==================== block 1
$ cat config.mk
export PLATFORM = sky130hd
export DESIGN_NAME = dcache
export DESIGN_NICKNAME = d
export VERILOG_FILES = /design/src/rtl/dcache.sv
export SDC_FILE = /design/constraint.sdc
export NUM_CORES = 2
export LEC_CHECK = 0
export CORE_MARGIN = 1.5
export CORE_UTILIZATION = 40
export CTS_BUF_LIST = sky130_fd_sc_hd__clkbuf_16
export DETAILED_ROUTE_END_ITERATION = 8
export GPL_TIMING_DRIVEN = 0
export PLACE_DENSITY = 0.66
export SKIP_CTS_REPAIR_TIMING = 1
export SYNTH_ARGS = -nofsm -noshare
export SYNTH_HDL_FRONTEND = slang
export SYNTH_SLANG_ARGS = --single-unit
$ cat constraint.sdc
create_clock -name clk -period 13.9 [get_ports clk]
set_input_delay 2.085 -clock clk [delete_from_list [all_inputs] [get_ports clk]]
set_output_delay 2.085 -clock clk [all_outputs]
set_load 0.02 [all_outputs]
$ cat src/rtl/dcache.sv
// rtl/dcache.sv - direct-mapped, write-through, no-write-allocate data cache
// A load miss fills the whole line beat by beat. Every store goes straight to backing memory.
module dcache #(
   parameter int WIDTH = 32,
   parameter int LINES = 16,
   parameter int WORDS = 4
) (
   input  logic             clk,
   input  logic             rst,
   input  logic             req_valid,
   input  logic             req_we,
   input  logic [WIDTH-1:0] req_addr,
   input  logic [WIDTH-1:0] req_wdata,
   input  logic [3:0]       req_be,
   output logic             req_ready,
   output logic [WIDTH-1:0] rdata,
   output logic             mem_req,
   output logic             mem_we,
   output logic [WIDTH-1:0] mem_addr,
   output logic [WIDTH-1:0] mem_wdata,
   output logic [3:0]       mem_be,
   input  logic             mem_ack,
   input  logic [WIDTH-1:0] mem_rdata
);

   localparam int OFF_W = $clog2(WORDS);
   localparam int IDX_W = $clog2(LINES);
   localparam int TAG_W = WIDTH - IDX_W - OFF_W - 2;

   localparam logic [1:0] IDLE  = 2'd0;
   localparam logic [1:0] FILL  = 2'd1;
   localparam logic [1:0] WRITE = 2'd2;

   logic [1:0]       state;
   logic [OFF_W-1:0] beat;
   logic [LINES-1:0] valid;
   logic [TAG_W-1:0] tag_array  [LINES];
   logic [WIDTH-1:0] data_array [LINES][WORDS];

   logic [OFF_W-1:0] offset;
   logic [IDX_W-1:0] index;
   logic [TAG_W-1:0] tag;
   logic             hit;
   logic             last_beat;
   logic [WIDTH-1:0] merged;
   logic             unused_addr_bits;

   assign offset    = req_addr[OFF_W+1:2];
   assign index     = req_addr[OFF_W+2 +: IDX_W];
   assign tag       = req_addr[WIDTH-1 -: TAG_W];
   assign hit       = valid[index] && (tag_array[index] == tag);
   assign last_beat = (beat == OFF_W'(WORDS - 1));
   assign rdata     = data_array[index][offset];
   assign unused_addr_bits = ^req_addr[1:0];

   always_comb begin
      merged = data_array[index][offset];
      for (int b = 0; b < 4; b++) begin
         if (req_be[b]) merged[8*b +: 8] = req_wdata[8*b +: 8];
      end
   end

   // The request is held by the pipeline, so addresses are built from req_* directly.
   always_comb begin
      req_ready = 1'b0;
      mem_req   = 1'b0;
      mem_we    = 1'b0;
      mem_addr  = '0;
      mem_wdata = '0;
      mem_be    = 4'h0;
      case (state)
         IDLE: req_ready = !req_valid || (!req_we && hit);
         FILL: begin
            mem_req  = 1'b1;
            mem_be   = 4'hF;
            mem_addr = {tag, index, beat, 2'b00};
         end
         WRITE: begin
            mem_req   = 1'b1;
            mem_we    = 1'b1;
            mem_addr  = {req_addr[WIDTH-1:2], 2'b00};
            mem_wdata = req_wdata;
            mem_be    = req_be;
            req_ready = mem_ack;
         end
         default: ;
      endcase
   end

   always_ff @(posedge clk or posedge rst) begin
      if (rst) begin
         state <= IDLE;
         beat  <= '0;
         valid <= '0;
      end else begin
         case (state)
            IDLE: begin
               if (req_valid) begin
                  if (req_we) begin
                     state <= WRITE;
                  end else if (!hit) begin
                     valid[index] <= 1'b0;
                     beat         <= '0;
                     state        <= FILL;
                  end
               end
            end
            FILL: begin
               if (mem_ack) begin
                  beat <= beat + 1'b1;
                  if (last_beat) begin
                     valid[index] <= 1'b1;
                     state        <= IDLE;
                  end
               end
            end
            WRITE: if (mem_ack) state <= IDLE;
            default: state <= IDLE;
         endcase
      end
   end

   // Storage arrays carry no reset; the valid bits alone qualify their contents.
   always_ff @(posedge clk) begin
      if (state == FILL && mem_ack) begin
         data_array[index][beat] <= mem_rdata;
         if (last_beat) tag_array[index] <= tag;
      end
      if (state == WRITE && mem_ack && hit) begin
         data_array[index][offset] <= merged;
      end
   end

endmodule

block_1/congestion_map.png
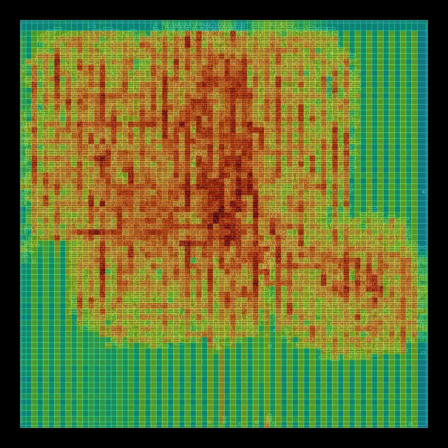
Tot GR Track Use: 22.41%
M2 GR Usage: 35.05%
routing usage on met3: 5.241%
gr busiest metal: met2

==> flow_summary.yaml <==
# synthesis and place-and-route metrics
timing:
  setup_viol: 0
  drv_slew: 20
  min_period_ns: 10.89
  skew_ns: 0.05838
  finalWorstSetupSlack_ns: 3.012
  rsz0062_at_grt: "no"
pwr:
  p_int_mw: 12.10
job:
  cap_violations: 2
finish:
  sh_comb_area_pct: 20.24
  stdcell_count: 7995
  area_delta_synth_final_pct: 16.45
  logic_gates: 1383
clocking:
  clock_latency_ns: 0.90
  cts_tree: "yes"
detailed_routing:
  firstDrtPassIters: 6
  route.met3.wl_um: 28680
  wirelength_um: 275500
global_routing:
  antenna_found_initial: 32
status:
  status: "complete, but fails checks"
  failed_checks: "max-capacitance violations, max-slew violations"
setup_path:
  r2r-start: "tag_array[15][0]"
yosys:
  mux_area_share_pct: 20.27
  synth-area-yosys_um2: 97010
  ys_cells: 4086
floorplanning:
  ioPinCount: 208
placement:
  place.port_buffers: 195
  dpl_worst_slack_ns: 2.974
block_1/m3.png
Cells faint in the background.
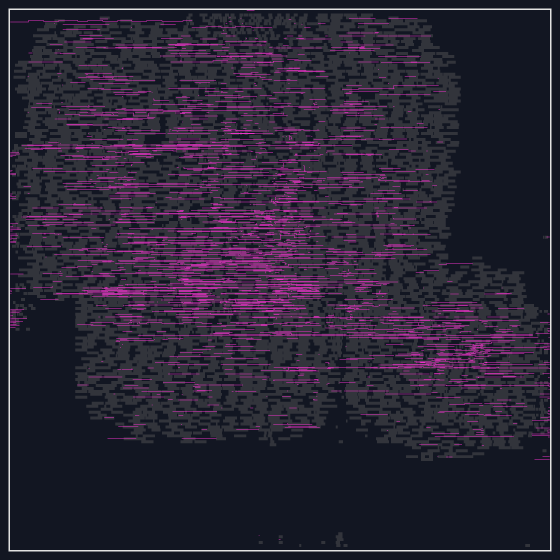
wire length on this layer: 28.7 mm
longest straight run: 210 um
nets with wire on the layer: 794
main direction: horizontal


==================== block 2
block_2/clock_wires.png
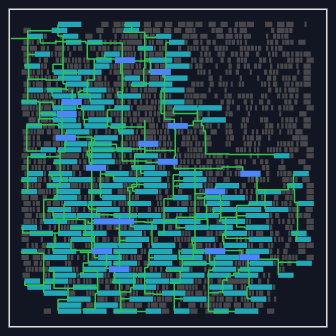
block_2/gates.png
Bar = 50 um.
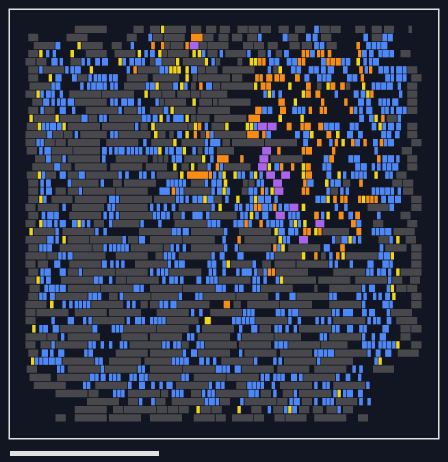
block_2/congestion_map.png
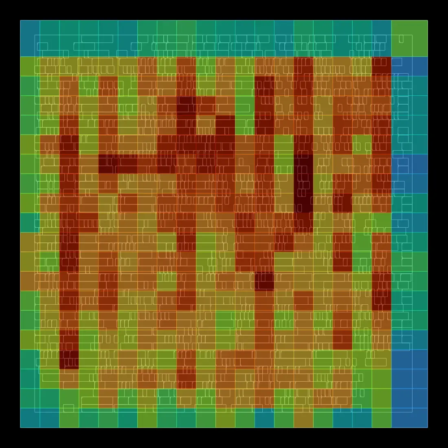
## src/rtl/rv_pkg.sv

```systemverilog
// Shared register-file constants and the writeback request record.
package rv_pkg;

  localparam int unsigned XLEN   = 32;
  localparam int unsigned REG_AW = 5;

  typedef struct packed {
    logic              valid;
    logic [REG_AW-1:0] rd;
    logic [XLEN-1:0]   data;
  } wb_req_t;

endpackage

```

## src/rtl/wb_ld_fifo.sv

```systemverilog
// In-order load-return buffer: each entry carries {rd, data, kill}.
// Killed entries still occupy a slot until popped, but drop out of pend_mask.
module wb_ld_fifo #(
  parameter int unsigned N     = 32,
  parameter int unsigned M     = 5,
  parameter int unsigned DEPTH = 4
) (
  input  logic                     clk,
  input  logic                     rst,
  input  logic                     push_i,
  input  logic [M-1:0]             push_rd_i,
  input  logic [N-1:0]             push_data_i,
  input  logic                     pop_i,
  input  logic                     kill_en_i,
  input  logic [M-1:0]             kill_rd_i,
  output logic [M-1:0]             head_rd_o,
  output logic [N-1:0]             head_data_o,
  output logic                     head_kill_o,
  output logic                     full_o,
  output logic                     empty_o,
  output logic [$clog2(DEPTH):0]   count_o,
  output logic [2**M-1:0]          pend_mask_o
);

  localparam int unsigned PW = $clog2(DEPTH);
  localparam int unsigned CW = PW + 1;
  localparam int unsigned NR = 2**M;

  logic [M-1:0]  rd_q   [DEPTH];
  logic [M-1:0]  rd_d   [DEPTH];
  logic [N-1:0]  data_q [DEPTH];
  logic [N-1:0]  data_d [DEPTH];
  logic [DEPTH-1:0] kill_q, kill_d;
  logic [DEPTH-1:0] occ;
  logic [PW-1:0] wr_ptr_q, wr_ptr_d, rd_ptr_q, rd_ptr_d;
  logic [CW-1:0] count_q, count_d;

  // An entry is occupied when its distance from the read pointer is below count.
  always_comb begin
    occ = '0;
    for (int i = 0; i < DEPTH; i++) begin
      logic [PW-1:0] off;
      off    = PW'(i) - rd_ptr_q;
      occ[i] = ({1'b0, off} < count_q);
    end
  end

  always_comb begin
    wr_ptr_d = wr_ptr_q;
    rd_ptr_d = rd_ptr_q;
    kill_d   = kill_q;
    rd_d     = rd_q;
    data_d   = data_q;
    if (kill_en_i) begin
      for (int i = 0; i < DEPTH; i++) begin
        if (occ[i] && (rd_q[i] == kill_rd_i)) kill_d[i] = 1'b1;
      end
    end
    if (pop_i) rd_ptr_d = rd_ptr_q + PW'(1);
    if (push_i) begin
      rd_d[wr_ptr_q]   = push_rd_i;
      data_d[wr_ptr_q] = push_data_i;
      kill_d[wr_ptr_q] = 1'b0;
      wr_ptr_d         = wr_ptr_q + PW'(1);
    end
    count_d = count_q + CW'(push_i) - CW'(pop_i);
  end

  always_ff @(posedge clk) begin
    if (rst) begin
      wr_ptr_q <= '0;
      rd_ptr_q <= '0;
      count_q  <= '0;
      kill_q   <= '0;
    end else begin
      wr_ptr_q <= wr_ptr_d;
      rd_ptr_q <= rd_ptr_d;
      count_q  <= count_d;
      kill_q   <= kill_d;
    end
  end

  always_ff @(posedge clk) begin
    rd_q   <= rd_d;
    data_q <= data_d;
  end

  always_comb begin
    pend_mask_o = '0;
    for (int i = 0; i < DEPTH; i++) begin
      if (occ[i] && !kill_q[i]) pend_mask_o = pend_mask_o | (NR'(1) << rd_q[i]);
    end
    pend_mask_o[0] = 1'b0;
  end

  assign head_rd_o   = rd_q[rd_ptr_q];
  assign head_data_o = data_q[rd_ptr_q];
  assign head_kill_o = kill_q[rd_ptr_q];
  assign full_o      = (count_q == CW'(DEPTH));
  assign empty_o     = (count_q == '0);
  assign count_o     = count_q;

endmodule

```

## src/rtl/wb_write_arbiter.sv

```systemverilog
// Register-file write port arbiter: ALU results win, loads queue behind them
// in order, and an ALU write kills any older queued load to the same register.
module wb_write_arbiter
  import rv_pkg::*;
#(
  parameter int unsigned N     = XLEN,
  parameter int unsigned M     = REG_AW,
  parameter int unsigned DEPTH = 4
) (
  input  logic                   clk,
  input  logic                   rst,
  input  logic                   alu_valid,
  input  logic [M-1:0]           alu_rd,
  input  logic [N-1:0]           alu_data,
  input  logic                   ld_valid,
  output logic                   ld_ready,
  input  logic [M-1:0]           ld_rd,
  input  logic [N-1:0]           ld_data,
  output logic                   RegWE,
  output logic [M-1:0]           adrs_w,
  output logic [N-1:0]           data_w,
  output logic [2**M-1:0]        pend_mask,
  output logic [$clog2(DEPTH):0] fifo_count
);

  wb_req_t req_q, req_d;

  logic         alu_req, ld_live;
  logic         push, pop, kill_en;
  logic         full, empty;
  logic [M-1:0] head_rd;
  logic [N-1:0] head_data;
  logic         head_kill;

  assign ld_ready = !full;
  assign alu_req  = alu_valid && (alu_rd != '0);
  // Accepted loads to x0 are consumed here and never reach the queue.
  assign ld_live  = ld_valid && ld_ready && (ld_rd != '0);

  always_comb begin
    req_d       = req_q;
    req_d.valid = 1'b0;
    push        = 1'b0;
    pop         = 1'b0;
    kill_en     = 1'b0;
    if (alu_req) begin
      req_d   = '{valid: 1'b1, rd: alu_rd, data: alu_data};
      kill_en = 1'b1;
      push    = ld_live && (ld_rd != alu_rd);
    end else if (!empty) begin
      pop  = 1'b1;
      push = ld_live;
      if (!head_kill) req_d = '{valid: 1'b1, rd: head_rd, data: head_data};
    end else if (ld_live) begin
      req_d = '{valid: 1'b1, rd: ld_rd, data: ld_data};
    end
  end

  always_ff @(posedge clk) begin
    if (rst) req_q <= '0;
    else     req_q <= req_d;
  end

  assign RegWE  = req_q.valid;
  assign adrs_w = req_q.rd;
  assign data_w = req_q.data;

  wb_ld_fifo #(
    .N     (N),
    .M     (M),
    .DEPTH (DEPTH)
  ) u_ld_fifo (
    .clk         (clk),
    .rst         (rst),
    .push_i      (push),
    .push_rd_i   (ld_rd),
    .push_data_i (ld_data),
    .pop_i       (pop),
    .kill_en_i   (kill_en),
    .kill_rd_i   (alu_rd),
    .head_rd_o   (head_rd),
    .head_data_o (head_data),
    .head_kill_o (head_kill),
    .full_o      (full),
    .empty_o     (empty),
    .count_o     (fifo_count),
    .pend_mask_o (pend_mask)
  );

endmodule

```

## config.mk

```make
export PLATFORM = sky130hd
export DESIGN_NAME = wb_write_arbiter
export DESIGN_NICKNAME = d
export VERILOG_FILES = /design/src/rtl/rv_pkg.sv /design/src/rtl/wb_ld_fifo.sv /design/src/rtl/wb_write_arbiter.sv
export SDC_FILE = /design/constraint.sdc
export NUM_CORES = 1
export LEC_CHECK = 0
export ABC_AREA = 1
export CAP_MARGIN = 25
export CORE_MARGIN = 5
export CORE_UTILIZATION = 60
export CTS_BUF_LIST = sky130_fd_sc_hd__clkbuf_16
export DETAILED_ROUTE_END_ITERATION = 7
export GPL_TIMING_DRIVEN = 1
export PLACE_DENSITY = 0.85
export SYNTH_ARGS = -nofsm -noshare
export SYNTH_HDL_FRONTEND = slang
export SYNTH_SLANG_ARGS = --single-unit
```

## constraint.sdc

```tcl
create_clock -name clk -period 7 [get_ports clk]
set_input_delay 2.1 -clock clk [delete_from_list [all_inputs] [get_ports clk]]
set_output_delay 2.1 -clock clk [all_outputs]
set_load 0.005 [all_outputs]
```

==> flow_summary.yaml <==
# synthesis and place-and-route metrics
yosys:
  mux_area_share_pct: 0
  ys_cells: 1347
  synthesis.nets: 1436
finish:
  num-nonclk-inverters: 117
  flop-count: 197
  stdcell_count: 1687
  area_delta_synth_final_pct: 18.92
  largest_class: "registers"
  antenna_cells: 0
detailed_routing:
  topRoutingLayerUsed: "met4"
  drt_iter0_markers: 1509
  vias: 10291
  firstDrtPassIters: 6
placement:
  dpl_worst_slack_ns: 1.517
status:
  status: "finished clean"
floorplanning:
  row_count: 49
  die-area_um2: 20700
setup_path:
  r2r-end: "RegWE"
  crit_chain: "inv_4 > nand2_1 > nand2_1 > inv_1 > ha_1 > nand3_1 > o21ai_1 > nor2_1 > nand2_1 > inv_2 > nand3_1 > nand3_1 > clkdlybuf4s50_1"
  critPathKind: "reg2out"
global_routing:
  antenna_found_initial: 0
  use_met1_pct: 42.75
timing:
  min_period_ns: 6.076
  drv_slew: 0
clocking:
  cts_setup_buffers: 0
  cts_sinks: 197
min_path:
  hp-class: "reg2reg"
pwr:
  ir_drop_mv: 0.2147
  powerDensity_nw_per_um2: 336.2
  power_frac_seq_pct: 35.3
Notes on block_2/clock_wires.png above:
[green] clock wires | length: 2220 um
[cyan] flip-flops | count: 197
[blue] clock-net drivers | count: 17
flops lie: widely spread
clk_skew: 0.01274 ns
clock network power: 1.02 mW

Notes on block_2/gates.png above:
[blue] nand cells | cells: 776 | where: widely spread
[purple] xor and xnor cells | cells: 14
[yellow] inv cells | cells: 117
[orange] nor cells | cells: 112

Notes on block_2/congestion_map.png above:
gr busiest metal: met2
M2 GR Usage: 54.97%
routing usage on met3: 6.722%
Core Util, Final: 71.93%
detailed-route wire length per cell: 20.64 um


==================== block 3
block_3/gates.png
Bar = 20 um.
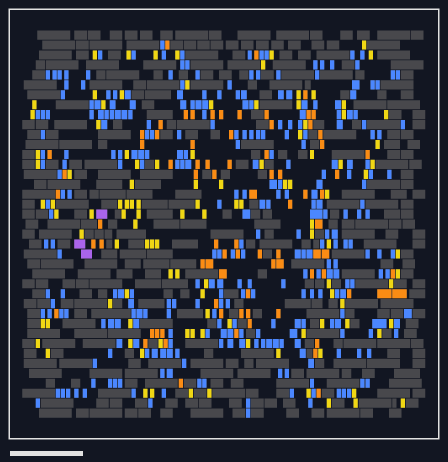
block_3/congestion_map.png
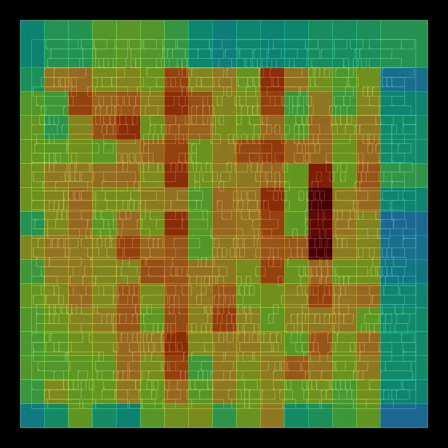
## src/rtl/xdecdr_pend.sv

```systemverilog
// Index-to-vector pending register: decodes posted event indices into a sticky
// one-hot pending vector, with per-index retire, bulk clear, masking and error flags.
module xdecdr_pend #(
  parameter int WIDTH = 32,
  parameter int IDX_W = 5
) (
  input  logic             clk,
  input  logic             rst_n,
  input  logic             set_vld,
  input  logic [IDX_W-1:0] set_idx,
  output logic             set_rdy,
  input  logic             clr_vld,
  input  logic [IDX_W-1:0] clr_idx,
  output logic             clr_rdy,
  input  logic             clr_all,
  input  logic [WIDTH-1:0] mask,
  input  logic             err_clr,
  output logic [WIDTH-1:0] pend,
  output logic [WIDTH-1:0] pend_msk,
  output logic             any_pend,
  output logic [5:0]       pend_cnt,
  output logic [WIDTH-1:0] set_oh,
  output logic             set_oh_vld,
  output logic             ovf,
  output logic             bad_idx
);

  typedef enum logic {INIT = 1'b0, RUN = 1'b1} state_t;

  state_t state, state_n;
  logic   rdy;

  // Out-of-range indices decode to all-zero so they never touch pend.
  function automatic logic [WIDTH-1:0] decode(input logic [IDX_W-1:0] idx);
    logic [WIDTH-1:0] oh;
    for (int k = 0; k < WIDTH; k++) oh[k] = (32'(idx) == 32'(k));
    return oh;
  endfunction

  function automatic logic in_range(input logic [IDX_W-1:0] idx);
    return 32'(idx) < 32'(WIDTH);
  endfunction

  function automatic logic [5:0] popcnt(input logic [WIDTH-1:0] v);
    logic [5:0] cnt;
    cnt = '0;
    for (int k = 0; k < WIDTH; k++) cnt = cnt + 6'(v[k]);
    return cnt;
  endfunction

  logic             set_acc, clr_acc, set_inr, clr_inr;
  logic [WIDTH-1:0] set_oh_acc, clr_oh, pend_n;
  logic             ovf_ev, bad_ev;

  always_ff @(posedge clk or negedge rst_n) begin
    if (!rst_n) state <= INIT;
    else        state <= state_n;
  end

  always_comb begin
    state_n = state;
    unique case (state)
      INIT: state_n = RUN;
      RUN:  state_n = RUN;
    endcase
  end

  always_comb begin
    set_acc    = set_vld & rdy;
    clr_acc    = clr_vld & rdy;
    set_inr    = in_range(set_idx);
    clr_inr    = in_range(clr_idx);
    set_oh_acc = set_acc ? decode(set_idx) : '0;
    clr_oh     = clr_acc ? decode(clr_idx) : '0;
    // Clear is applied before set, so a same-cycle set always survives.
    pend_n     = clr_all ? set_oh_acc : ((pend & ~clr_oh) | set_oh_acc);
    ovf_ev     = (|(set_oh_acc & pend & ~clr_oh)) & ~clr_all;
    bad_ev     = (set_acc & ~set_inr) | (clr_acc & ~clr_inr);
  end

  // Stage boundary: every output registered from pend_n / mask in the same edge.
  always_ff @(posedge clk or negedge rst_n) begin
    if (!rst_n) begin
      rdy        <= 1'b0;
      pend       <= '0;
      pend_msk   <= '0;
      any_pend   <= 1'b0;
      pend_cnt   <= '0;
      set_oh     <= '0;
      set_oh_vld <= 1'b0;
      ovf        <= 1'b0;
      bad_idx    <= 1'b0;
    end else begin
      rdy        <= (state_n == RUN);
      pend       <= pend_n;
      pend_msk   <= pend_n & mask;
      any_pend   <= |(pend_n & mask);
      pend_cnt   <= popcnt(pend_n);
      set_oh_vld <= set_acc & set_inr;
      if (set_acc && set_inr) set_oh <= set_oh_acc;
      ovf        <= ovf_ev | (ovf & ~err_clr);
      bad_idx    <= bad_ev | (bad_idx & ~err_clr);
    end
  end

  assign set_rdy = rdy;
  assign clr_rdy = rdy;

endmodule

```

## config.mk

```make
export PLATFORM = sky130hd
export DESIGN_NAME = xdecdr_pend
export DESIGN_NICKNAME = d
export VERILOG_FILES = /design/src/rtl/xdecdr_pend.sv
export SDC_FILE = /design/constraint.sdc
export NUM_CORES = 1
export LEC_CHECK = 0
export ABC_AREA = 1
export CAP_MARGIN = 0
export CORE_MARGIN = 3
export CORE_UTILIZATION = 43
export DETAILED_ROUTE_END_ITERATION = 10
export PLACE_DENSITY = 0.74
export REMOVE_ABC_BUFFERS = 1
export SYNTH_ARGS = -nofsm -noshare
export SYNTH_HDL_FRONTEND = slang
export SYNTH_SLANG_ARGS = --single-unit
```

## constraint.sdc

```tcl
create_clock -name clk -period 6.8 [get_ports clk]
set_input_delay 1.36 -clock clk [delete_from_list [all_inputs] [get_ports clk]]
set_output_delay 1.36 -clock clk [all_outputs]
set_load 0.05 [all_outputs]
```

==> flow_summary.yaml <==
# synthesis and place-and-route metrics
yosys:
  ys_seq_share_pct: 50.52
  mux_area_share_pct: 0
  ff_type: "dfrtp_1"
  netlist_area_um2: 5300
  yosysWarnings: 0
clocking:
  h-tree-depth: 3
  clk_pin_slew_ns: 0.07
  cts_root_buf: "clkbuf_16"
  cts_setup_buffers: 0
setup_path:
  arrival_ns: 6.86
  critPathLaunchType: "input port"
  crit_path_top_delay_cell: "fa_1"
  r2r-start: "clr_rdy"
  r2r-end: "pend_cnt[4]"
  path_max_fanout: 10
timing:
  min_period_ns: 6.587
finish:
  buffers_excl_clock: 222
  lay_top_count: "nand2_1"
placement:
  place.port_buffers: 155
  dp.cells: 998
detailed_routing:
  wl_met2_um: 8066
  wl_met1_um: 8019
  wirelength_um: 17320
  drcViolationCount: 0
global_routing:
  grt.met2_usage_pct: 41.75
  grt_pass1_vias: 5053
min_path:
  hp-start: "set_oh[27]"
pwr:
  switchingPower_mw: 0.3754
status:
  status: "finished clean"
## Picture notes: block_3/gates.png
[orange] nor cells | cells: 80
[blue] nand cells | cells: 299 | where: widely spread
[yellow] inv cells | cells: 110 | where: widely spread
[purple] xor and xnor cells | cells: 3
combinational share of cell area: 28.00%
final cell count without fillers: 1016

## Picture notes: block_3/congestion_map.png
met1 usage in global routing: 37.93%
Tot GR Track Use: 26.37%


==================== block 4
block_4/m3.png
Cells faint in the background.
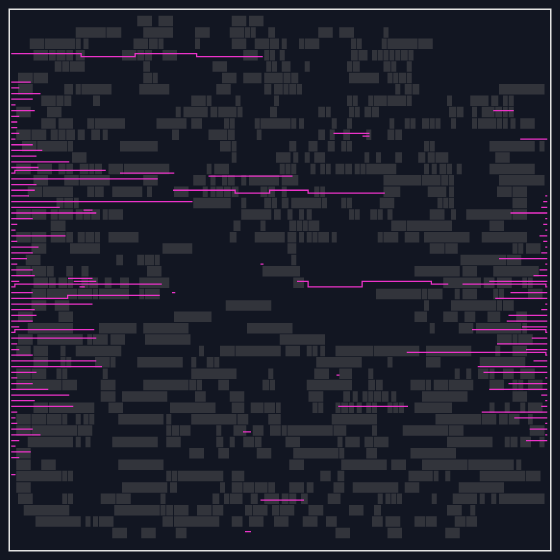
block_4/gates.png
Bar = 50 um.
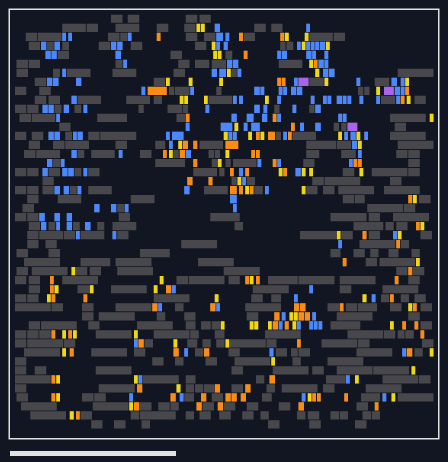
block_4/sizing.png
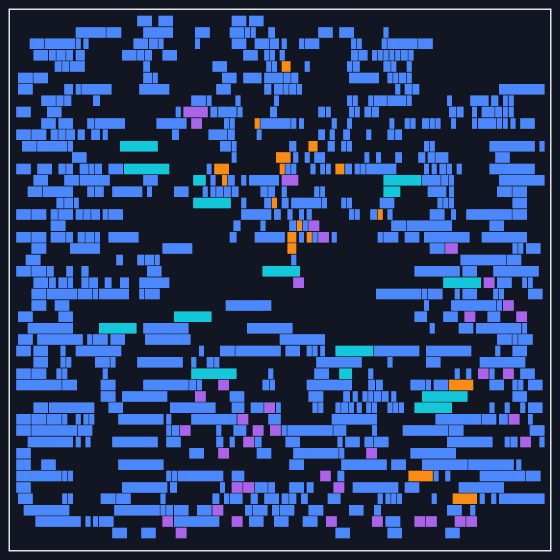
`src/rtl/imc_array_sequencer.sv`:
```
// Phase sequencer for one SRAM in-memory-compute macro: bitcell write,
// single-row sense-amp read and ternary multi-row MAC, with programmable
// phase durations and a valid/ready response port.
module imc_array_sequencer #(
    parameter int MEM_ROW        = 16,
    parameter int MEM_COL        = 16,
    parameter int SRAM_OUT_WIDTH = 16,
    parameter int IMC_OUT_WIDTH  = 16,
    parameter int ROW_ADDR_W     = 5,
    parameter int TW             = 4
) (
    input  logic                      clk,
    input  logic                      reset_n,
    input  logic                      cmd_valid,
    output logic                      cmd_ready,
    input  logic [1:0]                cmd_op,
    input  logic [ROW_ADDR_W-1:0]     cmd_row,
    input  logic [MEM_COL-1:0]        cmd_data,
    input  logic [MEM_ROW-1:0]        cmd_vec_p,
    input  logic [MEM_ROW-1:0]        cmd_vec_n,
    input  logic [TW-1:0]             t_pre,
    input  logic [TW-1:0]             t_wl,
    input  logic [TW-1:0]             t_sa,
    output logic                      PRE_SRAM,
    output logic                      WE,
    output logic                      PRE_VLSA,
    output logic                      PRE_CLSA,
    output logic                      PRE_A,
    output logic                      SAEN,
    output logic                      EN_VCLP,
    output logic [MEM_ROW-1:0]        WWL,
    output logic [MEM_ROW-1:0]        RWL,
    output logic [MEM_ROW-1:0]        RWLB,
    output logic [MEM_COL-1:0]        SRAM_Din,
    input  logic [SRAM_OUT_WIDTH-1:0] SA_out,
    input  logic [IMC_OUT_WIDTH-1:0]  IMC_out,
    output logic                      rsp_valid,
    input  logic                      rsp_ready,
    output logic [IMC_OUT_WIDTH-1:0]  rsp_data,
    output logic                      rsp_err,
    output logic                      busy
);

    localparam logic [1:0] OP_WRITE = 2'b01;
    localparam logic [1:0] OP_READ  = 2'b10;
    localparam logic [1:0] OP_MAC   = 2'b11;
    localparam logic [ROW_ADDR_W-1:0] ROW_LIMIT = ROW_ADDR_W'(MEM_ROW);

    typedef enum logic [3:0] {
        IDLE, W_PRE, W_WL, W_REC,
        R_PRE, R_WL, R_SA, R_CAP,
        M_PRE, M_WL, M_SA, M_CAP,
        ERR, RESP
    } state_t;

    state_t                state, state_nxt;
    logic [TW-1:0]         cnt, cnt_nxt;
    logic [ROW_ADDR_W-1:0] row_q;
    logic [MEM_COL-1:0]    data_q;
    logic [MEM_ROW-1:0]    vec_p_q, vec_n_q;
    logic [TW-1:0]         tw_q, ts_q;
    logic [MEM_ROW-1:0]    row_hot;
    logic [MEM_ROW-1:0]    mac_pos, mac_neg;
    logic                  row_ok;

    // A phase of t cycles ends when the down-counter reaches 0; t=0 acts as 1.
    function automatic logic [TW-1:0] last_cnt(input logic [TW-1:0] t);
        return (t == '0) ? '0 : t - 1'b1;
    endfunction

    assign cmd_ready = (state == IDLE) && reset_n;
    assign busy      = (state != IDLE);
    assign row_ok    = (cmd_row < ROW_LIMIT);
    assign row_hot   = {{(MEM_ROW-1){1'b0}}, 1'b1} << row_q;
    // Conflicting ternary bits (both +1 and -1) leave the row undriven.
    assign mac_pos   = vec_p_q & ~vec_n_q;
    assign mac_neg   = vec_n_q & ~vec_p_q;

    // State and phase counter; reset aborts any sequence in progress.
    always_ff @(posedge clk) begin
        if (!reset_n) begin
            state <= IDLE;
            cnt   <= '0;
        end else begin
            state <= state_nxt;
            cnt   <= cnt_nxt;
        end
    end

    // Command capture on accept so later input changes cannot disturb a sequence.
    always_ff @(posedge clk) begin
        if (cmd_valid && cmd_ready) begin
            row_q   <= cmd_row;
            data_q  <= cmd_data;
            vec_p_q <= cmd_vec_p;
            vec_n_q <= cmd_vec_n;
            tw_q    <= t_wl;
            ts_q    <= t_sa;
        end
    end

    // Response register: loaded in the capture/error states, held through RESP.
    always_ff @(posedge clk) begin
        if (!reset_n) begin
            rsp_data <= '0;
            rsp_err  <= 1'b0;
        end else begin
            case (state)
                ERR: begin
                    rsp_data <= '0;
                    rsp_err  <= 1'b1;
                end
                R_CAP: begin
                    rsp_data <= IMC_OUT_WIDTH'(SA_out);
                    rsp_err  <= 1'b0;
                end
                M_CAP: begin
                    rsp_data <= IMC_out;
                    rsp_err  <= 1'b0;
                end
                default: ;
            endcase
        end
    end

    // Next-state, counter reload on phase entry, and macro pin decode.
    always_comb begin
        state_nxt = state;
        cnt_nxt   = (cnt != '0) ? cnt - 1'b1 : cnt;
        PRE_SRAM  = 1'b0;
        WE        = 1'b0;
        PRE_VLSA  = 1'b0;
        PRE_CLSA  = 1'b0;
        PRE_A     = 1'b0;
        SAEN      = 1'b0;
        EN_VCLP   = 1'b0;
        WWL       = '0;
        RWL       = '0;
        RWLB      = '0;
        SRAM_Din  = '0;
        rsp_valid = 1'b0;
        case (state)
            IDLE: begin
                if (cmd_valid) begin
                    case (cmd_op)
                        OP_WRITE: begin
                            state_nxt = row_ok ? W_PRE : ERR;
                            cnt_nxt   = last_cnt(t_pre);
                        end
                        OP_READ: begin
                            state_nxt = row_ok ? R_PRE : ERR;
                            cnt_nxt   = last_cnt(t_pre);
                        end
                        OP_MAC: begin
                            state_nxt = M_PRE;
                            cnt_nxt   = last_cnt(t_pre);
                        end
                        default: ;
                    endcase
                end
            end
            W_PRE: begin
                PRE_SRAM = 1'b1;
                if (cnt == '0) begin
                    state_nxt = W_WL;
                    cnt_nxt   = last_cnt(tw_q);
                end
            end
            W_WL: begin
                WWL      = row_hot;
                WE       = 1'b1;
                SRAM_Din = data_q;
                if (cnt == '0) state_nxt = W_REC;
            end
            W_REC: state_nxt = IDLE;
            R_PRE: begin
                PRE_SRAM = 1'b1;
                PRE_VLSA = 1'b1;
                if (cnt == '0) begin
                    state_nxt = R_WL;
                    cnt_nxt   = last_cnt(tw_q);
                end
            end
            R_WL: begin
                RWL = row_hot;
                if (cnt == '0) begin
                    state_nxt = R_SA;
                    cnt_nxt   = last_cnt(ts_q);
                end
            end
            R_SA: begin
                RWL  = row_hot;
                SAEN = 1'b1;
                if (cnt == '0) state_nxt = R_CAP;
            end
            R_CAP: state_nxt = RESP;
            M_PRE: begin
                PRE_SRAM = 1'b1;
                PRE_CLSA = 1'b1;
                PRE_A    = 1'b1;
                EN_VCLP  = 1'b1;
                if (cnt == '0) begin
                    state_nxt = M_WL;
                    cnt_nxt   = last_cnt(tw_q);
                end
            end
            M_WL: begin
                RWL     = mac_pos;
                RWLB    = mac_neg;
                EN_VCLP = 1'b1;
                if (cnt == '0) begin
                    state_nxt = M_SA;
                    cnt_nxt   = last_cnt(ts_q);
                end
            end
            M_SA: begin
                RWL     = mac_pos;
                RWLB    = mac_neg;
                EN_VCLP = 1'b1;
                SAEN    = 1'b1;
                if (cnt == '0) state_nxt = M_CAP;
            end
            M_CAP: state_nxt = RESP;
            ERR:   state_nxt = RESP;
            RESP: begin
                rsp_valid = 1'b1;
                if (rsp_ready) state_nxt = IDLE;
            end
            default: state_nxt = IDLE;
        endcase
    end

endmodule

```
`config.mk`:
```
export PLATFORM = sky130hd
export DESIGN_NAME = imc_array_sequencer
export DESIGN_NICKNAME = d
export VERILOG_FILES = /design/src/rtl/imc_array_sequencer.sv
export SDC_FILE = /design/constraint.sdc
export NUM_CORES = 1
export LEC_CHECK = 0
export ABC_AREA = 1
export CAP_MARGIN = 20
export CELL_PAD_IN_SITES_DETAIL_PLACEMENT = 0
export CELL_PAD_IN_SITES_GLOBAL_PLACEMENT = 1
export CORE_UTILIZATION = 27
export DETAILED_ROUTE_END_ITERATION = 12
export GPL_TIMING_DRIVEN = 1
export HOLD_SLACK_MARGIN = 0.05
export PLACE_DENSITY_LB_ADDON = 0.1
export SLEW_MARGIN = 20
export SYNTH_ARGS = -nofsm -noshare
export SYNTH_HDL_FRONTEND = slang
export SYNTH_SLANG_ARGS = --single-unit
export TNS_END_PERCENT = 100
```
`constraint.sdc`:
```
create_clock -name clk -period 5.3 [get_ports clk]
set_input_delay 0.795 -clock clk [delete_from_list [all_inputs] [get_ports clk]]
set_output_delay 0.795 -clock clk [all_outputs]
set_load 0.1 [all_outputs]
```
==> flow_summary.yaml <==
# synthesis and place-and-route metrics
detailed_routing:
  firstDrtPassIters: 8
  drcViolationCount: 1
  viasPerCell: 4.403
setup_path:
  crit_start: "reset_n"
  crit_top_cell: "clkdlybuf4s50_1"
finish:
  logic_gates: 322
  num-nonclk-inverters: 83
pwr:
  p_leak_nw: 2.704
  p_seq_mw: 0.867
  pwr-share-comb_pct: 45.6
  comb-power_mw: 1.36
yosys:
  top_cells_by_area: "edfxtp_1 42%, dfxtp_1 11%, nand2_1 8.4%"
  edf_count: 61
  ys_cells: 509
  top_logic_kind: "simple AND/OR/NAND/NOR gates"
  synthArstFlopShare_pct: 0
  ys_seq_share_pct: 53.46
timing:
  hold_viol_final: 0
  drv_slew: 0
status:
  failed_checks: "design-rule violations"
  status: "complete, but fails checks"
placement:
  place.port_buffers: 193
  dpl_worst_slack_ns: 1.304
floorplanning:
  core_um2: 15830
  nWellTaps: 216
  ioPinCount: 194
clocking:
  cts_sinks: 86
## Picture notes: block_4/m3.png
longest straight run: 43.0 um
main direction: horizontal
share of all routed wire: 8.3%
nets with wire on the layer: 125
wire length on this layer: 1070 um

## Picture notes: block_4/gates.png
[blue] nand cells | cells: 163 | where: widely spread
[yellow] inv cells | cells: 83 | where: widely spread
[purple] xor and xnor cells | cells: 3
[orange] nor cells | cells: 92 | where: widely spread

## Picture notes: block_4/sizing.png
[orange] x2 | cells: 17
[blue] x1 and smaller | cells: 633
[cyan] x6 and larger | cells: 15
[purple] x3 and x4 | cells: 39
nonclk buf count: 197
P&R area growth vs syn: 55.46%
post-route setup slack: 1.330 ns
post-route cell area: 6783 um^2


==================== block 5
### config.mk
export PLATFORM = sky130hd
export DESIGN_NAME = writeback_arbiter
export DESIGN_NICKNAME = d
export VERILOG_FILES = /design/src/rtl/wb_arb_pkg.sv /design/src/rtl/wb_pending_fifo.sv /design/src/rtl/writeback_arbiter.sv
export SDC_FILE = /design/constraint.sdc
export NUM_CORES = 1
export LEC_CHECK = 0
export ABC_AREA = 1
export CORE_ASPECT_RATIO = 1.2
export CORE_MARGIN = 2
export CORE_UTILIZATION = 45
export CTS_BUF_LIST = sky130_fd_sc_hd__clkbuf_8 sky130_fd_sc_hd__clkbuf_16
export CTS_CLUSTER_DIAMETER = 60
export DETAILED_ROUTE_END_ITERATION = 16
export PLACE_DENSITY = 0.74
export SLEW_MARGIN = 30
export SYNTH_ARGS = -nofsm -noshare
export SYNTH_HDL_FRONTEND = slang
export SYNTH_SLANG_ARGS = --single-unit
### constraint.sdc
create_clock -name clk_i -period 3.9 [get_ports clk_i]
set_clock_uncertainty 0.05 [all_clocks]
set_input_delay 0.78 -clock clk_i [delete_from_list [all_inputs] [get_ports clk_i]]
set_output_delay 0.78 -clock clk_i [all_outputs]
set_load 0.01 [all_outputs]
### src/rtl/wb_arb_pkg.sv
// wb_arb_pkg: shared state, entry type and constants for the writeback arbiter
package wb_arb_pkg;
  typedef enum logic [1:0] {IDLE, PENDING, FORCE} state_e;
  typedef struct packed {
    logic        live;
    logic [4:0]  rd;
    logic [31:0] data;
  } entry_t;
  localparam logic [4:0] REG_ZERO = 5'd0;
endpackage

### src/rtl/wb_pending_fifo.sv
// wb_pending_fifo: circular buffer of late results with kill-by-register and lookup
module wb_pending_fifo
  import wb_arb_pkg::*;
#(
  parameter int DEPTH = 2
) (
  input  logic                     clk_i,
  input  logic                     rst_i,
  input  logic                     push_i,
  input  logic                     push_live_i,
  input  logic [4:0]               push_reg_i,
  input  logic [31:0]              push_data_i,
  input  logic                     pop_i,
  input  logic                     kill_i,
  input  logic [4:0]               kill_reg_i,
  input  logic [4:0]               query_reg_i,
  output logic                     match_o,
  output logic                     head_live_o,
  output logic [4:0]               head_reg_o,
  output logic [31:0]              head_data_o,
  output logic                     full_o,
  output logic                     empty_o,
  output logic [$clog2(DEPTH):0]   count_o
);
  localparam int AW = $clog2(DEPTH);
  entry_t        mem_q [DEPTH];
  logic [AW-1:0] rptr_q, wptr_q;
  logic [AW:0]   cnt_q;
  logic          do_push, do_pop;
  assign full_o      = cnt_q == (AW+1)'(DEPTH);
  assign empty_o     = cnt_q == '0;
  assign count_o     = cnt_q;
  assign do_push     = push_i && !full_o;
  assign do_pop      = pop_i && !empty_o;
  assign head_live_o = !empty_o && mem_q[rptr_q].live;
  assign head_reg_o  = mem_q[rptr_q].rd;
  assign head_data_o = mem_q[rptr_q].data;
  always_comb begin
    match_o = 1'b0;
    for (int i = 0; i < DEPTH; i++)
      match_o = match_o | (mem_q[i].live && mem_q[i].rd == query_reg_i);
  end
  // Freed slots have live cleared so the lookup never sees stale entries.
  always_ff @(posedge clk_i) begin
    if (rst_i) begin
      rptr_q <= '0;
      wptr_q <= '0;
      cnt_q  <= '0;
      for (int i = 0; i < DEPTH; i++) mem_q[i] <= '0;
    end else begin
      for (int i = 0; i < DEPTH; i++)
        if (kill_i && mem_q[i].rd == kill_reg_i) mem_q[i].live <= 1'b0;
      if (do_pop) begin
        mem_q[rptr_q].live <= 1'b0;
        rptr_q             <= rptr_q + AW'(1);
      end
      if (do_push) begin
        mem_q[wptr_q] <= '{live: push_live_i, rd: push_reg_i, data: push_data_i};
        wptr_q        <= wptr_q + AW'(1);
      end
      cnt_q <= cnt_q + (AW+1)'(do_push) - (AW+1)'(do_pop);
    end
  end
endmodule

### src/rtl/writeback_arbiter.sv
// writeback_arbiter: shares the register-file write port between the W stage and late results
module writeback_arbiter
  import wb_arb_pkg::*;
#(
  parameter int DEPTH        = 2,
  parameter int STARVE_LIMIT = 4
) (
  input  logic        clk_i,
  input  logic        rst_i,
  input  logic        reg_write_w_i,
  input  logic [4:0]  write_reg_w_i,
  input  logic [31:0] result_w_i,
  input  logic        late_valid_i,
  input  logic [4:0]  late_reg_i,
  input  logic [31:0] late_data_i,
  output logic        late_ready_o,
  output logic        stall_w_o,
  output logic        rf_we_o,
  output logic [4:0]  rf_wa_o,
  output logic [31:0] rf_wd_o,
  input  logic [4:0]  query_reg_i,
  output logic        query_busy_o
);
  localparam int GW = $clog2(STARVE_LIMIT) + 1;
  localparam int CW = $clog2(DEPTH) + 1;
  state_e        state_q, state_d;
  logic [GW-1:0] age_q, age_d;
  logic [CW-1:0] count;
  logic [4:0]    head_reg;
  logic [31:0]   head_data;
  logic          full, empty, head_live, match;
  logic          force_c, pipe_req, pipe_grant, late_grant, push, pop, push_live, nonempty_d;
  assign force_c      = state_q == FORCE;
  assign pipe_req     = reg_write_w_i && write_reg_w_i != REG_ZERO;
  assign pipe_grant   = !rst_i && !force_c && pipe_req;
  assign late_grant   = !rst_i && head_live && (force_c || !pipe_req);
  // Dead heads drain regardless of who owns the port.
  assign pop          = !rst_i && !empty && (force_c || !head_live || late_grant);
  assign late_ready_o = !rst_i && !full;
  assign push         = late_valid_i && late_ready_o && late_reg_i != REG_ZERO;
  assign push_live    = !(pipe_grant && late_reg_i == write_reg_w_i);
  assign stall_w_o    = !rst_i && force_c;
  assign rf_we_o      = pipe_grant || late_grant;
  assign rf_wa_o      = pipe_grant ? write_reg_w_i : late_grant ? head_reg : REG_ZERO;
  assign rf_wd_o      = pipe_grant ? result_w_i : late_grant ? head_data : '0;
  assign query_busy_o = !rst_i && match && query_reg_i != REG_ZERO;
  wb_pending_fifo #(.DEPTH(DEPTH)) u_fifo (
    .clk_i       (clk_i),
    .rst_i       (rst_i),
    .push_i      (push),
    .push_live_i (push_live),
    .push_reg_i  (late_reg_i),
    .push_data_i (late_data_i),
    .pop_i       (pop),
    .kill_i      (pipe_grant),
    .kill_reg_i  (write_reg_w_i),
    .query_reg_i (query_reg_i),
    .match_o     (match),
    .head_live_o (head_live),
    .head_reg_o  (head_reg),
    .head_data_o (head_data),
    .full_o      (full),
    .empty_o     (empty),
    .count_o     (count)
  );
  always_comb begin
    age_d      = (pop || empty) ? '0 : head_live ? age_q + GW'(1) : age_q;
    nonempty_d = push || count != CW'(pop);
    state_d    = (head_live && !pop && age_d == GW'(STARVE_LIMIT - 1)) ? FORCE :
                 nonempty_d ? PENDING : IDLE;
  end
  always_ff @(posedge clk_i) begin
    if (rst_i) begin
      state_q <= IDLE;
      age_q   <= '0;
    end else begin
      state_q <= state_d;
      age_q   <= age_d;
    end
  end
endmodule
block_5/congestion_map.png
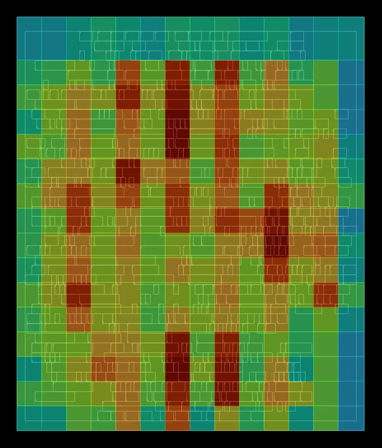
Core Util, Final: 62.45%
routing usage on met3: 5.066%
Tot GR Track Use: 21.09%
gr busiest metal: met2
detailed-route wire length per cell: 15.34 um

==> flow_summary.yaml <==
# synthesis and place-and-route metrics
min_path:
  min_path_cells: 2
yosys:
  top_cells_by_area: "edfxtp_1 49%, nor2_1 13%, o31ai_2 5.1%"
  ys_cells: 510
  ys_seq_share_pct: 53.20
setup_path:
  worst-path-stages: 8
  cp_top_family: "buffers and inverters"
global_routing:
  grt_pass1_wl_um: 18640
timing:
  slew_headroom_pct: 63.93
  rsz0062_at_grt: "no"
finish:
  lay_top_count: "nor2_1"
  largest_class: "registers"
  regMostFlops: "u_fifo.mem_q"
placement:
  gp_congestion: 0.9188
clocking:
  cts_root_buf: "clkbuf_16"
status:
  status: "finished clean"

==================== block 6
block_6/m3.png
Cells faint in the background.
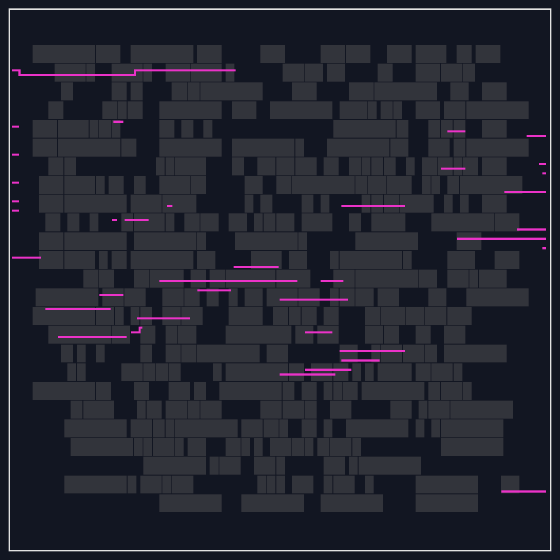
### src/rtl/round_led_tracker_pkg.sv
// ---------------------------------------------------------------------------
// round_led_tracker_pkg: state encoding, difficulty codes and step-period helper
// Rev 1.0
// ---------------------------------------------------------------------------
`default_nettype none

package round_led_tracker_pkg;

  typedef enum logic [1:0] {
    ST_IDLE = 2'd0,
    ST_RUN  = 2'd1,
    ST_WAIT = 2'd2,
    ST_OVER = 2'd3
  } state_t;

  localparam logic [1:0] C_DIFF_EASY    = 2'd0;
  localparam logic [1:0] C_DIFF_MEDIUM  = 2'd1;
  localparam logic [1:0] C_DIFF_HARD    = 2'd2;
  localparam logic [1:0] C_DIFF_HARDEST = 2'd3;

  // Each difficulty step halves the period; never below one cycle.
  function automatic int unsigned step_period(input int unsigned base, input logic [1:0] diff);
    int unsigned p;
    p = base >> diff;
    return (p == 0) ? 1 : p;
  endfunction

endpackage

`default_nettype wire

### src/rtl/round_led_tracker_if.sv
// ---------------------------------------------------------------------------
// round_led_tracker_if: controller <-> tracker signal bundle
// Rev 1.0
// ---------------------------------------------------------------------------
`default_nettype none

interface round_led_tracker_if #(
  parameter int NUM_LEDS = 10
);
  logic                new_game_pulse;
  logic                passed_round_pulse;
  logic                game_over_pulse;
  logic                enable_game_elements;
  logic [1:0]          difficulty;
  logic [NUM_LEDS-1:0] leds;
  logic                led_time_out;
  logic [7:0]          round_count;
  logic                running;

  modport master (
    output new_game_pulse, passed_round_pulse, game_over_pulse,
           enable_game_elements, difficulty,
    input  leds, led_time_out, round_count, running
  );

  modport slave (
    input  new_game_pulse, passed_round_pulse, game_over_pulse,
           enable_game_elements, difficulty,
    output leds, led_time_out, round_count, running
  );
endinterface

`default_nettype wire

### src/rtl/round_led_tracker_step_prescaler.sv
// ---------------------------------------------------------------------------
// step_prescaler: pausable cycle counter emitting one tick per step period
// Rev 1.0
// ---------------------------------------------------------------------------
`default_nettype none

module step_prescaler #(
  parameter int unsigned BASE_TICKS = 25_000_000,
  localparam int CW = (BASE_TICKS > 1) ? $clog2(BASE_TICKS) : 1,
  localparam int PW = $clog2(BASE_TICKS + 1)
) (
  input  wire logic          clk,
  input  wire logic          rst_n,
  input  wire logic          enable,
  input  wire logic          clear,
  input  wire logic [PW-1:0] period,
  output logic               tick
);

  logic [CW-1:0] count;

  assign tick = enable && (PW'(count) == (period - PW'(1)));

  // Holding while disabled keeps any partial step across a pause.
  always_ff @(posedge clk or negedge rst_n) begin
    if (!rst_n) begin
      count <= '0;
    end else if (clear) begin
      count <= '0;
    end else if (enable) begin
      count <= tick ? '0 : count + CW'(1);
    end
  end

endmodule

`default_nettype wire

### src/rtl/round_led_tracker.sv
// ---------------------------------------------------------------------------
// round_led_tracker: per-round LED countdown bar, timeout pulse and round count
// Rev 1.0
// ---------------------------------------------------------------------------
`default_nettype none

module round_led_tracker
  import round_led_tracker_pkg::*;
#(
  parameter int unsigned BASE_TICKS = 25_000_000,
  parameter int          NUM_LEDS   = 10
) (
  input  wire logic          clk,
  input  wire logic          rst_n,
  round_led_tracker_if.slave bus
);

  localparam int PW = $clog2(BASE_TICKS + 1);

  state_t              state, state_n;
  logic [NUM_LEDS-1:0] leds_q, leds_n;
  logic [7:0]          rounds_q, rounds_n;
  logic [1:0]          diff_q, diff_n;
  logic                timeout_q, timeout_n;
  logic                running_q;
  logic                pre_clear;
  logic                pre_enable;
  logic                tick;
  logic [PW-1:0]       period;

  assign period     = PW'(step_period(BASE_TICKS, diff_q));
  assign pre_enable = (state == ST_RUN) && bus.enable_game_elements;

  step_prescaler #(
    .BASE_TICKS (BASE_TICKS)
  ) u_prescaler (
    .clk    (clk),
    .rst_n  (rst_n),
    .enable (pre_enable),
    .clear  (pre_clear),
    .period (period),
    .tick   (tick)
  );

  always_ff @(posedge clk or negedge rst_n) begin
    if (!rst_n) begin
      state     <= ST_IDLE;
      leds_q    <= '0;
      rounds_q  <= '0;
      diff_q    <= '0;
      timeout_q <= 1'b0;
      running_q <= 1'b0;
    end else begin
      state     <= state_n;
      leds_q    <= leds_n;
      rounds_q  <= rounds_n;
      diff_q    <= diff_n;
      timeout_q <= timeout_n;
      running_q <= (state_n == ST_RUN);
    end
  end

  // Pulse priority: game over, then new game, then round pass.
  always_comb begin
    state_n   = state;
    leds_n    = leds_q;
    rounds_n  = rounds_q;
    diff_n    = diff_q;
    timeout_n = 1'b0;
    pre_clear = 1'b0;
    if (bus.game_over_pulse) begin
      state_n   = ST_OVER;
      leds_n    = '0;
      pre_clear = 1'b1;
    end else if (bus.new_game_pulse) begin
      state_n   = ST_RUN;
      leds_n    = '1;
      rounds_n  = '0;
      diff_n    = bus.difficulty;
      pre_clear = 1'b1;
    end else begin
      case (state)
        ST_RUN: begin
          if (tick) begin
            leds_n = leds_q >> 1;
            if (leds_n == '0) begin
              timeout_n = 1'b1;
              state_n   = ST_WAIT;
            end
          end
        end
        ST_WAIT: begin
          if (bus.passed_round_pulse) begin
            rounds_n  = (rounds_q == 8'hFF) ? rounds_q : rounds_q + 8'd1;
            leds_n    = '1;
            diff_n    = bus.difficulty;
            pre_clear = 1'b1;
            state_n   = ST_RUN;
          end
        end
        default: ;
      endcase
    end
  end

  assign bus.leds         = leds_q;
  assign bus.led_time_out = timeout_q;
  assign bus.round_count  = rounds_q;
  assign bus.running      = running_q;

endmodule

`default_nettype wire

### src/flat_wrapper.sv
// flat-port wrapper written by rule: the top's interface ports become plain ports
module round_led_tracker_flat import round_led_tracker_pkg::*;
#(
  parameter int unsigned BASE_TICKS = 25_000_000,
  parameter int          NUM_LEDS   = 10
)
  (clk, rst_n, bus_new_game_pulse, bus_passed_round_pulse, bus_game_over_pulse, bus_enable_game_elements, bus_difficulty, bus_leds, bus_led_time_out, bus_round_count, bus_running);
  round_led_tracker_if #(.NUM_LEDS(NUM_LEDS)) bus_i ();
  input  wire logic clk;
  input  wire logic rst_n;
  input wire logic [$bits(bus_i.new_game_pulse)-1:0] bus_new_game_pulse;
  input wire logic [$bits(bus_i.passed_round_pulse)-1:0] bus_passed_round_pulse;
  input wire logic [$bits(bus_i.game_over_pulse)-1:0] bus_game_over_pulse;
  input wire logic [$bits(bus_i.enable_game_elements)-1:0] bus_enable_game_elements;
  input wire logic [$bits(bus_i.difficulty)-1:0] bus_difficulty;
  output wire logic [$bits(bus_i.leds)-1:0] bus_leds;
  output wire logic [$bits(bus_i.led_time_out)-1:0] bus_led_time_out;
  output wire logic [$bits(bus_i.round_count)-1:0] bus_round_count;
  output wire logic [$bits(bus_i.running)-1:0] bus_running;
  assign bus_i.new_game_pulse = bus_new_game_pulse;
  assign bus_i.passed_round_pulse = bus_passed_round_pulse;
  assign bus_i.game_over_pulse = bus_game_over_pulse;
  assign bus_i.enable_game_elements = bus_enable_game_elements;
  assign bus_i.difficulty = bus_difficulty;
  assign bus_leds = bus_i.leds;
  assign bus_led_time_out = bus_i.led_time_out;
  assign bus_round_count = bus_i.round_count;
  assign bus_running = bus_i.running;
  round_led_tracker #(.BASE_TICKS(BASE_TICKS), .NUM_LEDS(NUM_LEDS)) u_core (.clk(clk), .rst_n(rst_n), .bus(bus_i));
endmodule
### config.mk
export PLATFORM = sky130hd
export DESIGN_NAME = round_led_tracker_flat
export DESIGN_NICKNAME = d
export VERILOG_FILES = /design/src/rtl/round_led_tracker_pkg.sv /design/src/rtl/round_led_tracker_if.sv /design/src/rtl/round_led_tracker_step_prescaler.sv /design/src/rtl/round_led_tracker.sv /design/src/flat_wrapper.sv
export SDC_FILE = /design/constraint.sdc
export NUM_CORES = 1
export LEC_CHECK = 0
export CAP_MARGIN = 10
export CORE_MARGIN = 3
export CORE_UTILIZATION = 55
export CTS_CLUSTER_SIZE = 12
export DETAILED_ROUTE_END_ITERATION = 10
export PLACE_DENSITY = 0.74
export SLEW_MARGIN = 20
export SYNTH_ARGS = -nofsm -noshare
export SYNTH_HDL_FRONTEND = slang
export SYNTH_SLANG_ARGS = --single-unit
### constraint.sdc
create_clock -name clk -period 3.1 [get_ports clk]
set_input_delay 0.62 -clock clk [delete_from_list [all_inputs] [get_ports clk]]
set_output_delay 0.62 -clock clk [all_outputs]
set_load 0.005 [all_outputs]
==> flow_summary.yaml <==
# synthesis and place-and-route metrics
status:
  status: "finished clean"
finish:
  fill_cells: 387
  area_delta_synth_final_pct: 15.76
  seqCellArea_um2: 1226
  lay_top_cells: "49 x dfrtp_1, 44 x nor2_1, 26 x clkdlybuf4s50_1, 20 x nand2_1"
clocking:
  cts_tree: "yes"
  clk_pin_slew_ns: 0.09
setup_path:
  rr_worst_depth: 8
  r2r-end: "u_core.u_prescaler.count[24]"
  arrival_ns: 2.91
pwr:
  clkPwrFrac_pct: 27.3
  comb-power_mw: 0.290
floorplanning:
  die_x_um: 78.48
min_path:
  hp-class: "in2async"
placement:
  place_area_um2: 3256
About block_6/m3.png:
wire length on this layer: 200 um
main direction: horizontal
longest straight run: 19.8 um
via count: 2410
Routed WL: 6264 um


==================== block 7
block_7/clock_wires.png
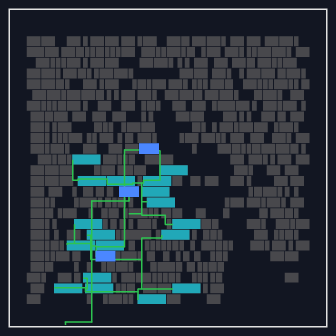
**src/rtl/rr_bus_arbiter_pkg.sv**
```systemverilog
// rr_bus_arbiter_pkg: shared state encoding and width helper for the round-robin arbiter
package rr_bus_arbiter_pkg;
  typedef enum logic [1:0] {IDLE = 2'd0, OFFER = 2'd1, WAIT = 2'd2} state_t;
  function automatic int clog2(input int v);
    int r;
    r = 0;
    while ((1 << r) < v) r++;
    return r < 1 ? 1 : r;
  endfunction
endpackage

```
**src/rtl/rr_bus_arbiter_parallel_mux.sv**
```systemverilog
// parallel_mux: one-hot AND-OR payload select, all-zero select yields zero
module parallel_mux #(
  parameter int WIDTH = 32,
  parameter int MUX_QUANTITY = 4
) (
  input  logic [MUX_QUANTITY-1:0]       sel,
  input  logic [WIDTH*MUX_QUANTITY-1:0] data,
  output logic [WIDTH-1:0]              out
);
  // OR together every payload gated by its select bit
  always_comb begin
    out = '0;
    for (int i = 0; i < MUX_QUANTITY; i++) out = out | (data[i*WIDTH +: WIDTH] & {WIDTH{sel[i]}});
  end
endmodule

```
**src/rtl/rr_bus_arbiter.sv**
```systemverilog
// rr_bus_arbiter: round-robin grant of one shared resource with ready/done handshake and watchdog
module rr_bus_arbiter
  import rr_bus_arbiter_pkg::*;
#(
  parameter int WIDTH = 32,
  parameter int REQ_QUANTITY = 4,
  parameter int TIMEOUT_CYCLES = 64
) (
  input  logic                          clk,
  input  logic                          rst,
  input  logic [REQ_QUANTITY-1:0]       req,
  input  logic [WIDTH*REQ_QUANTITY-1:0] req_data,
  output logic [REQ_QUANTITY-1:0]       grant,
  output logic [WIDTH-1:0]              sel_data,
  output logic                          res_valid,
  input  logic                          res_ready,
  input  logic                          res_done,
  output logic                          busy,
  output logic                          timeout
);
  localparam int PW = clog2(REQ_QUANTITY);
  localparam int CW = clog2(TIMEOUT_CYCLES + 1);
  localparam logic [CW-1:0] LAST = CW'(TIMEOUT_CYCLES > 0 ? TIMEOUT_CYCLES - 1 : 0);
  localparam logic [PW-1:0] PMAX = PW'(REQ_QUANTITY - 1);
  localparam logic [REQ_QUANTITY-1:0] ONE = REQ_QUANTITY'(1);
  state_t state, state_n;
  logic [REQ_QUANTITY-1:0] grant_n, mask, masked, cand, pick;
  logic [PW-1:0] ptr, ptr_n, idx;
  logic [CW-1:0] cnt, cnt_n;
  logic done, expire, timeout_n;
  // requesters at or above the pointer get first pick; otherwise wrap to the lowest
  for (genvar g = 0; g < REQ_QUANTITY; g++) begin : g_mask
    assign mask[g] = PW'(g) >= ptr;
  end
  assign masked = req & mask;
  assign cand = |masked ? masked : req;
  assign pick = cand & (~cand + ONE);
  assign done = state == OFFER ? (res_ready & res_done) : ((state == WAIT) & res_done);
  assign expire = (TIMEOUT_CYCLES > 0) && (state != IDLE) && (cnt == LAST);
  // index of the current owner, used to advance the pointer past it
  always_comb begin
    idx = '0;
    for (int i = 0; i < REQ_QUANTITY; i++) idx = grant[i] ? PW'(i) : idx;
  end
  // next-state: arbitrate in IDLE, hold through the handshake, release on done or expiry
  always_comb begin
    state_n = state;
    grant_n = grant;
    ptr_n = ptr;
    timeout_n = 1'b0;
    cnt_n = (state == IDLE || TIMEOUT_CYCLES == 0) ? '0 : cnt + CW'(1);
    if (state == IDLE) begin
      if (|req) begin
        state_n = OFFER;
        grant_n = pick;
      end
    end else if (done || expire) begin
      state_n = IDLE;
      grant_n = '0;
      ptr_n = idx == PMAX ? '0 : idx + PW'(1);
      timeout_n = !done;
    end else if (state == OFFER && res_ready) begin
      state_n = WAIT;
    end
  end
  // state and registered outputs
  always_ff @(posedge clk) begin
    if (rst) begin
      state <= IDLE;
      grant <= '0;
      res_valid <= 1'b0;
      busy <= 1'b0;
      timeout <= 1'b0;
      ptr <= '0;
      cnt <= '0;
    end else begin
      state <= state_n;
      grant <= grant_n;
      res_valid <= state_n == OFFER;
      busy <= state_n != IDLE;
      timeout <= timeout_n;
      ptr <= ptr_n;
      cnt <= cnt_n;
    end
  end
  parallel_mux #(.WIDTH(WIDTH), .MUX_QUANTITY(REQ_QUANTITY)) u_mux (
    .sel(grant),
    .data(req_data),
    .out(sel_data)
  );
endmodule

```
**config.mk**
```make
export PLATFORM = sky130hd
export DESIGN_NAME = rr_bus_arbiter
export DESIGN_NICKNAME = d
export VERILOG_FILES = /design/src/rtl/rr_bus_arbiter_pkg.sv /design/src/rtl/rr_bus_arbiter_parallel_mux.sv /design/src/rtl/rr_bus_arbiter.sv
export SDC_FILE = /design/constraint.sdc
export NUM_CORES = 1
export LEC_CHECK = 0
export ABC_AREA = 1
export CORE_MARGIN = 4
export CORE_UTILIZATION = 31
export DETAILED_ROUTE_END_ITERATION = 12
export PLACE_DENSITY = 0.93
export SLEW_MARGIN = 20
export SYNTH_ARGS = -nofsm -noshare
export SYNTH_HDL_FRONTEND = slang
export SYNTH_SLANG_ARGS = --single-unit
```
**constraint.sdc**
```tcl
create_clock -name clk -period 3 [get_ports clk]
set_input_delay 0.9 -clock clk [delete_from_list [all_inputs] [get_ports clk]]
set_output_delay 0.9 -clock clk [all_outputs]
set_load 0.005 [all_outputs]
```
==> flow_summary.yaml <==
# synthesis and place-and-route metrics
global_routing:
  track_usage_pct: 22.86
pwr:
  power_frac_seq_pct: 26.2
  ir_drop_mv: 0.2888
yosys:
  synthArstFlopShare_pct: 0
  most_common_cell: "nand2_1"
  compound_area_share_pct: 6.153
  synthCells: 293
  top_area_cell: "nand2_1"
  mux_area_share_pct: 0
  ys_seq_elements: 18
  ys_seq_share_pct: 22.43
finish:
  sh_comb_area_pct: 31.76
  buffer_area_share_pct: 51.90
  drive_above_1_share_pct: 6.725
setup_path:
  rr_worst_depth: 8
  r2r-end: "busy"
detailed_routing:
  firstDrtPassIters: 4
  wl_met2_um: 4034
clocking:
  postCtsHoldBufs: 0
  cts_resized: 0
  cts_made_buffers: 3
placement:
  dpl_worst_slack_ns: 0.03288
  dp.cells: 524
status:
  status: "finished clean"
## Picture notes: block_7/clock_wires.png
[blue] clock-net drivers | count: 3
[cyan] flip-flops | count: 18
[green] clock wires | length: 243 um
routed clock nets: 4
clk_skew: 0.007191 ns
Late-Pin Clk Latency: 0.26 ns
Clk network pwr share: 19.4%
clock network power: 0.198 mW


==================== block 8
block_8/m3.png
Cells faint in the background.
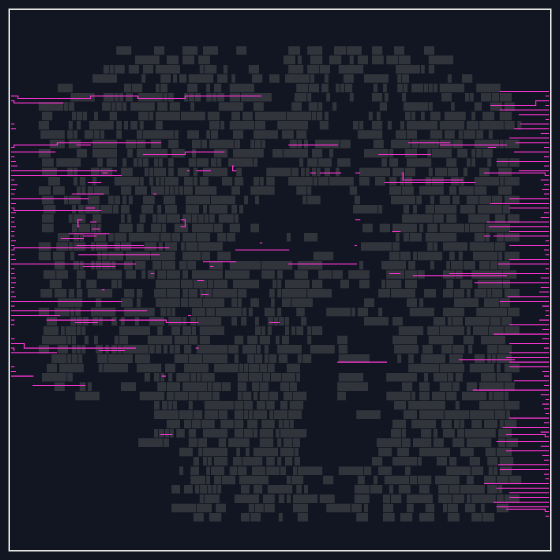
block_8/sizing.png
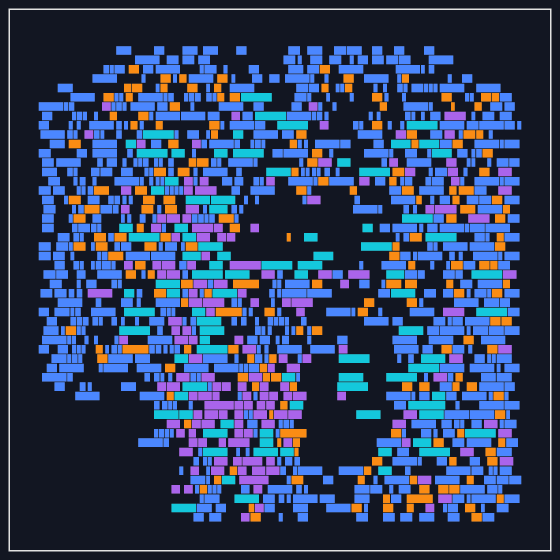
block_8/congestion_map.png
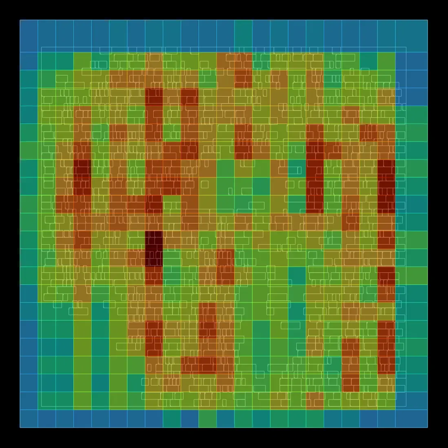
--- src/rtl/mem_pkg.sv ---
// Shared definitions for the data-memory access path: access-size encodings,
// controller states, fault causes and access legality checks.
package mem_pkg;

  localparam logic [2:0] RwB  = 3'b000;
  localparam logic [2:0] RwH  = 3'b001;
  localparam logic [2:0] RwW  = 3'b010;
  localparam logic [2:0] RwBu = 3'b100;
  localparam logic [2:0] RwHu = 3'b101;

  typedef enum logic [1:0] {StIdle, StReq, StResp, StErr} state_e;

  localparam logic [1:0] CauseNone       = 2'b00;
  localparam logic [1:0] CauseMisaligned = 2'b01;
  localparam logic [1:0] CauseIllegal    = 2'b10;
  localparam logic [1:0] CauseTimeout    = 2'b11;

  function automatic logic access_illegal(input logic rd, input logic wr,
                                          input logic [2:0] rw_type);
    logic bad;
    if (rd && wr)  bad = 1'b1;
    else if (rd)   bad = (rw_type == 3'b011) || (rw_type[2:1] == 2'b11);
    else           bad = rw_type[2] || (rw_type[1:0] == 2'b11);
    return bad;
  endfunction

  function automatic logic access_misaligned(input logic [2:0] rw_type,
                                             input logic [1:0] addr_lo);
    logic bad;
    case (rw_type[1:0])
      2'b01:   bad = addr_lo[0];
      2'b10:   bad = (addr_lo != 2'b00);
      default: bad = 1'b0;
    endcase
    return bad;
  endfunction

endpackage

--- src/rtl/mem_lane_align.sv ---
// Byte-lane steering between a core access and a 32-bit word-aligned memory port:
// byte enables, replicated store data and extended load data.
module mem_lane_align
  import mem_pkg::*;
(
  input  logic [2:0]  RW_type,
  input  logic [1:0]  addr,
  input  logic [31:0] wdata,
  input  logic [31:0] mem_rdata,
  output logic [3:0]  be,
  output logic [31:0] store_data,
  output logic [31:0] load_data
);

  logic [7:0]  byte_sel;
  logic [15:0] half_sel;

  always_comb begin
    byte_sel   = mem_rdata[{addr, 3'b000} +: 8];
    half_sel   = mem_rdata[{addr[1], 4'b0000} +: 16];
    be         = 4'b1111;
    store_data = wdata;
    case (RW_type[1:0])
      2'b00: begin
        be         = 4'b0001 << addr;
        store_data = {4{wdata[7:0]}};
      end
      2'b01: begin
        be         = 4'b0011 << {addr[1], 1'b0};
        store_data = {2{wdata[15:0]}};
      end
      default: ;
    endcase
    case (RW_type)
      RwB:     load_data = {{24{byte_sel[7]}}, byte_sel};
      RwBu:    load_data = {24'b0, byte_sel};
      RwH:     load_data = {{16{half_sel[15]}}, half_sel};
      RwHu:    load_data = {16'b0, half_sel};
      default: load_data = mem_rdata;
    endcase
  end

endmodule

--- src/rtl/mem_access_ctrl.sv ---
// Multi-cycle load/store controller: stalls the core while an access is outstanding,
// issues a registered handshaked request and reports faults with a one-cycle pulse.
module mem_access_ctrl
  import mem_pkg::*;
#(
  parameter int unsigned TIMEOUT = 16
) (
  input  logic        clk,
  input  logic        rst,
  input  logic        MemRead,
  input  logic        MemWrite,
  input  logic [2:0]  RW_type,
  input  logic [31:0] addr,
  input  logic [31:0] wdata,
  output logic        stall,
  output logic        done,
  output logic [31:0] rdata_out,
  output logic        fault,
  output logic [1:0]  fault_cause,
  output logic        mem_req,
  output logic        mem_we,
  output logic [31:0] mem_addr,
  output logic [31:0] mem_wdata,
  output logic [3:0]  mem_be,
  input  logic        mem_ack,
  input  logic [31:0] mem_rdata
);

  localparam logic [7:0] TmoLast = 8'(TIMEOUT - 1);

  state_e     state_q;
  logic [7:0] tmo_cnt_q;
  logic [2:0] rw_type_q;
  logic [1:0] addr_lo_q;
  logic       is_store_q;

  logic       access;
  logic [2:0] la_rw_type;
  logic [1:0] la_addr;
  logic [3:0] la_be;
  logic [31:0] la_store_data;
  logic [31:0] la_load_data;

  assign access = MemRead | MemWrite;
  assign stall  = !rst && (((state_q == StIdle) && access) || (state_q == StReq));

  // Live inputs steer lanes while issuing; captured fields while extending the response.
  assign la_rw_type = (state_q == StIdle) ? RW_type    : rw_type_q;
  assign la_addr    = (state_q == StIdle) ? addr[1:0]  : addr_lo_q;

  mem_lane_align u_lane_align (
    .RW_type    (la_rw_type),
    .addr       (la_addr),
    .wdata      (wdata),
    .mem_rdata  (mem_rdata),
    .be         (la_be),
    .store_data (la_store_data),
    .load_data  (la_load_data)
  );

  always_ff @(posedge clk) begin
    if (rst) begin
      state_q     <= StIdle;
      tmo_cnt_q   <= '0;
      rw_type_q   <= '0;
      addr_lo_q   <= '0;
      is_store_q  <= 1'b0;
      done        <= 1'b0;
      rdata_out   <= '0;
      fault       <= 1'b0;
      fault_cause <= CauseNone;
      mem_req     <= 1'b0;
      mem_we      <= 1'b0;
      mem_addr    <= '0;
      mem_wdata   <= '0;
      mem_be      <= '0;
    end else begin
      unique case (state_q)
        StIdle: begin
          if (access) begin
            rw_type_q  <= RW_type;
            addr_lo_q  <= addr[1:0];
            is_store_q <= MemWrite;
            if (access_illegal(MemRead, MemWrite, RW_type)) begin
              state_q     <= StErr;
              fault       <= 1'b1;
              fault_cause <= CauseIllegal;
            end else if (access_misaligned(RW_type, addr[1:0])) begin
              state_q     <= StErr;
              fault       <= 1'b1;
              fault_cause <= CauseMisaligned;
            end else begin
              state_q   <= StReq;
              tmo_cnt_q <= '0;
              mem_req   <= 1'b1;
              mem_we    <= MemWrite;
              mem_addr  <= {addr[31:2], 2'b00};
              mem_wdata <= MemWrite ? la_store_data : 32'h0;
              mem_be    <= la_be;
            end
          end
        end
        StReq: begin
          if (mem_ack || (tmo_cnt_q == TmoLast)) begin
            mem_req   <= 1'b0;
            mem_we    <= 1'b0;
            mem_addr  <= '0;
            mem_wdata <= '0;
            mem_be    <= '0;
          end
          if (mem_ack) begin
            state_q   <= StResp;
            done      <= 1'b1;
            rdata_out <= is_store_q ? 32'h0 : la_load_data;
          end else if (tmo_cnt_q == TmoLast) begin
            state_q     <= StErr;
            fault       <= 1'b1;
            fault_cause <= CauseTimeout;
          end else begin
            tmo_cnt_q <= tmo_cnt_q + 8'd1;
          end
        end
        StResp: begin
          state_q   <= StIdle;
          done      <= 1'b0;
          rdata_out <= '0;
        end
        StErr: begin
          state_q     <= StIdle;
          fault       <= 1'b0;
          fault_cause <= CauseNone;
        end
      endcase
    end
  end

endmodule

--- config.mk ---
export PLATFORM = sky130hd
export DESIGN_NAME = mem_access_ctrl
export DESIGN_NICKNAME = d
export VERILOG_FILES = /design/src/rtl/mem_pkg.sv /design/src/rtl/mem_lane_align.sv /design/src/rtl/mem_access_ctrl.sv
export SDC_FILE = /design/constraint.sdc
export NUM_CORES = 1
export LEC_CHECK = 0
export ABC_AREA = 1
export CAP_MARGIN = 20
export CORE_MARGIN = 8
export CORE_UTILIZATION = 29
export CTS_CLUSTER_DIAMETER = 50
export DETAILED_ROUTE_END_ITERATION = 10
export HOLD_SLACK_MARGIN = 0.1
export MAX_ROUTING_LAYER = met4
export PLACE_DENSITY_LB_ADDON = 0.2
export SYNTH_ARGS = -nofsm -noshare
export SYNTH_HDL_FRONTEND = slang
export SYNTH_SLANG_ARGS = --single-unit
--- constraint.sdc ---
create_clock -name clk -period 1.7 [get_ports clk]
set_clock_uncertainty 0.15 [all_clocks]
set_input_delay 0.34 -clock clk [delete_from_list [all_inputs] [get_ports clk]]
set_output_delay 0.34 -clock clk [all_outputs]
set_load 0.005 [all_outputs]
==> flow_summary.yaml <==
# synthesis and place-and-route metrics
status:
  status: "complete, but fails checks"
  failed_checks: "negative setup slack"
finish:
  stdcell_count: 1433
  largest_class: "multi-input combinational cells"
  sh_comb_area_pct: 35.86
timing:
  setup_viol: 105
  finalWorstSetupSlack_ns: -0.1896
global_routing:
  grt_max_degree: 79
yosys:
  ff_type: "dfxtp_1"
  top_cells_by_area: "dfxtp_1 41%, nand2_1 18%, a21oi_1 9.5%"
  top_logic_kind: "simple AND/OR/NAND/NOR gates"
setup_path:
  max_stage_delay_ns: 0.38
  worst-path-stages: 6
min_path:
  hp-class: "in2reg"
floorplanning:
  initCoreUtil_pct: 29.67
  die_h_um: 157.3
  row_count: 51
Notes on block_8/m3.png above:
wire length on this layer: 1690 um
share of all routed wire: 7.0%

Notes on block_8/sizing.png above:
[cyan] x6 and larger | cells: 89
[blue] x1 and smaller | cells: 738
[purple] x3 and x4 | cells: 156
[orange] x2 | cells: 182

Notes on block_8/congestion_map.png above:
detailed-route wire length per cell: 16.97 um
Tot GR Track Use: 17.86%
Core Util, Final: 56.92%
M2 GR Usage: 30.13%
routing usage on met3: 4.579%


==================== block 9
$ cat config.mk
export PLATFORM = sky130hd
export DESIGN_NAME = pc_gen
export DESIGN_NICKNAME = d
export VERILOG_FILES = /design/src/rtl/pc_pkg.sv /design/src/rtl/pc_addr_check.sv /design/src/rtl/pc_gen.sv
export SDC_FILE = /design/constraint.sdc
export NUM_CORES = 1
export LEC_CHECK = 0
export CAP_MARGIN = 20
export CORE_ASPECT_RATIO = 0.6
export CORE_MARGIN = 5
export CORE_UTILIZATION = 46
export DETAILED_ROUTE_END_ITERATION = 7
export MAX_ROUTING_LAYER = met4
export PLACE_DENSITY_LB_ADDON = 0.3
export SLEW_MARGIN = 20
export SYNTH_ARGS = -nofsm -noshare
export SYNTH_HDL_FRONTEND = slang
export SYNTH_SLANG_ARGS = --single-unit
$ cat constraint.sdc
create_clock -name i_clk -period 3.3 [get_ports i_clk]
set_input_delay 0.825 -clock i_clk [delete_from_list [all_inputs] [get_ports i_clk]]
set_output_delay 0.825 -clock i_clk [all_outputs]
set_load 0.005 [all_outputs]
$ cat src/rtl/pc_pkg.sv
// Shared constants and next-PC source encoding for the fetch-stage PC generator.
// The source codes are also used by the debug trace to label each fetch.
package pc_pkg;

    localparam logic [31:0] PC_RESET_DEFAULT = 32'h0000_3000;
    localparam logic [31:0] PC_EXC_DEFAULT   = 32'h0000_4180;
    localparam logic [31:0] IMEM_LO_DEFAULT  = 32'h0000_3000;
    localparam logic [31:0] IMEM_HI_DEFAULT  = 32'h0000_6ffc;

    typedef enum logic [2:0] {
        PC_SRC_SEQ   = 3'd0,
        PC_SRC_REDIR = 3'd1,
        PC_SRC_PEND  = 3'd2,
        PC_SRC_EXC   = 3'd3,
        PC_SRC_ERET  = 3'd4,
        PC_SRC_HOLD  = 3'd5
    } pc_src_e;

    // Only these sources mark the pipeline contents as stale.
    function automatic logic srcFlushes(input pc_src_e src);
        return (src == PC_SRC_EXC) || (src == PC_SRC_ERET) || (src == PC_SRC_PEND);
    endfunction

endpackage

$ cat src/rtl/pc_addr_check.sv
// Fetch-address legality test: word alignment plus inclusive instruction-memory window.
// Purely combinational so the D-stage jr target check can reuse it.
module pc_addr_check
    import pc_pkg::*;
#(
    parameter int               WIDTH   = 32,
    parameter logic [WIDTH-1:0] IMEM_LO = WIDTH'(IMEM_LO_DEFAULT),
    parameter logic [WIDTH-1:0] IMEM_HI = WIDTH'(IMEM_HI_DEFAULT)
) (
    input  logic [WIDTH-1:0] i_addr,
    output logic             o_err
);

    logic w_misaligned;
    logic w_below;
    logic w_above;

    assign w_misaligned = (i_addr[1:0] != 2'b00);
    assign w_below      = (i_addr < IMEM_LO);
    assign w_above      = (i_addr > IMEM_HI);
    assign o_err        = w_misaligned | w_below | w_above;

endmodule

$ cat src/rtl/pc_gen.sv
// Fetch-stage program counter: priority next-PC selection, stall-time redirect
// buffering, and a registered address-error flag that travels with the PC.
module pc_gen
    import pc_pkg::*;
#(
    parameter int               WIDTH      = 32,
    parameter logic [WIDTH-1:0] RESET_PC   = WIDTH'(PC_RESET_DEFAULT),
    parameter logic [WIDTH-1:0] EXC_VECTOR = WIDTH'(PC_EXC_DEFAULT),
    parameter logic [WIDTH-1:0] IMEM_LO    = WIDTH'(IMEM_LO_DEFAULT),
    parameter logic [WIDTH-1:0] IMEM_HI    = WIDTH'(IMEM_HI_DEFAULT)
) (
    input  logic             i_clk,
    input  logic             i_reset,
    input  logic             i_en,
    input  logic             i_redir_valid,
    input  logic [WIDTH-1:0] i_redir_pc,
    input  logic             i_exc_req,
    input  logic             i_eret_req,
    input  logic [WIDTH-1:0] i_epc,
    output logic [WIDTH-1:0] o_pc,
    output logic [WIDTH-1:0] o_pc_plus4,
    output logic             o_pc_err,
    output logic             o_flush,
    output logic             o_pend_valid
);

    logic [WIDTH-1:0] r_pc;
    logic             r_pc_err;
    logic             r_flush;
    logic             r_pend_valid;
    logic [WIDTH-1:0] r_pend_pc;

    pc_src_e          w_src;
    logic [WIDTH-1:0] w_pc_plus4;
    logic [WIDTH-1:0] w_next_pc;
    logic             w_next_err;

    assign w_pc_plus4 = r_pc + WIDTH'(4);

    // CP0 requests override the stall; a live redirect beats a buffered one.
    always_comb begin
        w_src = PC_SRC_SEQ;
        if (i_exc_req)
            w_src = PC_SRC_EXC;
        else if (i_eret_req)
            w_src = PC_SRC_ERET;
        else if (!i_en)
            w_src = PC_SRC_HOLD;
        else if (i_redir_valid)
            w_src = PC_SRC_REDIR;
        else if (r_pend_valid)
            w_src = PC_SRC_PEND;
    end

    always_comb begin
        w_next_pc = w_pc_plus4;
        case (w_src)
            PC_SRC_EXC:   w_next_pc = EXC_VECTOR;
            PC_SRC_ERET:  w_next_pc = i_epc;
            PC_SRC_REDIR: w_next_pc = i_redir_pc;
            PC_SRC_PEND:  w_next_pc = r_pend_pc;
            PC_SRC_HOLD:  w_next_pc = r_pc;
            default:      w_next_pc = w_pc_plus4;
        endcase
    end

    pc_addr_check #(
        .WIDTH   (WIDTH),
        .IMEM_LO (IMEM_LO),
        .IMEM_HI (IMEM_HI)
    ) u_addr_check (
        .i_addr (w_next_pc),
        .o_err  (w_next_err)
    );

    always_ff @(posedge i_clk or posedge i_reset) begin
        if (i_reset) begin
            r_pc         <= RESET_PC;
            r_pc_err     <= 1'b0;
            r_flush      <= 1'b0;
            r_pend_valid <= 1'b0;
            r_pend_pc    <= '0;
        end else begin
            r_flush <= srcFlushes(w_src);
            if (w_src == PC_SRC_HOLD) begin
                // The error flag stays with the held PC; only the buffer can change.
                if (i_redir_valid) begin
                    r_pend_pc    <= i_redir_pc;
                    r_pend_valid <= 1'b1;
                end
            end else begin
                r_pc     <= w_next_pc;
                r_pc_err <= w_next_err;
                if (w_src != PC_SRC_SEQ) begin
                    r_pend_valid <= 1'b0;
                    r_pend_pc    <= '0;
                end
            end
        end
    end

    assign o_pc         = r_pc;
    assign o_pc_plus4   = w_pc_plus4;
    assign o_pc_err     = r_pc_err;
    assign o_flush      = r_flush;
    assign o_pend_valid = r_pend_valid;

endmodule

block_9/gates.png
Bar = 50 um.
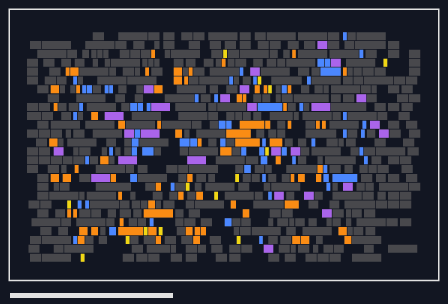
[blue] nand cells | cells: 64
[purple] xor and xnor cells | cells: 26
[yellow] inv cells | cells: 14
[orange] nor cells | cells: 73

block_9/sizing.png
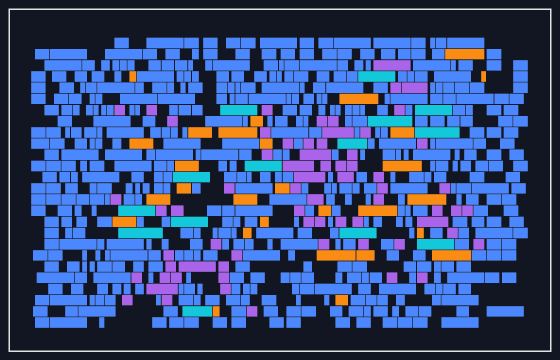
[orange] x2 | cells: 28
[cyan] x6 and larger | cells: 14
[purple] x3 and x4 | cells: 67
[blue] x1 and smaller | cells: 500

block_9/congestion_map.png
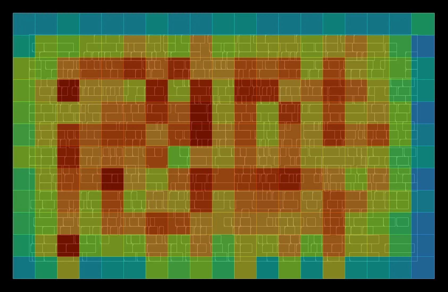
routing usage on met3: 7.367%
met1 usage in global routing: 43.61%
Tot GR Track Use: 29.39%
gr busiest metal: met1
Core Util, Final: 73.72%

==> flow_summary.yaml <==
# synthesis and place-and-route metrics
floorplanning:
  core_um2: 8556
  die_h_um: 82.83
  row_count: 26
  ioPinCount: 137
min_path:
  min_path_cells: 1
timing:
  drv_slew: 0
global_routing:
  grt_pass1_wl_um: 25070
  grt_pass1_vias: 4422
finish:
  nets: 675
  clock_area_share_pct: 5.416
setup_path:
  critPathLaunchType: "register"
  path_max_fanout: 5
  max_stage_delay_ns: 0.59
yosys:
  simple_gate_share_pct: 21.63
  top_area_cell: "dfrtp_1"
detailed_routing:
  viasPerCell: 6.322
clocking:
  cts_setup_buffers: 5
status:
  status: "finished clean"

==================== block 10
**src/rtl/regfile_wb_arbiter.sv**
```systemverilog
// Register-file writeback arbiter: three sources (link, load, ALU) share one
// write port. Fixed priority lnk > ld > alu, with per-source aging so that a
// source waiting MAX_WAIT cycles becomes urgent and beats non-urgent ones.
// The write port itself is registered: a grant in cycle N drives rf_we in N+1.
module regfile_wb_arbiter #(
  parameter int unsigned DATA_W   = 32,
  parameter int unsigned ADDR_W   = 5,
  parameter int unsigned LINK_REG = 31,
  parameter int unsigned MAX_WAIT = 3,
  parameter int unsigned DROP_R0  = 1
) (
  input  logic              clk,
  input  logic              rst_n,
  input  logic              lnk_valid,
  output logic              lnk_ready,
  input  logic [DATA_W-1:0] lnk_pc,
  input  logic              ld_valid,
  output logic              ld_ready,
  input  logic [ADDR_W-1:0] ld_addr,
  input  logic [DATA_W-1:0] ld_data,
  input  logic              alu_valid,
  output logic              alu_ready,
  input  logic [ADDR_W-1:0] alu_addr,
  input  logic [DATA_W-1:0] alu_data,
  output logic              rf_we,
  output logic [ADDR_W-1:0] rf_waddr,
  output logic [DATA_W-1:0] rf_wdata,
  output logic [15:0]       stall_cnt
);

  localparam int unsigned NSRC    = 3;
  localparam int unsigned WAIT_W  = 4;
  localparam int unsigned STALL_W = 16;
  localparam int unsigned SRC_LNK = 0;
  localparam int unsigned SRC_LD  = 1;
  localparam int unsigned SRC_ALU = 2;

  localparam logic [WAIT_W-1:0]  WAIT_SAT  = WAIT_W'(MAX_WAIT);
  localparam logic [STALL_W-1:0] STALL_MAX = '1;

  // One candidate write: destination register and data.
  typedef struct packed {
    logic [ADDR_W-1:0] addr;
    logic [DATA_W-1:0] data;
  } wb_req_t;

  logic [NSRC-1:0]   valid_c;
  logic [NSRC-1:0]   urgent_c;
  logic [NSRC-1:0]   grant_c;
  logic              found_c;
  logic              any_grant_c;
  logic              drop_c;
  logic              stall_c;
  wb_req_t           req_c [NSRC];
  wb_req_t           sel_c;
  logic [WAIT_W-1:0] wait_q [NSRC];

  assign valid_c = {alu_valid, ld_valid, lnk_valid};

  // Normalise each source into an address/data pair; link writes PC+4 to the link register.
  always_comb begin
    req_c[SRC_LNK] = '{addr: ADDR_W'(LINK_REG), data: lnk_pc + DATA_W'(4)};
    req_c[SRC_LD]  = '{addr: ld_addr,  data: ld_data};
    req_c[SRC_ALU] = '{addr: alu_addr, data: alu_data};
  end

  // A valid source whose wait counter reached the limit is urgent.
  always_comb begin
    urgent_c = '0;
    for (int i = 0; i < int'(NSRC); i++) begin
      urgent_c[i] = valid_c[i] && (wait_q[i] == WAIT_SAT);
    end
  end

  // Urgent class first, then fixed priority by index; nothing is granted while in reset.
  always_comb begin
    grant_c = '0;
    found_c = 1'b0;
    for (int i = 0; i < int'(NSRC); i++) begin
      if (!found_c && urgent_c[i]) begin
        grant_c[i] = 1'b1;
        found_c    = 1'b1;
      end
    end
    for (int i = 0; i < int'(NSRC); i++) begin
      if (!found_c && valid_c[i]) begin
        grant_c[i] = 1'b1;
        found_c    = 1'b1;
      end
    end
    grant_c = grant_c & {NSRC{rst_n}};
  end

  assign lnk_ready = grant_c[SRC_LNK];
  assign ld_ready  = grant_c[SRC_LD];
  assign alu_ready = grant_c[SRC_ALU];

  // Payload of the granted source (grant is one-hot or zero).
  always_comb begin
    sel_c = '0;
    for (int i = 0; i < int'(NSRC); i++) begin
      if (grant_c[i]) begin
        sel_c = req_c[i];
      end
    end
  end

  assign any_grant_c = |grant_c;
  assign drop_c      = (DROP_R0 != 0) && (sel_c.addr == '0);
  assign stall_c     = |(valid_c & ~grant_c);

  // Per-source aging: count cycles spent waiting, clear on grant or withdrawn request.
  always_ff @(posedge clk or negedge rst_n) begin
    if (!rst_n) begin
      for (int i = 0; i < int'(NSRC); i++) begin
        wait_q[i] <= '0;
      end
    end else begin
      for (int i = 0; i < int'(NSRC); i++) begin
        if (valid_c[i] && !grant_c[i]) begin
          wait_q[i] <= (wait_q[i] >= WAIT_SAT) ? WAIT_SAT : wait_q[i] + WAIT_W'(1);
        end else begin
          wait_q[i] <= '0;
        end
      end
    end
  end

  // Registered write port: one-cycle pulse after the grant; address/data hold when idle.
  always_ff @(posedge clk or negedge rst_n) begin
    if (!rst_n) begin
      rf_we    <= 1'b0;
      rf_waddr <= '0;
      rf_wdata <= '0;
    end else begin
      rf_we <= any_grant_c && !drop_c;
      if (any_grant_c) begin
        rf_waddr <= sel_c.addr;
        rf_wdata <= sel_c.data;
      end
    end
  end

  // Saturating count of cycles in which some requester was left waiting.
  always_ff @(posedge clk or negedge rst_n) begin
    if (!rst_n) begin
      stall_cnt <= '0;
    end else if (stall_c && (stall_cnt != STALL_MAX)) begin
      stall_cnt <= stall_cnt + STALL_W'(1);
    end
  end

endmodule

```
**config.mk**
```make
export PLATFORM = sky130hd
export DESIGN_NAME = regfile_wb_arbiter
export DESIGN_NICKNAME = d
export VERILOG_FILES = /design/src/rtl/regfile_wb_arbiter.sv
export SDC_FILE = /design/constraint.sdc
export NUM_CORES = 1
export LEC_CHECK = 0
export CAP_MARGIN = 20
export CORE_ASPECT_RATIO = 0.7
export CORE_MARGIN = 2
export CORE_UTILIZATION = 35
export DETAILED_ROUTE_END_ITERATION = 12
export PLACE_DENSITY = 0.78
export SLEW_MARGIN = 10
export SYNTH_ARGS = -nofsm -noshare
export SYNTH_HDL_FRONTEND = slang
export SYNTH_SLANG_ARGS = --single-unit
```
**constraint.sdc**
```tcl
create_clock -name clk -period 5.7 [get_ports clk]
set_input_delay 1.425 -clock clk [delete_from_list [all_inputs] [get_ports clk]]
set_output_delay 1.425 -clock clk [all_outputs]
set_load 0.01 [all_outputs]
```
block_10/sizing.png
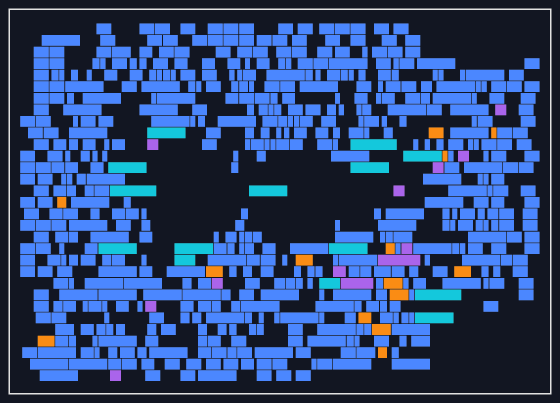
[blue] x1 and smaller | cells: 523
[orange] x2 | cells: 14
[cyan] x6 and larger | cells: 14
[purple] x3 and x4 | cells: 12

==> flow_summary.yaml <==
# synthesis and place-and-route metrics
yosys:
  synthArstFlopShare_pct: 100.0
  ys_cells: 384
  top_cells_by_count: "66 x dfrtp_1, 41 x nor2_1, 39 x nand2_1"
  synthCells: 384
  synth_area_per_cell_um2: 9.661
  top_cells_by_area: "dfrtp_1 45%, xnor2_1 6.4%, nor2_1 4.1%"
timing:
  tns_ns: 0
  drv_slew: 0
detailed_routing:
  wl_met2_um: 5643
global_routing:
  grt_pass1_vias: 3756
  grt-busiest-layer: "met2"
  grt_pass1_wl_um: 19030
clocking:
  postCtsHoldBufs: 0
  cts_resized: 0
floorplanning:
  ioPinCount: 168
status:
  status: "finished clean"
pwr:
  power.group.top: "the clock network"
setup_path:
  path_max_fanout: 6
  crit_top_cell: "clkdlybuf4s50_1"
finish:
  utilization_pct: 56.88
block_10/congestion_map.png
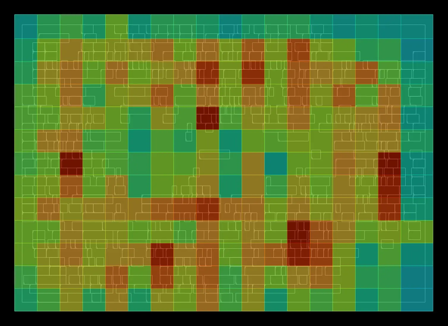
Tot GR Track Use: 20.97%
met1 usage in global routing: 28.57%


==================== block 11
==> config.mk <==
export PLATFORM = sky130hd
export DESIGN_NAME = wb_port_arbiter
export DESIGN_NICKNAME = d
export VERILOG_FILES = /design/src/rtl/wb_arb_pkg.sv /design/src/rtl/wb_fifo.sv /design/src/rtl/wb_port_arbiter.sv
export SDC_FILE = /design/constraint.sdc
export NUM_CORES = 1
export LEC_CHECK = 0
export CELL_PAD_IN_SITES_DETAIL_PLACEMENT = 0
export CELL_PAD_IN_SITES_GLOBAL_PLACEMENT = 1
export CORE_ASPECT_RATIO = 1.25
export CORE_MARGIN = 8
export CORE_UTILIZATION = 40
export CTS_BUF_LIST = sky130_fd_sc_hd__clkbuf_4
export CTS_CLUSTER_DIAMETER = 150
export CTS_CLUSTER_SIZE = 8
export DETAILED_ROUTE_END_ITERATION = 16
export PLACE_DENSITY_LB_ADDON = 0.1
export SYNTH_ARGS = -nofsm -noshare
export SYNTH_HDL_FRONTEND = slang
export SYNTH_SLANG_ARGS = --single-unit
export TNS_END_PERCENT = 20
==> constraint.sdc <==
create_clock -name clk -period 8.3 [get_ports clk]
set_input_delay 1.66 -clock clk [delete_from_list [all_inputs] [get_ports clk]]
set_output_delay 1.66 -clock clk [all_outputs]
set_load 0.005 [all_outputs]
==> src/rtl/wb_arb_pkg.sv <==
// Shared widths, select/state encodings and the MCU result entry type
// for the register-file write-port arbiter.
package wb_arb_pkg;

   localparam int DATA_W   = 32;
   localparam int REG_W    = 5;
   localparam int NUM_REGS = 1 << REG_W;

   typedef enum logic [1:0] {SEL_NONE, SEL_PIPE, SEL_MC} wb_sel_t;

   typedef enum logic [1:0] {ST_IDLE, ST_WAIT, ST_STALL} starve_st_t;

   typedef struct packed {
      logic [REG_W-1:0]  dst;
      logic [DATA_W-1:0] data;
   } mc_entry_t;

   function automatic logic [NUM_REGS-1:0] reg_onehot(input logic [REG_W-1:0] r);
      logic [NUM_REGS-1:0] v;
      v    = '0;
      v[r] = 1'b1;
      return v;
   endfunction

endpackage

==> src/rtl/wb_fifo.sv <==
// Small synchronous FIFO of MCU results; exposes every slot and its valid
// bit so the parent can build the busy-register mask.
module wb_fifo
   import wb_arb_pkg::*;
#(
   parameter int DEPTH = 2
) (
   input  logic                       clk,
   input  logic                       rst_n,
   input  logic                       push,
   input  mc_entry_t                  wr_entry,
   input  logic                       pop,
   output mc_entry_t                  head,
   output logic                       full,
   output logic                       empty,
   output logic [$clog2(DEPTH+1)-1:0] count,
   output mc_entry_t                  entries [DEPTH],
   output logic [DEPTH-1:0]           valid
);

   localparam int PTR_W = $clog2(DEPTH);
   localparam int CNT_W = $clog2(DEPTH + 1);

   logic [PTR_W-1:0] wr_ptr;
   logic [PTR_W-1:0] rd_ptr;
   logic             do_push;
   logic             do_pop;
   mc_entry_t        mem [DEPTH];

   assign full    = (count == CNT_W'(DEPTH));
   assign empty   = (count == '0);
   assign do_push = push && !full;
   assign do_pop  = pop && !empty;
   assign head    = mem[rd_ptr];
   assign entries = mem;

   // NOTE: payload storage is deliberately not reset; the valid bits alone decide what is live.
   always_ff @(posedge clk) begin
      if (do_push) mem[wr_ptr] <= wr_entry;
   end

   // DEPTH is a power of two, so the pointers wrap by plain overflow.
   always_ff @(posedge clk or negedge rst_n) begin
      if (!rst_n) begin
         wr_ptr <= '0;
         rd_ptr <= '0;
         count  <= '0;
         valid  <= '0;
      end else begin
         if (do_push) begin
            wr_ptr         <= wr_ptr + PTR_W'(1);
            valid[wr_ptr]  <= 1'b1;
         end
         if (do_pop) begin
            rd_ptr         <= rd_ptr + PTR_W'(1);
            valid[rd_ptr]  <= 1'b0;
         end
         unique case ({do_push, do_pop})
            2'b10:   count <= count + CNT_W'(1);
            2'b01:   count <= count - CNT_W'(1);
            default: count <= count;
         endcase
      end
   end

endmodule

==> src/rtl/wb_port_arbiter.sv <==
// Shares the register-file write port between the MEM/WB stage (always wins)
// and queued multi-cycle results, asking for a WB bubble when those starve.
module wb_port_arbiter
   import wb_arb_pkg::*;
#(
   parameter int DEPTH        = 2,
   parameter int STARVE_LIMIT = 4
) (
   input  logic                clk,
   input  logic                rst_n,
   input  logic                wb_reg_write,
   input  logic                wb_mem_to_reg,
   input  logic [DATA_W-1:0]   wb_alu_result,
   input  logic [DATA_W-1:0]   wb_data_load,
   input  logic [REG_W-1:0]    wb_dst,
   input  logic                mc_valid,
   output logic                mc_ready,
   input  logic [REG_W-1:0]    mc_dst,
   input  logic [DATA_W-1:0]   mc_data,
   output logic                rf_we,
   output logic [REG_W-1:0]    rf_waddr,
   output logic [DATA_W-1:0]   rf_wdata,
   output logic                stall_req,
   output logic [NUM_REGS-1:0] mc_busy
);

   localparam int CNT_W  = $clog2(DEPTH + 1);
   localparam int WCNT_W = $clog2(STARVE_LIMIT + 1);

   logic              pipe_valid;
   logic              push;
   logic              pop;
   logic              drain;
   logic              full;
   logic              empty;
   logic [CNT_W-1:0]  count;
   mc_entry_t         new_entry;
   mc_entry_t         head;
   mc_entry_t         entries [DEPTH];
   logic [DEPTH-1:0]  valid;
   wb_sel_t           sel;
   starve_st_t        st;
   starve_st_t        st_nxt;
   logic [WCNT_W-1:0] wcnt;
   logic [WCNT_W-1:0] wcnt_nxt;

   assign pipe_valid = wb_reg_write && (wb_dst != '0);
   assign mc_ready   = !full;
   // Zero-destination results are acknowledged but never stored.
   assign push       = mc_valid && mc_ready && (mc_dst != '0);
   assign pop        = (sel == SEL_MC);
   assign drain      = pop && !push && (count == CNT_W'(1));
   assign new_entry  = '{dst: mc_dst, data: mc_data};

   wb_fifo #(.DEPTH(DEPTH)) u_fifo (
      .clk      (clk),
      .rst_n    (rst_n),
      .push     (push),
      .wr_entry (new_entry),
      .pop      (pop),
      .head     (head),
      .full     (full),
      .empty    (empty),
      .count    (count),
      .entries  (entries),
      .valid    (valid)
   );

   always_comb begin
      if (pipe_valid)  sel = SEL_PIPE;
      else if (!empty) sel = SEL_MC;
      else             sel = SEL_NONE;
   end

   always_comb begin
      mc_busy = '0;
      for (int i = 0; i < DEPTH; i++) begin
         if (valid[i]) mc_busy = mc_busy | reg_onehot(entries[i].dst);
      end
   end

   // NOTE: every output of this block gets a default first, so no path can infer a latch.
   always_comb begin
      st_nxt   = st;
      wcnt_nxt = wcnt;
      unique case (st)
         ST_IDLE: begin
            wcnt_nxt = '0;
            if (push) st_nxt = ST_WAIT;
         end
         ST_WAIT: begin
            if (sel == SEL_MC) begin
               wcnt_nxt = '0;
               if (drain) st_nxt = ST_IDLE;
            end else if (sel == SEL_PIPE) begin
               wcnt_nxt = wcnt + WCNT_W'(1);
               if (wcnt_nxt == WCNT_W'(STARVE_LIMIT)) st_nxt = ST_STALL;
            end
         end
         ST_STALL: begin
            if (sel == SEL_MC) begin
               wcnt_nxt = '0;
               st_nxt   = drain ? ST_IDLE : ST_WAIT;
            end
         end
         default: begin
            st_nxt   = ST_IDLE;
            wcnt_nxt = '0;
         end
      endcase
   end

   // NOTE: state and output registers use non-blocking assignments so all flops update together.
   always_ff @(posedge clk or negedge rst_n) begin
      if (!rst_n) begin
         st        <= ST_IDLE;
         wcnt      <= '0;
         stall_req <= 1'b0;
         rf_we     <= 1'b0;
         rf_waddr  <= '0;
         rf_wdata  <= '0;
      end else begin
         st        <= st_nxt;
         wcnt      <= wcnt_nxt;
         stall_req <= (st_nxt == ST_STALL);
         unique case (sel)
            SEL_PIPE: begin
               rf_we    <= 1'b1;
               rf_waddr <= wb_dst;
               rf_wdata <= wb_mem_to_reg ? wb_data_load : wb_alu_result;
            end
            SEL_MC: begin
               rf_we    <= 1'b1;
               rf_waddr <= head.dst;
               rf_wdata <= head.data;
            end
            default: begin
               rf_we    <= 1'b0;
               rf_waddr <= '0;
               rf_wdata <= '0;
            end
         endcase
      end
   end

endmodule
block_11/clock_wires.png
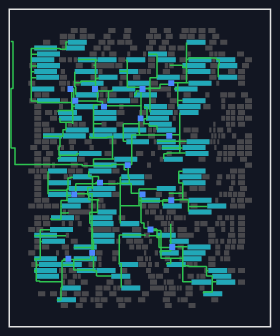
[green] clock wires | length: 1410 um
[blue] clock-net drivers | count: 17
[cyan] flip-flops | count: 124
routed clock nets: 18

block_11/m3.png
Cells faint in the background.
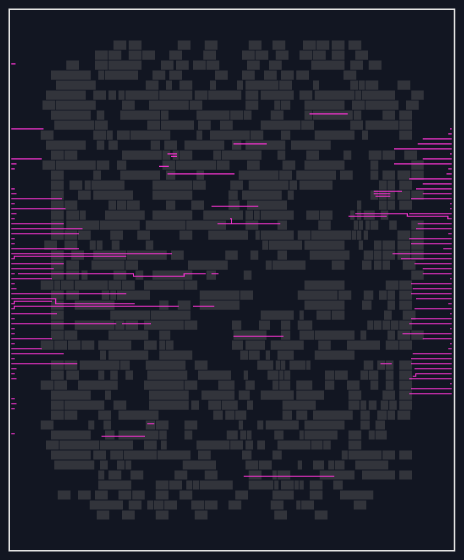
share of all routed wire: 7.7%
wire length on this layer: 1100 um
longest straight run: 44.6 um
main direction: horizontal
nets with wire on the layer: 112
routing usage on met3: 6.260%
Routed WL: 14390 um

==> flow_summary.yaml <==
# synthesis and place-and-route metrics
finish:
  sh_comb_area_pct: 24.20
  final_cell_area_um2: 7761
placement:
  gp_congestion: 0.8132
clocking:
  cts_root_buf: "clkbuf_4"
setup_path:
  cp-endpoint: "mc_busy[8]"
  cp_top_family: "simple AND/OR/NAND/NOR gates"
detailed_routing:
  viasPerCell: 5.123
pwr:
  power.group.top: "registers"
  power_clock_mw: 0.468
  powerDensity_nw_per_um2: 261.6
  power_mw: 2.030
yosys:
  synthesis.nets: 526
  synth_area_per_cell_um2: 13.41
  mux_area_share_pct: 12.59
timing:
  hold_ws_ns: 0.5214
  min_period_ns: 3.998
global_routing:
  grt_pass1_vias: 4387
status:
  status: "finished clean"
min_path:
  hp-class: "reg2reg"

==================== block 12
block_12/clock_wires.png
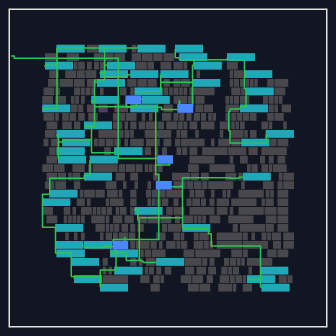
block_12/sizing.png
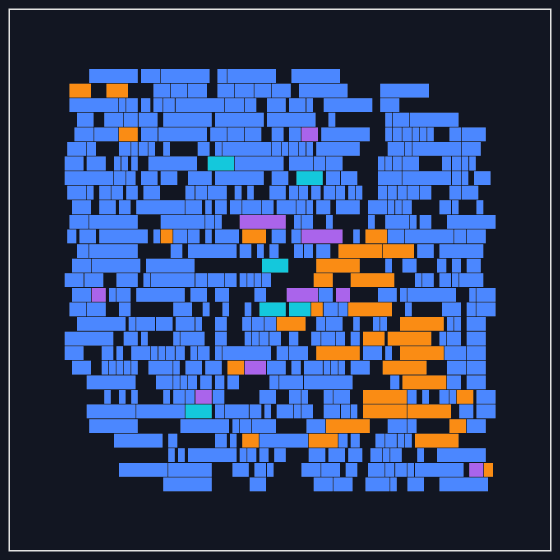
block_12/gates.png
Bar = 20 um.
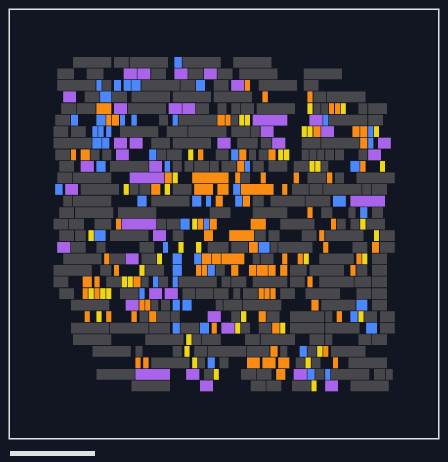
## src/rtl/reg_scoreboard.sv

```systemverilog
// reg_scoreboard: register-file hazard controller between decode and writeback.
// Keeps one pending-write counter per register code and holds decode while a
// source has an outstanding write or the destination counter is full.
// Optional feature macro: HAZ_WB_BYPASS_EN (same-cycle writeback forwarding
// suppresses a source hazard on the last pending write).
//
// Issue handshake: decode raises issue_vld_in with its operands. The
// instruction is accepted in that same cycle exactly when issue_ack_out=1;
// when stall_out=1 decode must hold the same instruction and retry. Both
// outputs are combinational and both are 0 whenever issue_vld_in=0.
// Writeback is a one-way strobe (wb_vld_in) with no back-pressure.
module reg_scoreboard #(
  parameter int NUM_REGS = 16,
  parameter int PEND_MAX = 3,
  parameter int CNT_W    = 16
) (
  input  logic             clk,
  input  logic             rst_n,
  input  logic             issue_vld_in,
  input  logic             rs_a_en_in,
  input  logic [3:0]       rs_a_in,
  input  logic             rs_b_en_in,
  input  logic [3:0]       rs_b_in,
  input  logic             rd_en_in,
  input  logic [3:0]       rd_in,
  input  logic             wb_vld_in,
  input  logic [3:0]       wb_reg_in,
  input  logic             flush_in,
  output logic             stall_out,
  output logic             issue_ack_out,
  output logic             busy_out,
  output logic             err_out,
  output logic [CNT_W-1:0] stall_cnt_out
);

  localparam int            PW       = $clog2(PEND_MAX + 1);
  localparam logic [PW-1:0] PEND_TOP = PW'(PEND_MAX);
  localparam logic [PW-1:0] PEND_ONE = PW'(1);

  // Constant registers are never written, so they never carry a hazard.
  localparam logic [3:0] ZERO_REG = 4'd14;
  localparam logic [3:0] ONE_REG  = 4'd15;

  function automatic logic is_tracked(input logic [3:0] r);
    return (r != ZERO_REG) && (r != ONE_REG);
  endfunction

  logic [PW-1:0] pend_q [NUM_REGS];
  logic [PW-1:0] pend_d [NUM_REGS];
  logic [PW-1:0] pend_a, pend_b, pend_rd, pend_wb;
  logic          byp_a, byp_b;
  logic          haz_a, haz_b, full;
  logic          busy_d;
  logic          err_set;

  assign pend_a  = pend_q[rs_a_in];
  assign pend_b  = pend_q[rs_b_in];
  assign pend_rd = pend_q[rd_in];
  assign pend_wb = pend_q[wb_reg_in];

`ifdef HAZ_WB_BYPASS_EN
  // The retiring write is forwarded by the register file write-through, so a
  // source whose only pending write retires this cycle needs no stall.
  assign byp_a = wb_vld_in && (wb_reg_in == rs_a_in) && (pend_a == PEND_ONE);
  assign byp_b = wb_vld_in && (wb_reg_in == rs_b_in) && (pend_b == PEND_ONE);
`else
  assign byp_a = 1'b0;
  assign byp_b = 1'b0;
`endif

  // Hazard detection and same-cycle accept/stall decision.
  always_comb begin
    haz_a         = rs_a_en_in && is_tracked(rs_a_in) && (pend_a != '0) && !byp_a;
    haz_b         = rs_b_en_in && is_tracked(rs_b_in) && (pend_b != '0) && !byp_b;
    full          = rd_en_in && is_tracked(rd_in) && (pend_rd == PEND_TOP);
    stall_out     = issue_vld_in && (flush_in || haz_a || haz_b || full);
    issue_ack_out = issue_vld_in && !stall_out;
    err_set       = !flush_in && wb_vld_in && is_tracked(wb_reg_in) && (pend_wb == '0);
  end

  // Next pending count per register: flush clears, issue adds, writeback retires.
  always_comb begin : next_pend
    logic inc;
    logic dec;
    busy_d = 1'b0;
    for (int r = 0; r < NUM_REGS; r++) begin
      inc = issue_ack_out && rd_en_in && (rd_in == 4'(r)) && is_tracked(rd_in);
      dec = wb_vld_in && (wb_reg_in == 4'(r)) && is_tracked(wb_reg_in) &&
            (pend_q[r] != '0);
      pend_d[r] = pend_q[r];
      if (flush_in) begin
        pend_d[r] = '0;
      end else if (inc && !dec) begin
        pend_d[r] = pend_q[r] + PEND_ONE;
      end else if (dec && !inc) begin
        pend_d[r] = pend_q[r] - PEND_ONE;
      end
      busy_d = busy_d | (pend_d[r] != '0);
    end
  end

  // Pending-write counter array.
  always_ff @(posedge clk or negedge rst_n) begin
    if (!rst_n) begin
      for (int r = 0; r < NUM_REGS; r++) begin
        pend_q[r] <= '0;
      end
    end else begin
      for (int r = 0; r < NUM_REGS; r++) begin
        pend_q[r] <= pend_d[r];
      end
    end
  end

  // Registered busy flag and sticky writeback-underflow error.
  always_ff @(posedge clk or negedge rst_n) begin
    if (!rst_n) begin
      busy_out <= 1'b0;
      err_out  <= 1'b0;
    end else begin
      busy_out <= busy_d;
      if (err_set) begin
        err_out <= 1'b1;
      end
    end
  end

  // Saturating count of stalled issue cycles; survives flush.
  always_ff @(posedge clk or negedge rst_n) begin
    if (!rst_n) begin
      stall_cnt_out <= '0;
    end else if (stall_out && (stall_cnt_out != '1)) begin
      stall_cnt_out <= stall_cnt_out + 1'b1;
    end
  end

endmodule

```

## config.mk

```make
export PLATFORM = sky130hd
export DESIGN_NAME = reg_scoreboard
export DESIGN_NICKNAME = d
export VERILOG_FILES = /design/src/rtl/reg_scoreboard.sv
export SDC_FILE = /design/constraint.sdc
export NUM_CORES = 1
export LEC_CHECK = 0
export CAP_MARGIN = 5
export CORE_MARGIN = 10
export CORE_UTILIZATION = 62
export CTS_CLUSTER_SIZE = 20
export DETAILED_ROUTE_END_ITERATION = 6
export PLACE_DENSITY = 0.87
export SETUP_SLACK_MARGIN = 0.02
export SLEW_MARGIN = 0
export SYNTH_ARGS = -nofsm -noshare
export SYNTH_HDL_FRONTEND = slang
export SYNTH_SLANG_ARGS = --single-unit
export TNS_END_PERCENT = 100
```

## constraint.sdc

```tcl
create_clock -name clk -period 6.5 [get_ports clk]
set_input_delay 0.975 -clock clk [delete_from_list [all_inputs] [get_ports clk]]
set_output_delay 0.975 -clock clk [all_outputs]
set_load 0.005 [all_outputs]
```

==> flow_summary.yaml <==
# synthesis and place-and-route metrics
timing:
  fmax_mhz: 186.0
  min_period_ns: 5.376
  period_used_pct: 82.70
  worst_pin_slew_ns: 0.7660
  finalWorstSetupSlack_ns: 1.124
setup_path:
  crit_start: "rd_in[0]"
  cp.required_ns: 5.52
  crit_path_top_delay_cell: "clkdlybuf4s50_1"
yosys:
  mux_area_share_pct: 12.21
  ff_type: "dfrtp_1"
  compound_area_share_pct: 8.643
  synthesis.nets: 477
pwr:
  comb-power_mw: 0.155
  pwr-share-comb_pct: 21.7
detailed_routing:
  topRoutingLayerUsed: "met4"
  wl_met2_um: 5035
global_routing:
  grt_overflow_total: 0
  antenna_found_initial: 0
placement:
  dp_hpwl_um: 8413
  place.port_buffers: 43
  place_area_um2: 4479
finish:
  clock_area_share_pct: 2.132
  nets: 509
  antenna_cells: 0
status:
  status: "finished clean"
About block_12/clock_wires.png:
[blue] clock-net drivers | count: 5
[cyan] flip-flops | count: 50
[green] clock wires | length: 682 um
routed clock nets: 6

About block_12/sizing.png:
[cyan] x6 and larger | cells: 6
[orange] x2 | cells: 32
[purple] x3 and x4 | cells: 9
[blue] x1 and smaller | cells: 424

About block_12/gates.png:
[yellow] inv cells | cells: 43
[blue] nand cells | cells: 57
[purple] xor and xnor cells | cells: 39
[orange] nor cells | cells: 91
combinational share of cell area: 55.11%
final cell count without fillers: 548


==================== block 13
block_13/m3.png
Cells faint in the background.
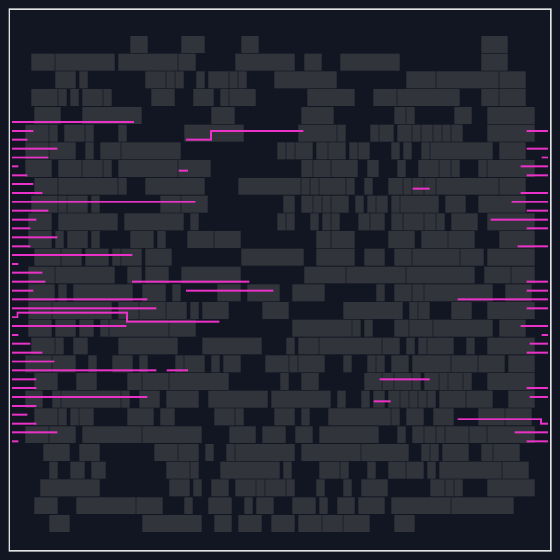
block_13/sizing.png
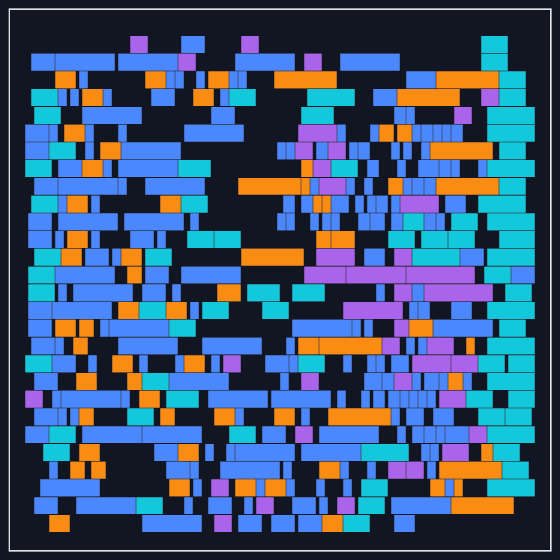
$ cat config.mk
export PLATFORM = sky130hd
export DESIGN_NAME = seq_step_player
export DESIGN_NICKNAME = d
export VERILOG_FILES = /design/src/rtl/seq_step_player.sv
export SDC_FILE = /design/constraint.sdc
export NUM_CORES = 1
export LEC_CHECK = 0
export ABC_AREA = 1
export ABC_CLOCK_PERIOD_IN_PS = 1300
export CAP_MARGIN = 10
export CORE_MARGIN = 2
export CORE_UTILIZATION = 40
export CTS_CLUSTER_DIAMETER = 50
export DETAILED_ROUTE_END_ITERATION = 10
export GPL_TIMING_DRIVEN = 0
export PLACE_DENSITY = 0.76
export SLEW_MARGIN = 20
export SYNTH_ARGS = -nofsm -noshare
export SYNTH_HDL_FRONTEND = slang
export SYNTH_SLANG_ARGS = --single-unit
export TNS_END_PERCENT = 10
$ cat constraint.sdc
create_clock -name CLK_50 -period 1.3 [get_ports CLK_50]
set_clock_uncertainty 0.05 [all_clocks]
set_input_delay 0.26 -clock CLK_50 [delete_from_list [all_inputs] [get_ports CLK_50]]
set_output_delay 0.26 -clock CLK_50 [all_outputs]
set_load 0.1 [all_outputs]
$ cat src/rtl/seq_step_player.sv
// Pattern-ROM sequence player: button-selected sequence, one ROM word per slow_tick,
// one-cycle valid strobe per word, loop/one-shot playback with in-word end markers.
module seq_step_player #(
  parameter int unsigned SEQ_W    = 6,
  parameter int unsigned STEP_W   = 4,
  parameter int unsigned DATA_W   = 32,
  parameter bit          WRAP_SEQ = 1'b1
) (
  input  logic                    CLK_50,
  input  logic                    reset,
  input  logic                    pb_seq_up,
  input  logic                    pb_seq_dn,
  input  logic                    slow_tick,
  input  logic                    loop_mode,
  input  logic [DATA_W-1:0]       rom_q,
  output logic [SEQ_W+STEP_W-1:0] rom_addr,
  output logic [SEQ_W-1:0]        seq_num,
  output logic [STEP_W-1:0]       step,
  output logic [DATA_W-2:0]       data_out,
  output logic                    data_valid,
  output logic                    busy,
  output logic                    seq_done
);

  typedef enum logic [2:0] {StIdle, StFetch, StLatch, StHold, StDone} state_e;

  localparam logic [SEQ_W-1:0]  SeqMax  = '1;
  localparam logic [STEP_W-1:0] StepMax = '1;

  state_e              state_q, state_d;
  logic [SEQ_W-1:0]    seq_num_q, seq_num_d;
  logic [STEP_W-1:0]   step_q, step_d;
  logic [DATA_W-2:0]   data_out_q, data_out_d;
  logic                data_valid_q, data_valid_d;
  logic                last_q, last_d;
  logic                pb_up_prev_q, pb_dn_prev_q;

  logic                up_edge, dn_edge, seq_change;

  always_comb begin
    up_edge   = pb_seq_up & ~pb_up_prev_q;
    dn_edge   = pb_seq_dn & ~pb_dn_prev_q;
    seq_num_d = seq_num_q;
    // Simultaneous edges cancel; a saturated counter blocks the edge entirely.
    if (up_edge && !dn_edge) begin
      if (WRAP_SEQ || (seq_num_q != SeqMax)) seq_num_d = seq_num_q + 1'b1;
    end else if (dn_edge && !up_edge) begin
      if (WRAP_SEQ || (seq_num_q != '0)) seq_num_d = seq_num_q - 1'b1;
    end
    seq_change = (seq_num_d != seq_num_q);
  end

  always_comb begin
    state_d      = state_q;
    step_d       = step_q;
    last_d       = last_q;
    data_out_d   = data_out_q;
    data_valid_d = 1'b0;
    if (seq_change) begin
      // A new selection restarts from any state and swallows a coincident tick.
      step_d  = '0;
      last_d  = 1'b0;
      state_d = StFetch;
    end else begin
      unique case (state_q)
        StIdle:  state_d = StFetch;
        StFetch: state_d = StLatch;
        StLatch: begin
          data_out_d   = rom_q[DATA_W-2:0];
          data_valid_d = 1'b1;
          last_d       = rom_q[DATA_W-1] | (step_q == StepMax);
          state_d      = StHold;
        end
        StHold: begin
          if (slow_tick) begin
            if (!last_q) begin
              step_d  = step_q + 1'b1;
              state_d = StFetch;
            end else if (loop_mode) begin
              step_d  = '0;
              last_d  = 1'b0;
              state_d = StFetch;
            end else begin
              state_d = StDone;
            end
          end
        end
        StDone:  state_d = StDone;
        default: state_d = StIdle;
      endcase
    end
  end

  always_ff @(posedge CLK_50 or negedge reset) begin
    if (!reset) begin
      state_q      <= StIdle;
      seq_num_q    <= '0;
      step_q       <= '0;
      data_out_q   <= '0;
      data_valid_q <= 1'b0;
      last_q       <= 1'b0;
      pb_up_prev_q <= 1'b0;
      pb_dn_prev_q <= 1'b0;
    end else begin
      state_q      <= state_d;
      seq_num_q    <= seq_num_d;
      step_q       <= step_d;
      data_out_q   <= data_out_d;
      data_valid_q <= data_valid_d;
      last_q       <= last_d;
      pb_up_prev_q <= pb_seq_up;
      pb_dn_prev_q <= pb_seq_dn;
    end
  end

  assign rom_addr   = {seq_num_q, step_q};
  assign seq_num    = seq_num_q;
  assign step       = step_q;
  assign data_out   = data_out_q;
  assign data_valid = data_valid_q;
  assign busy       = (state_q == StFetch) || (state_q == StLatch) || (state_q == StHold);
  assign seq_done   = (state_q == StDone);

endmodule

==> flow_summary.yaml <==
# synthesis and place-and-route metrics
finish:
  utilization_pct: 67.54
  antenna_cells: 0
  lay_top_cells: "56 x nand2_1, 49 x buf_6, 47 x inv_1, 35 x dfrtp_1, 34 x clkdlybuf4s50_1"
  flop-count: 48
timing:
  setup_viol: 49
  slew_headroom_pct: 70.83
  finalWorstSetupSlack_ns: -0.2092
  rsz0062_at_grt: "yes"
yosys:
  compound_area_share_pct: 14.21
  ff_type: "dfrtp_1"
  synthCells: 273
  top_area_cell: "dfrtp_1"
  most_common_cell: "nand2_1"
  ys_seq_share_pct: 48.36
  ys_types: 27
setup_path:
  arrival_ns: 1.20
  critPathLaunchType: "register"
status:
  status: "complete, but fails checks"
  failed_checks: "negative setup slack"
About block_13/m3.png:
share of all routed wire: 7.9%
wire length on this layer: 465 um
main direction: horizontal
longest straight run: 27.8 um
nets with wire on the layer: 65
via count: 2147
Routed WL: 5914 um
routing usage on met3: 6.494%

About block_13/sizing.png:
[purple] x3 and x4 | cells: 39
[cyan] x6 and larger | cells: 71
[orange] x2 | cells: 66
[blue] x1 and smaller | cells: 214
P&R area growth vs syn: 61.96%
nonclk buf count: 125
post-route setup slack: -0.2092 ns
post-route cell area: 4023 um^2


==================== block 14
block_14/sizing.png
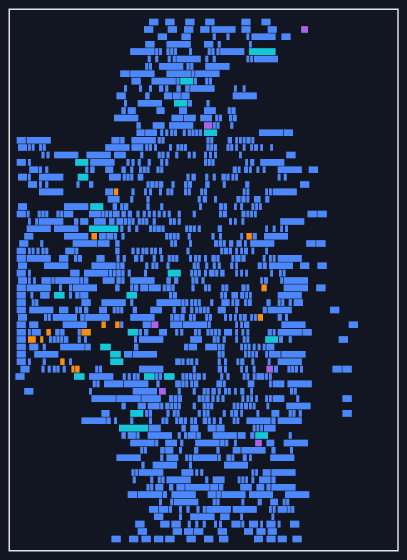
block_14/clock_wires.png
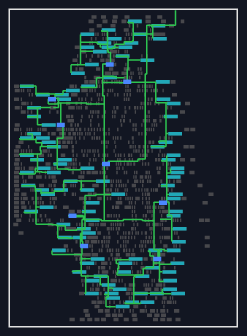
**src/rtl/addsub_fu.sv**
```systemverilog
// Add/subtract functional unit for a reservation-station backend.
// One operation in flight. An add takes one cycle and a subtract takes two,
// because the extra INV cycle inverts b. The result is held until the CDB
// takes it.
module addsub_fu #(
  parameter int unsigned WIDTH = 32,
  parameter int unsigned TAG_W = 4
) (
  input  logic             clk,
  input  logic             nRST,
  input  logic             in_valid,
  output logic             in_ready,
  input  logic             in_op,
  input  logic [WIDTH-1:0] in_a,
  input  logic [WIDTH-1:0] in_b,
  input  logic [TAG_W-1:0] in_tag,
  output logic             out_valid,
  input  logic             out_ready,
  output logic [WIDTH-1:0] out_result,
  output logic [TAG_W-1:0] out_tag,
  output logic             out_carry,
  output logic             out_ovf,
  input  logic             flush,
  output logic             busy
);

  typedef enum logic [1:0] {StIdle, StInv, StExec, StDone} state_e;

  state_e           state_q;
  logic [WIDTH-1:0] a_q;
  logic [WIDTH-1:0] b_q;
  logic             op_q;
  logic [TAG_W-1:0] tag_q;
  logic [WIDTH-1:0] result_q;
  logic             carry_q;
  logic             ovf_q;

  logic             accept;
  logic [WIDTH:0]   sum;
  logic             ovf;

  // Handshake and adder. When op_q is set, b_q already holds ~b, so op_q is the carry-in.
  always_comb begin
    in_ready = ~flush & ((state_q == StIdle) | ((state_q == StDone) & out_ready));
    accept   = in_valid & in_ready;
    sum      = {1'b0, a_q} + {1'b0, b_q} + {{WIDTH{1'b0}}, op_q};
    ovf      = (a_q[WIDTH-1] == b_q[WIDTH-1]) & (sum[WIDTH-1] != a_q[WIDTH-1]);
  end

  // Outputs come straight from state and result registers.
  always_comb begin
    out_valid  = (state_q == StDone);
    busy       = (state_q != StIdle);
    out_result = result_q;
    out_tag    = tag_q;
    out_carry  = carry_q;
    out_ovf    = ovf_q;
  end

  // FSM and datapath registers. Flush wins over both accept and retire.
  always_ff @(posedge clk or negedge nRST) begin
    if (!nRST) begin
      state_q  <= StIdle;
      a_q      <= '0;
      b_q      <= '0;
      op_q     <= 1'b0;
      tag_q    <= '0;
      result_q <= '0;
      carry_q  <= 1'b0;
      ovf_q    <= 1'b0;
    end else if (flush) begin
      state_q <= StIdle;
    end else if (accept) begin
      // Accept happens from IDLE, or from DONE on the same edge as the retire.
      a_q     <= in_a;
      b_q     <= in_b;
      op_q    <= in_op;
      tag_q   <= in_tag;
      state_q <= in_op ? StInv : StExec;
    end else begin
      case (state_q)
        StInv: begin
          b_q     <= ~b_q;
          state_q <= StExec;
        end
        StExec: begin
          result_q <= sum[WIDTH-1:0];
          carry_q  <= sum[WIDTH];
          ovf_q    <= ovf;
          state_q  <= StDone;
        end
        StDone: begin
          if (out_ready) state_q <= StIdle;
        end
        default: ;
      endcase
    end
  end

endmodule

```
**config.mk**
```make
export PLATFORM = sky130hd
export DESIGN_NAME = addsub_fu
export DESIGN_NICKNAME = d
export VERILOG_FILES = /design/src/rtl/addsub_fu.sv
export SDC_FILE = /design/constraint.sdc
export NUM_CORES = 1
export LEC_CHECK = 0
export ABC_AREA = 1
export CORE_ASPECT_RATIO = 1.4
export CORE_UTILIZATION = 24
export CTS_BUF_LIST = sky130_fd_sc_hd__clkbuf_2 sky130_fd_sc_hd__clkbuf_4 sky130_fd_sc_hd__clkbuf_8
export DETAILED_ROUTE_END_ITERATION = 16
export GPL_TIMING_DRIVEN = 0
export SYNTH_ARGS = -nofsm -noshare
export SYNTH_HDL_FRONTEND = slang
export SYNTH_SLANG_ARGS = --single-unit
```
**constraint.sdc**
```tcl
create_clock -name clk -period 6.2 [get_ports clk]
set_clock_uncertainty 0.2 [all_clocks]
set_input_delay 0.93 -clock clk [delete_from_list [all_inputs] [get_ports clk]]
set_output_delay 0.93 -clock clk [all_outputs]
set_load 0.1 [all_outputs]
```
==> flow_summary.yaml <==
# synthesis and place-and-route metrics
setup_path:
  critPathLaunchType: "input port"
  crit_top_cell: "clkdlybuf4s50_1"
  end_kind: "output pin"
yosys:
  simple_gate_share_pct: 33.18
  ys_types: 30
  most_common_cell: "nand2_1"
job:
  cap_violations: 0
placement:
  place_area_um2: 8270
min_path:
  hp-start: "out_result[12]"
  min_path_cells: 2
  min_to: "out_result[12]"
pwr:
  pwr-share-comb_pct: 64.6
  powerDensity_nw_per_um2: 561.4
  p_int_mw: 2.150
  sw_frac_of_total_pct: 54.95
finish:
  layout.area.comb_um2: 3374
  area_delta_synth_final_pct: 27.91
  buffer_area_share_pct: 15.70
  utilization_pct: 31.49
global_routing:
  antenna_found_initial: 0
  grt_pass1_wl_um: 32090
status:
  status: "finished clean"
clocking:
  cts_made_buffers: 9
  cts_tree: "yes"
  cts_setup_buffers: 0
timing:
  setup_viol: 0
  fmax_mhz: 256.6
detailed_routing:
  route.met3.wl_um: 741
floorplanning:
  initCoreUtil_pct: 24.62
Notes on block_14/sizing.png above:
[blue] x1 and smaller | cells: 1046
[purple] x3 and x4 | cells: 6
[cyan] x6 and larger | cells: 22
[orange] x2 | cells: 14
post-route setup slack: 2.303 ns
nonclk buf count: 140
post-route cell area: 8503 um^2

Notes on block_14/clock_wires.png above:
[cyan] flip-flops | count: 105
[blue] clock-net drivers | count: 9
[green] clock wires | length: 1540 um
routed clock nets: 10
Clk network pwr share: 10.6%
Late-Pin Clk Latency: 0.41 ns



==> notes/layouts.md <==
Pictures saved along the way, in no particular order.

Signal wires on met3.
Cells faint in the background.
panel A
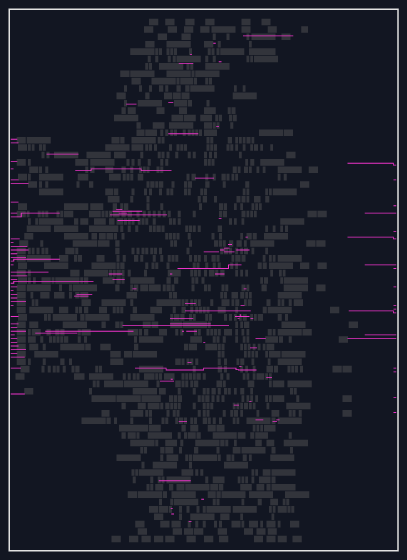
panel B
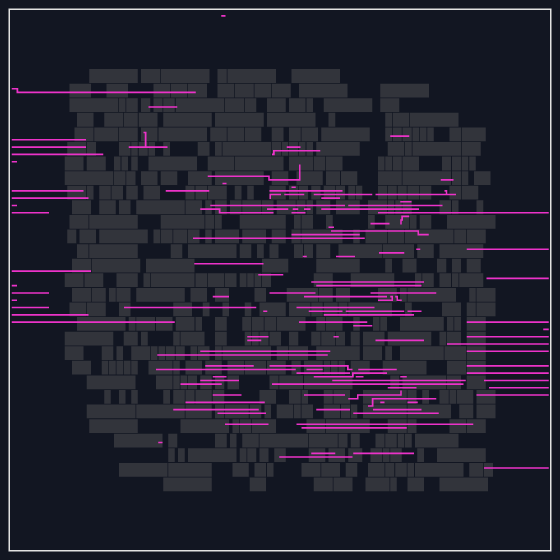
panel C
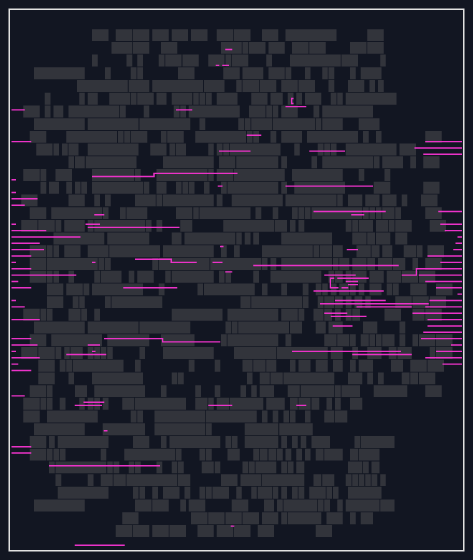
panel D
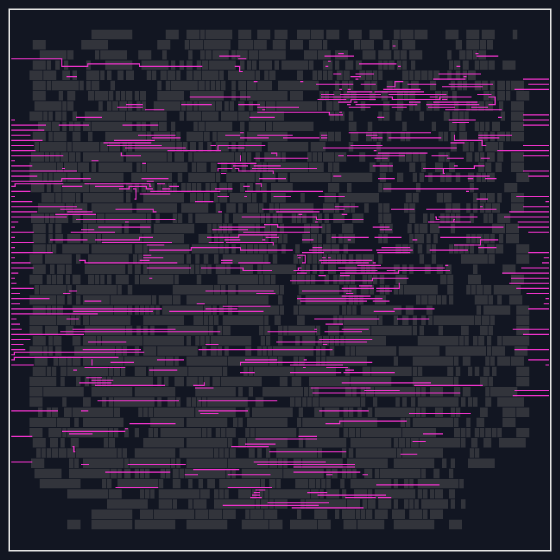
panel E
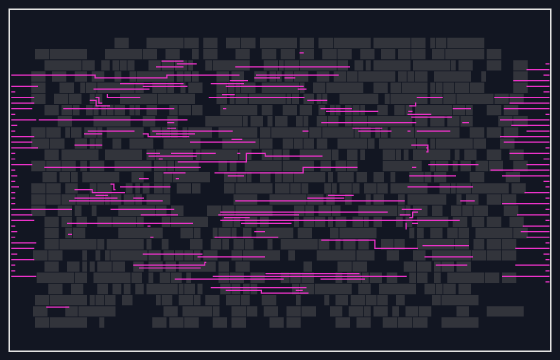
panel F
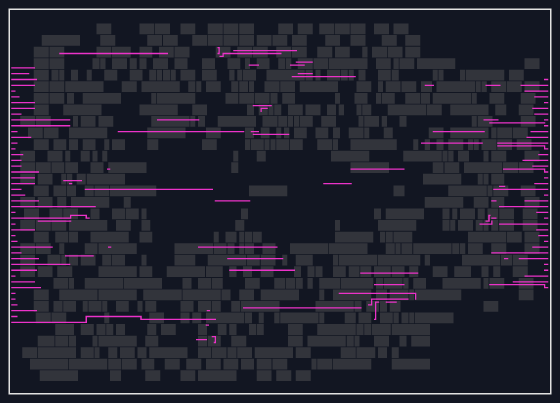
- block 2 = panel D
- block 9 = panel E
- block 12 = panel B
- block 14 = panel A
- block 10 = panel F
- block 5 = panel C

Key to panel B:
main direction: horizontal
longest straight run: 35.4 um
nets with wire on the layer: 103
wire length on this layer: 1280 um


==> screenshots <==
Cell sizes after repair.
Plate I
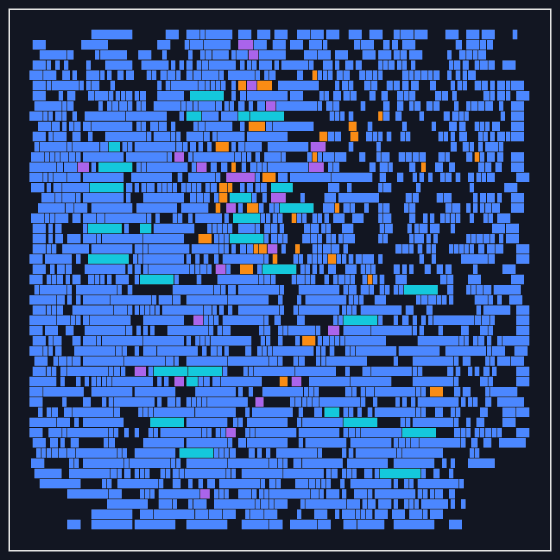
Plate II
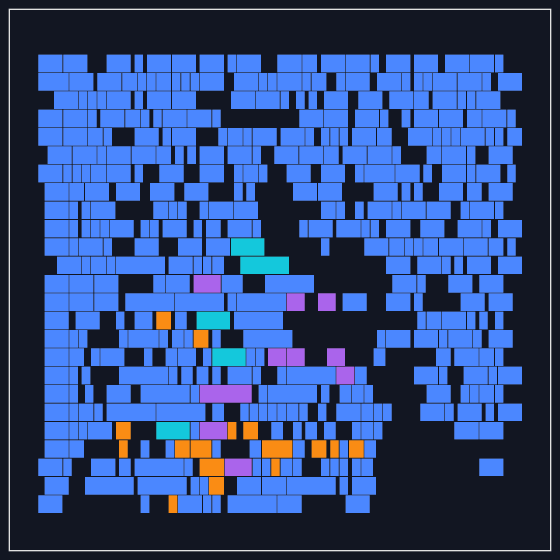
Plate III
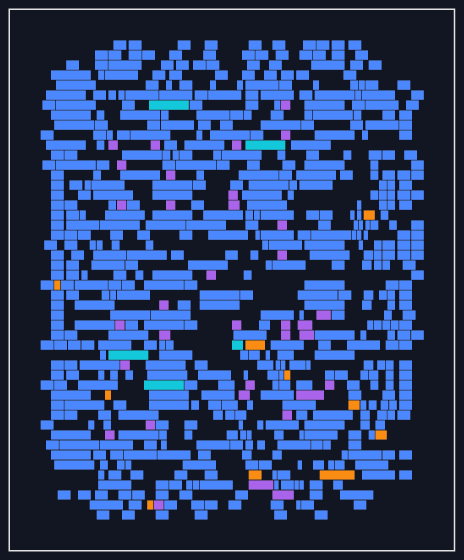
Plate IV
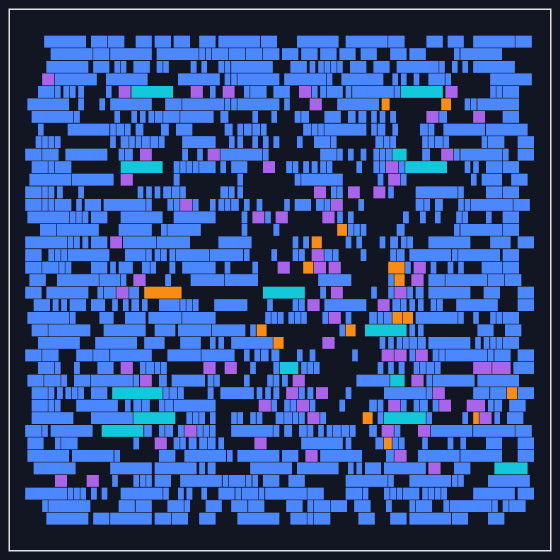
Plate V
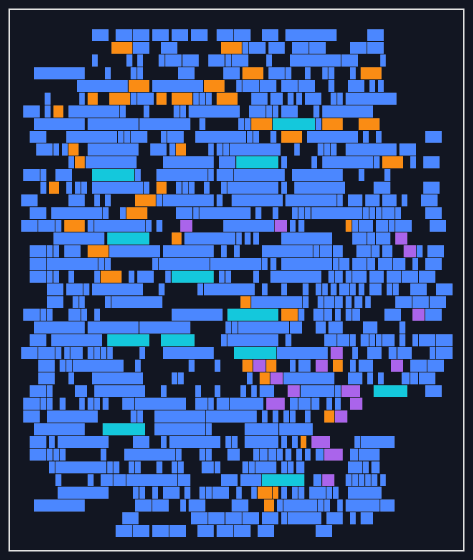
Plate VI
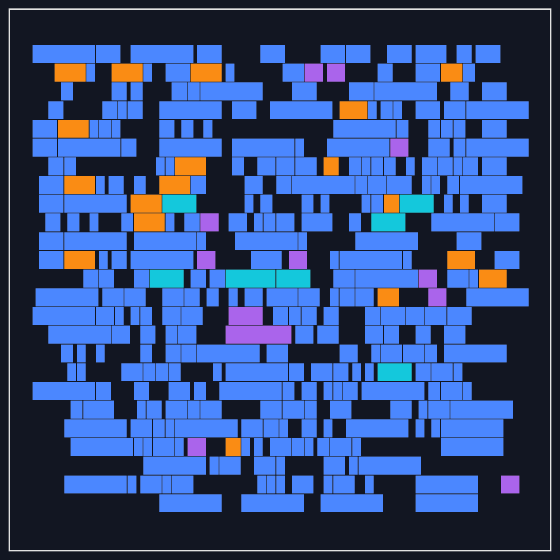
Block 3 is Plate IV.
Block 11 is Plate III.
Block 5 is Plate V.
Block 6 is Plate VI.
Block 7 is Plate II.
Block 2 is Plate I.

Key to Plate I:
[cyan] x6 and larger | cells: 28
[blue] x1 and smaller | cells: 1376
[purple] x3 and x4 | cells: 22
[orange] x2 | cells: 32

Power and IR drop assume default switching activity.
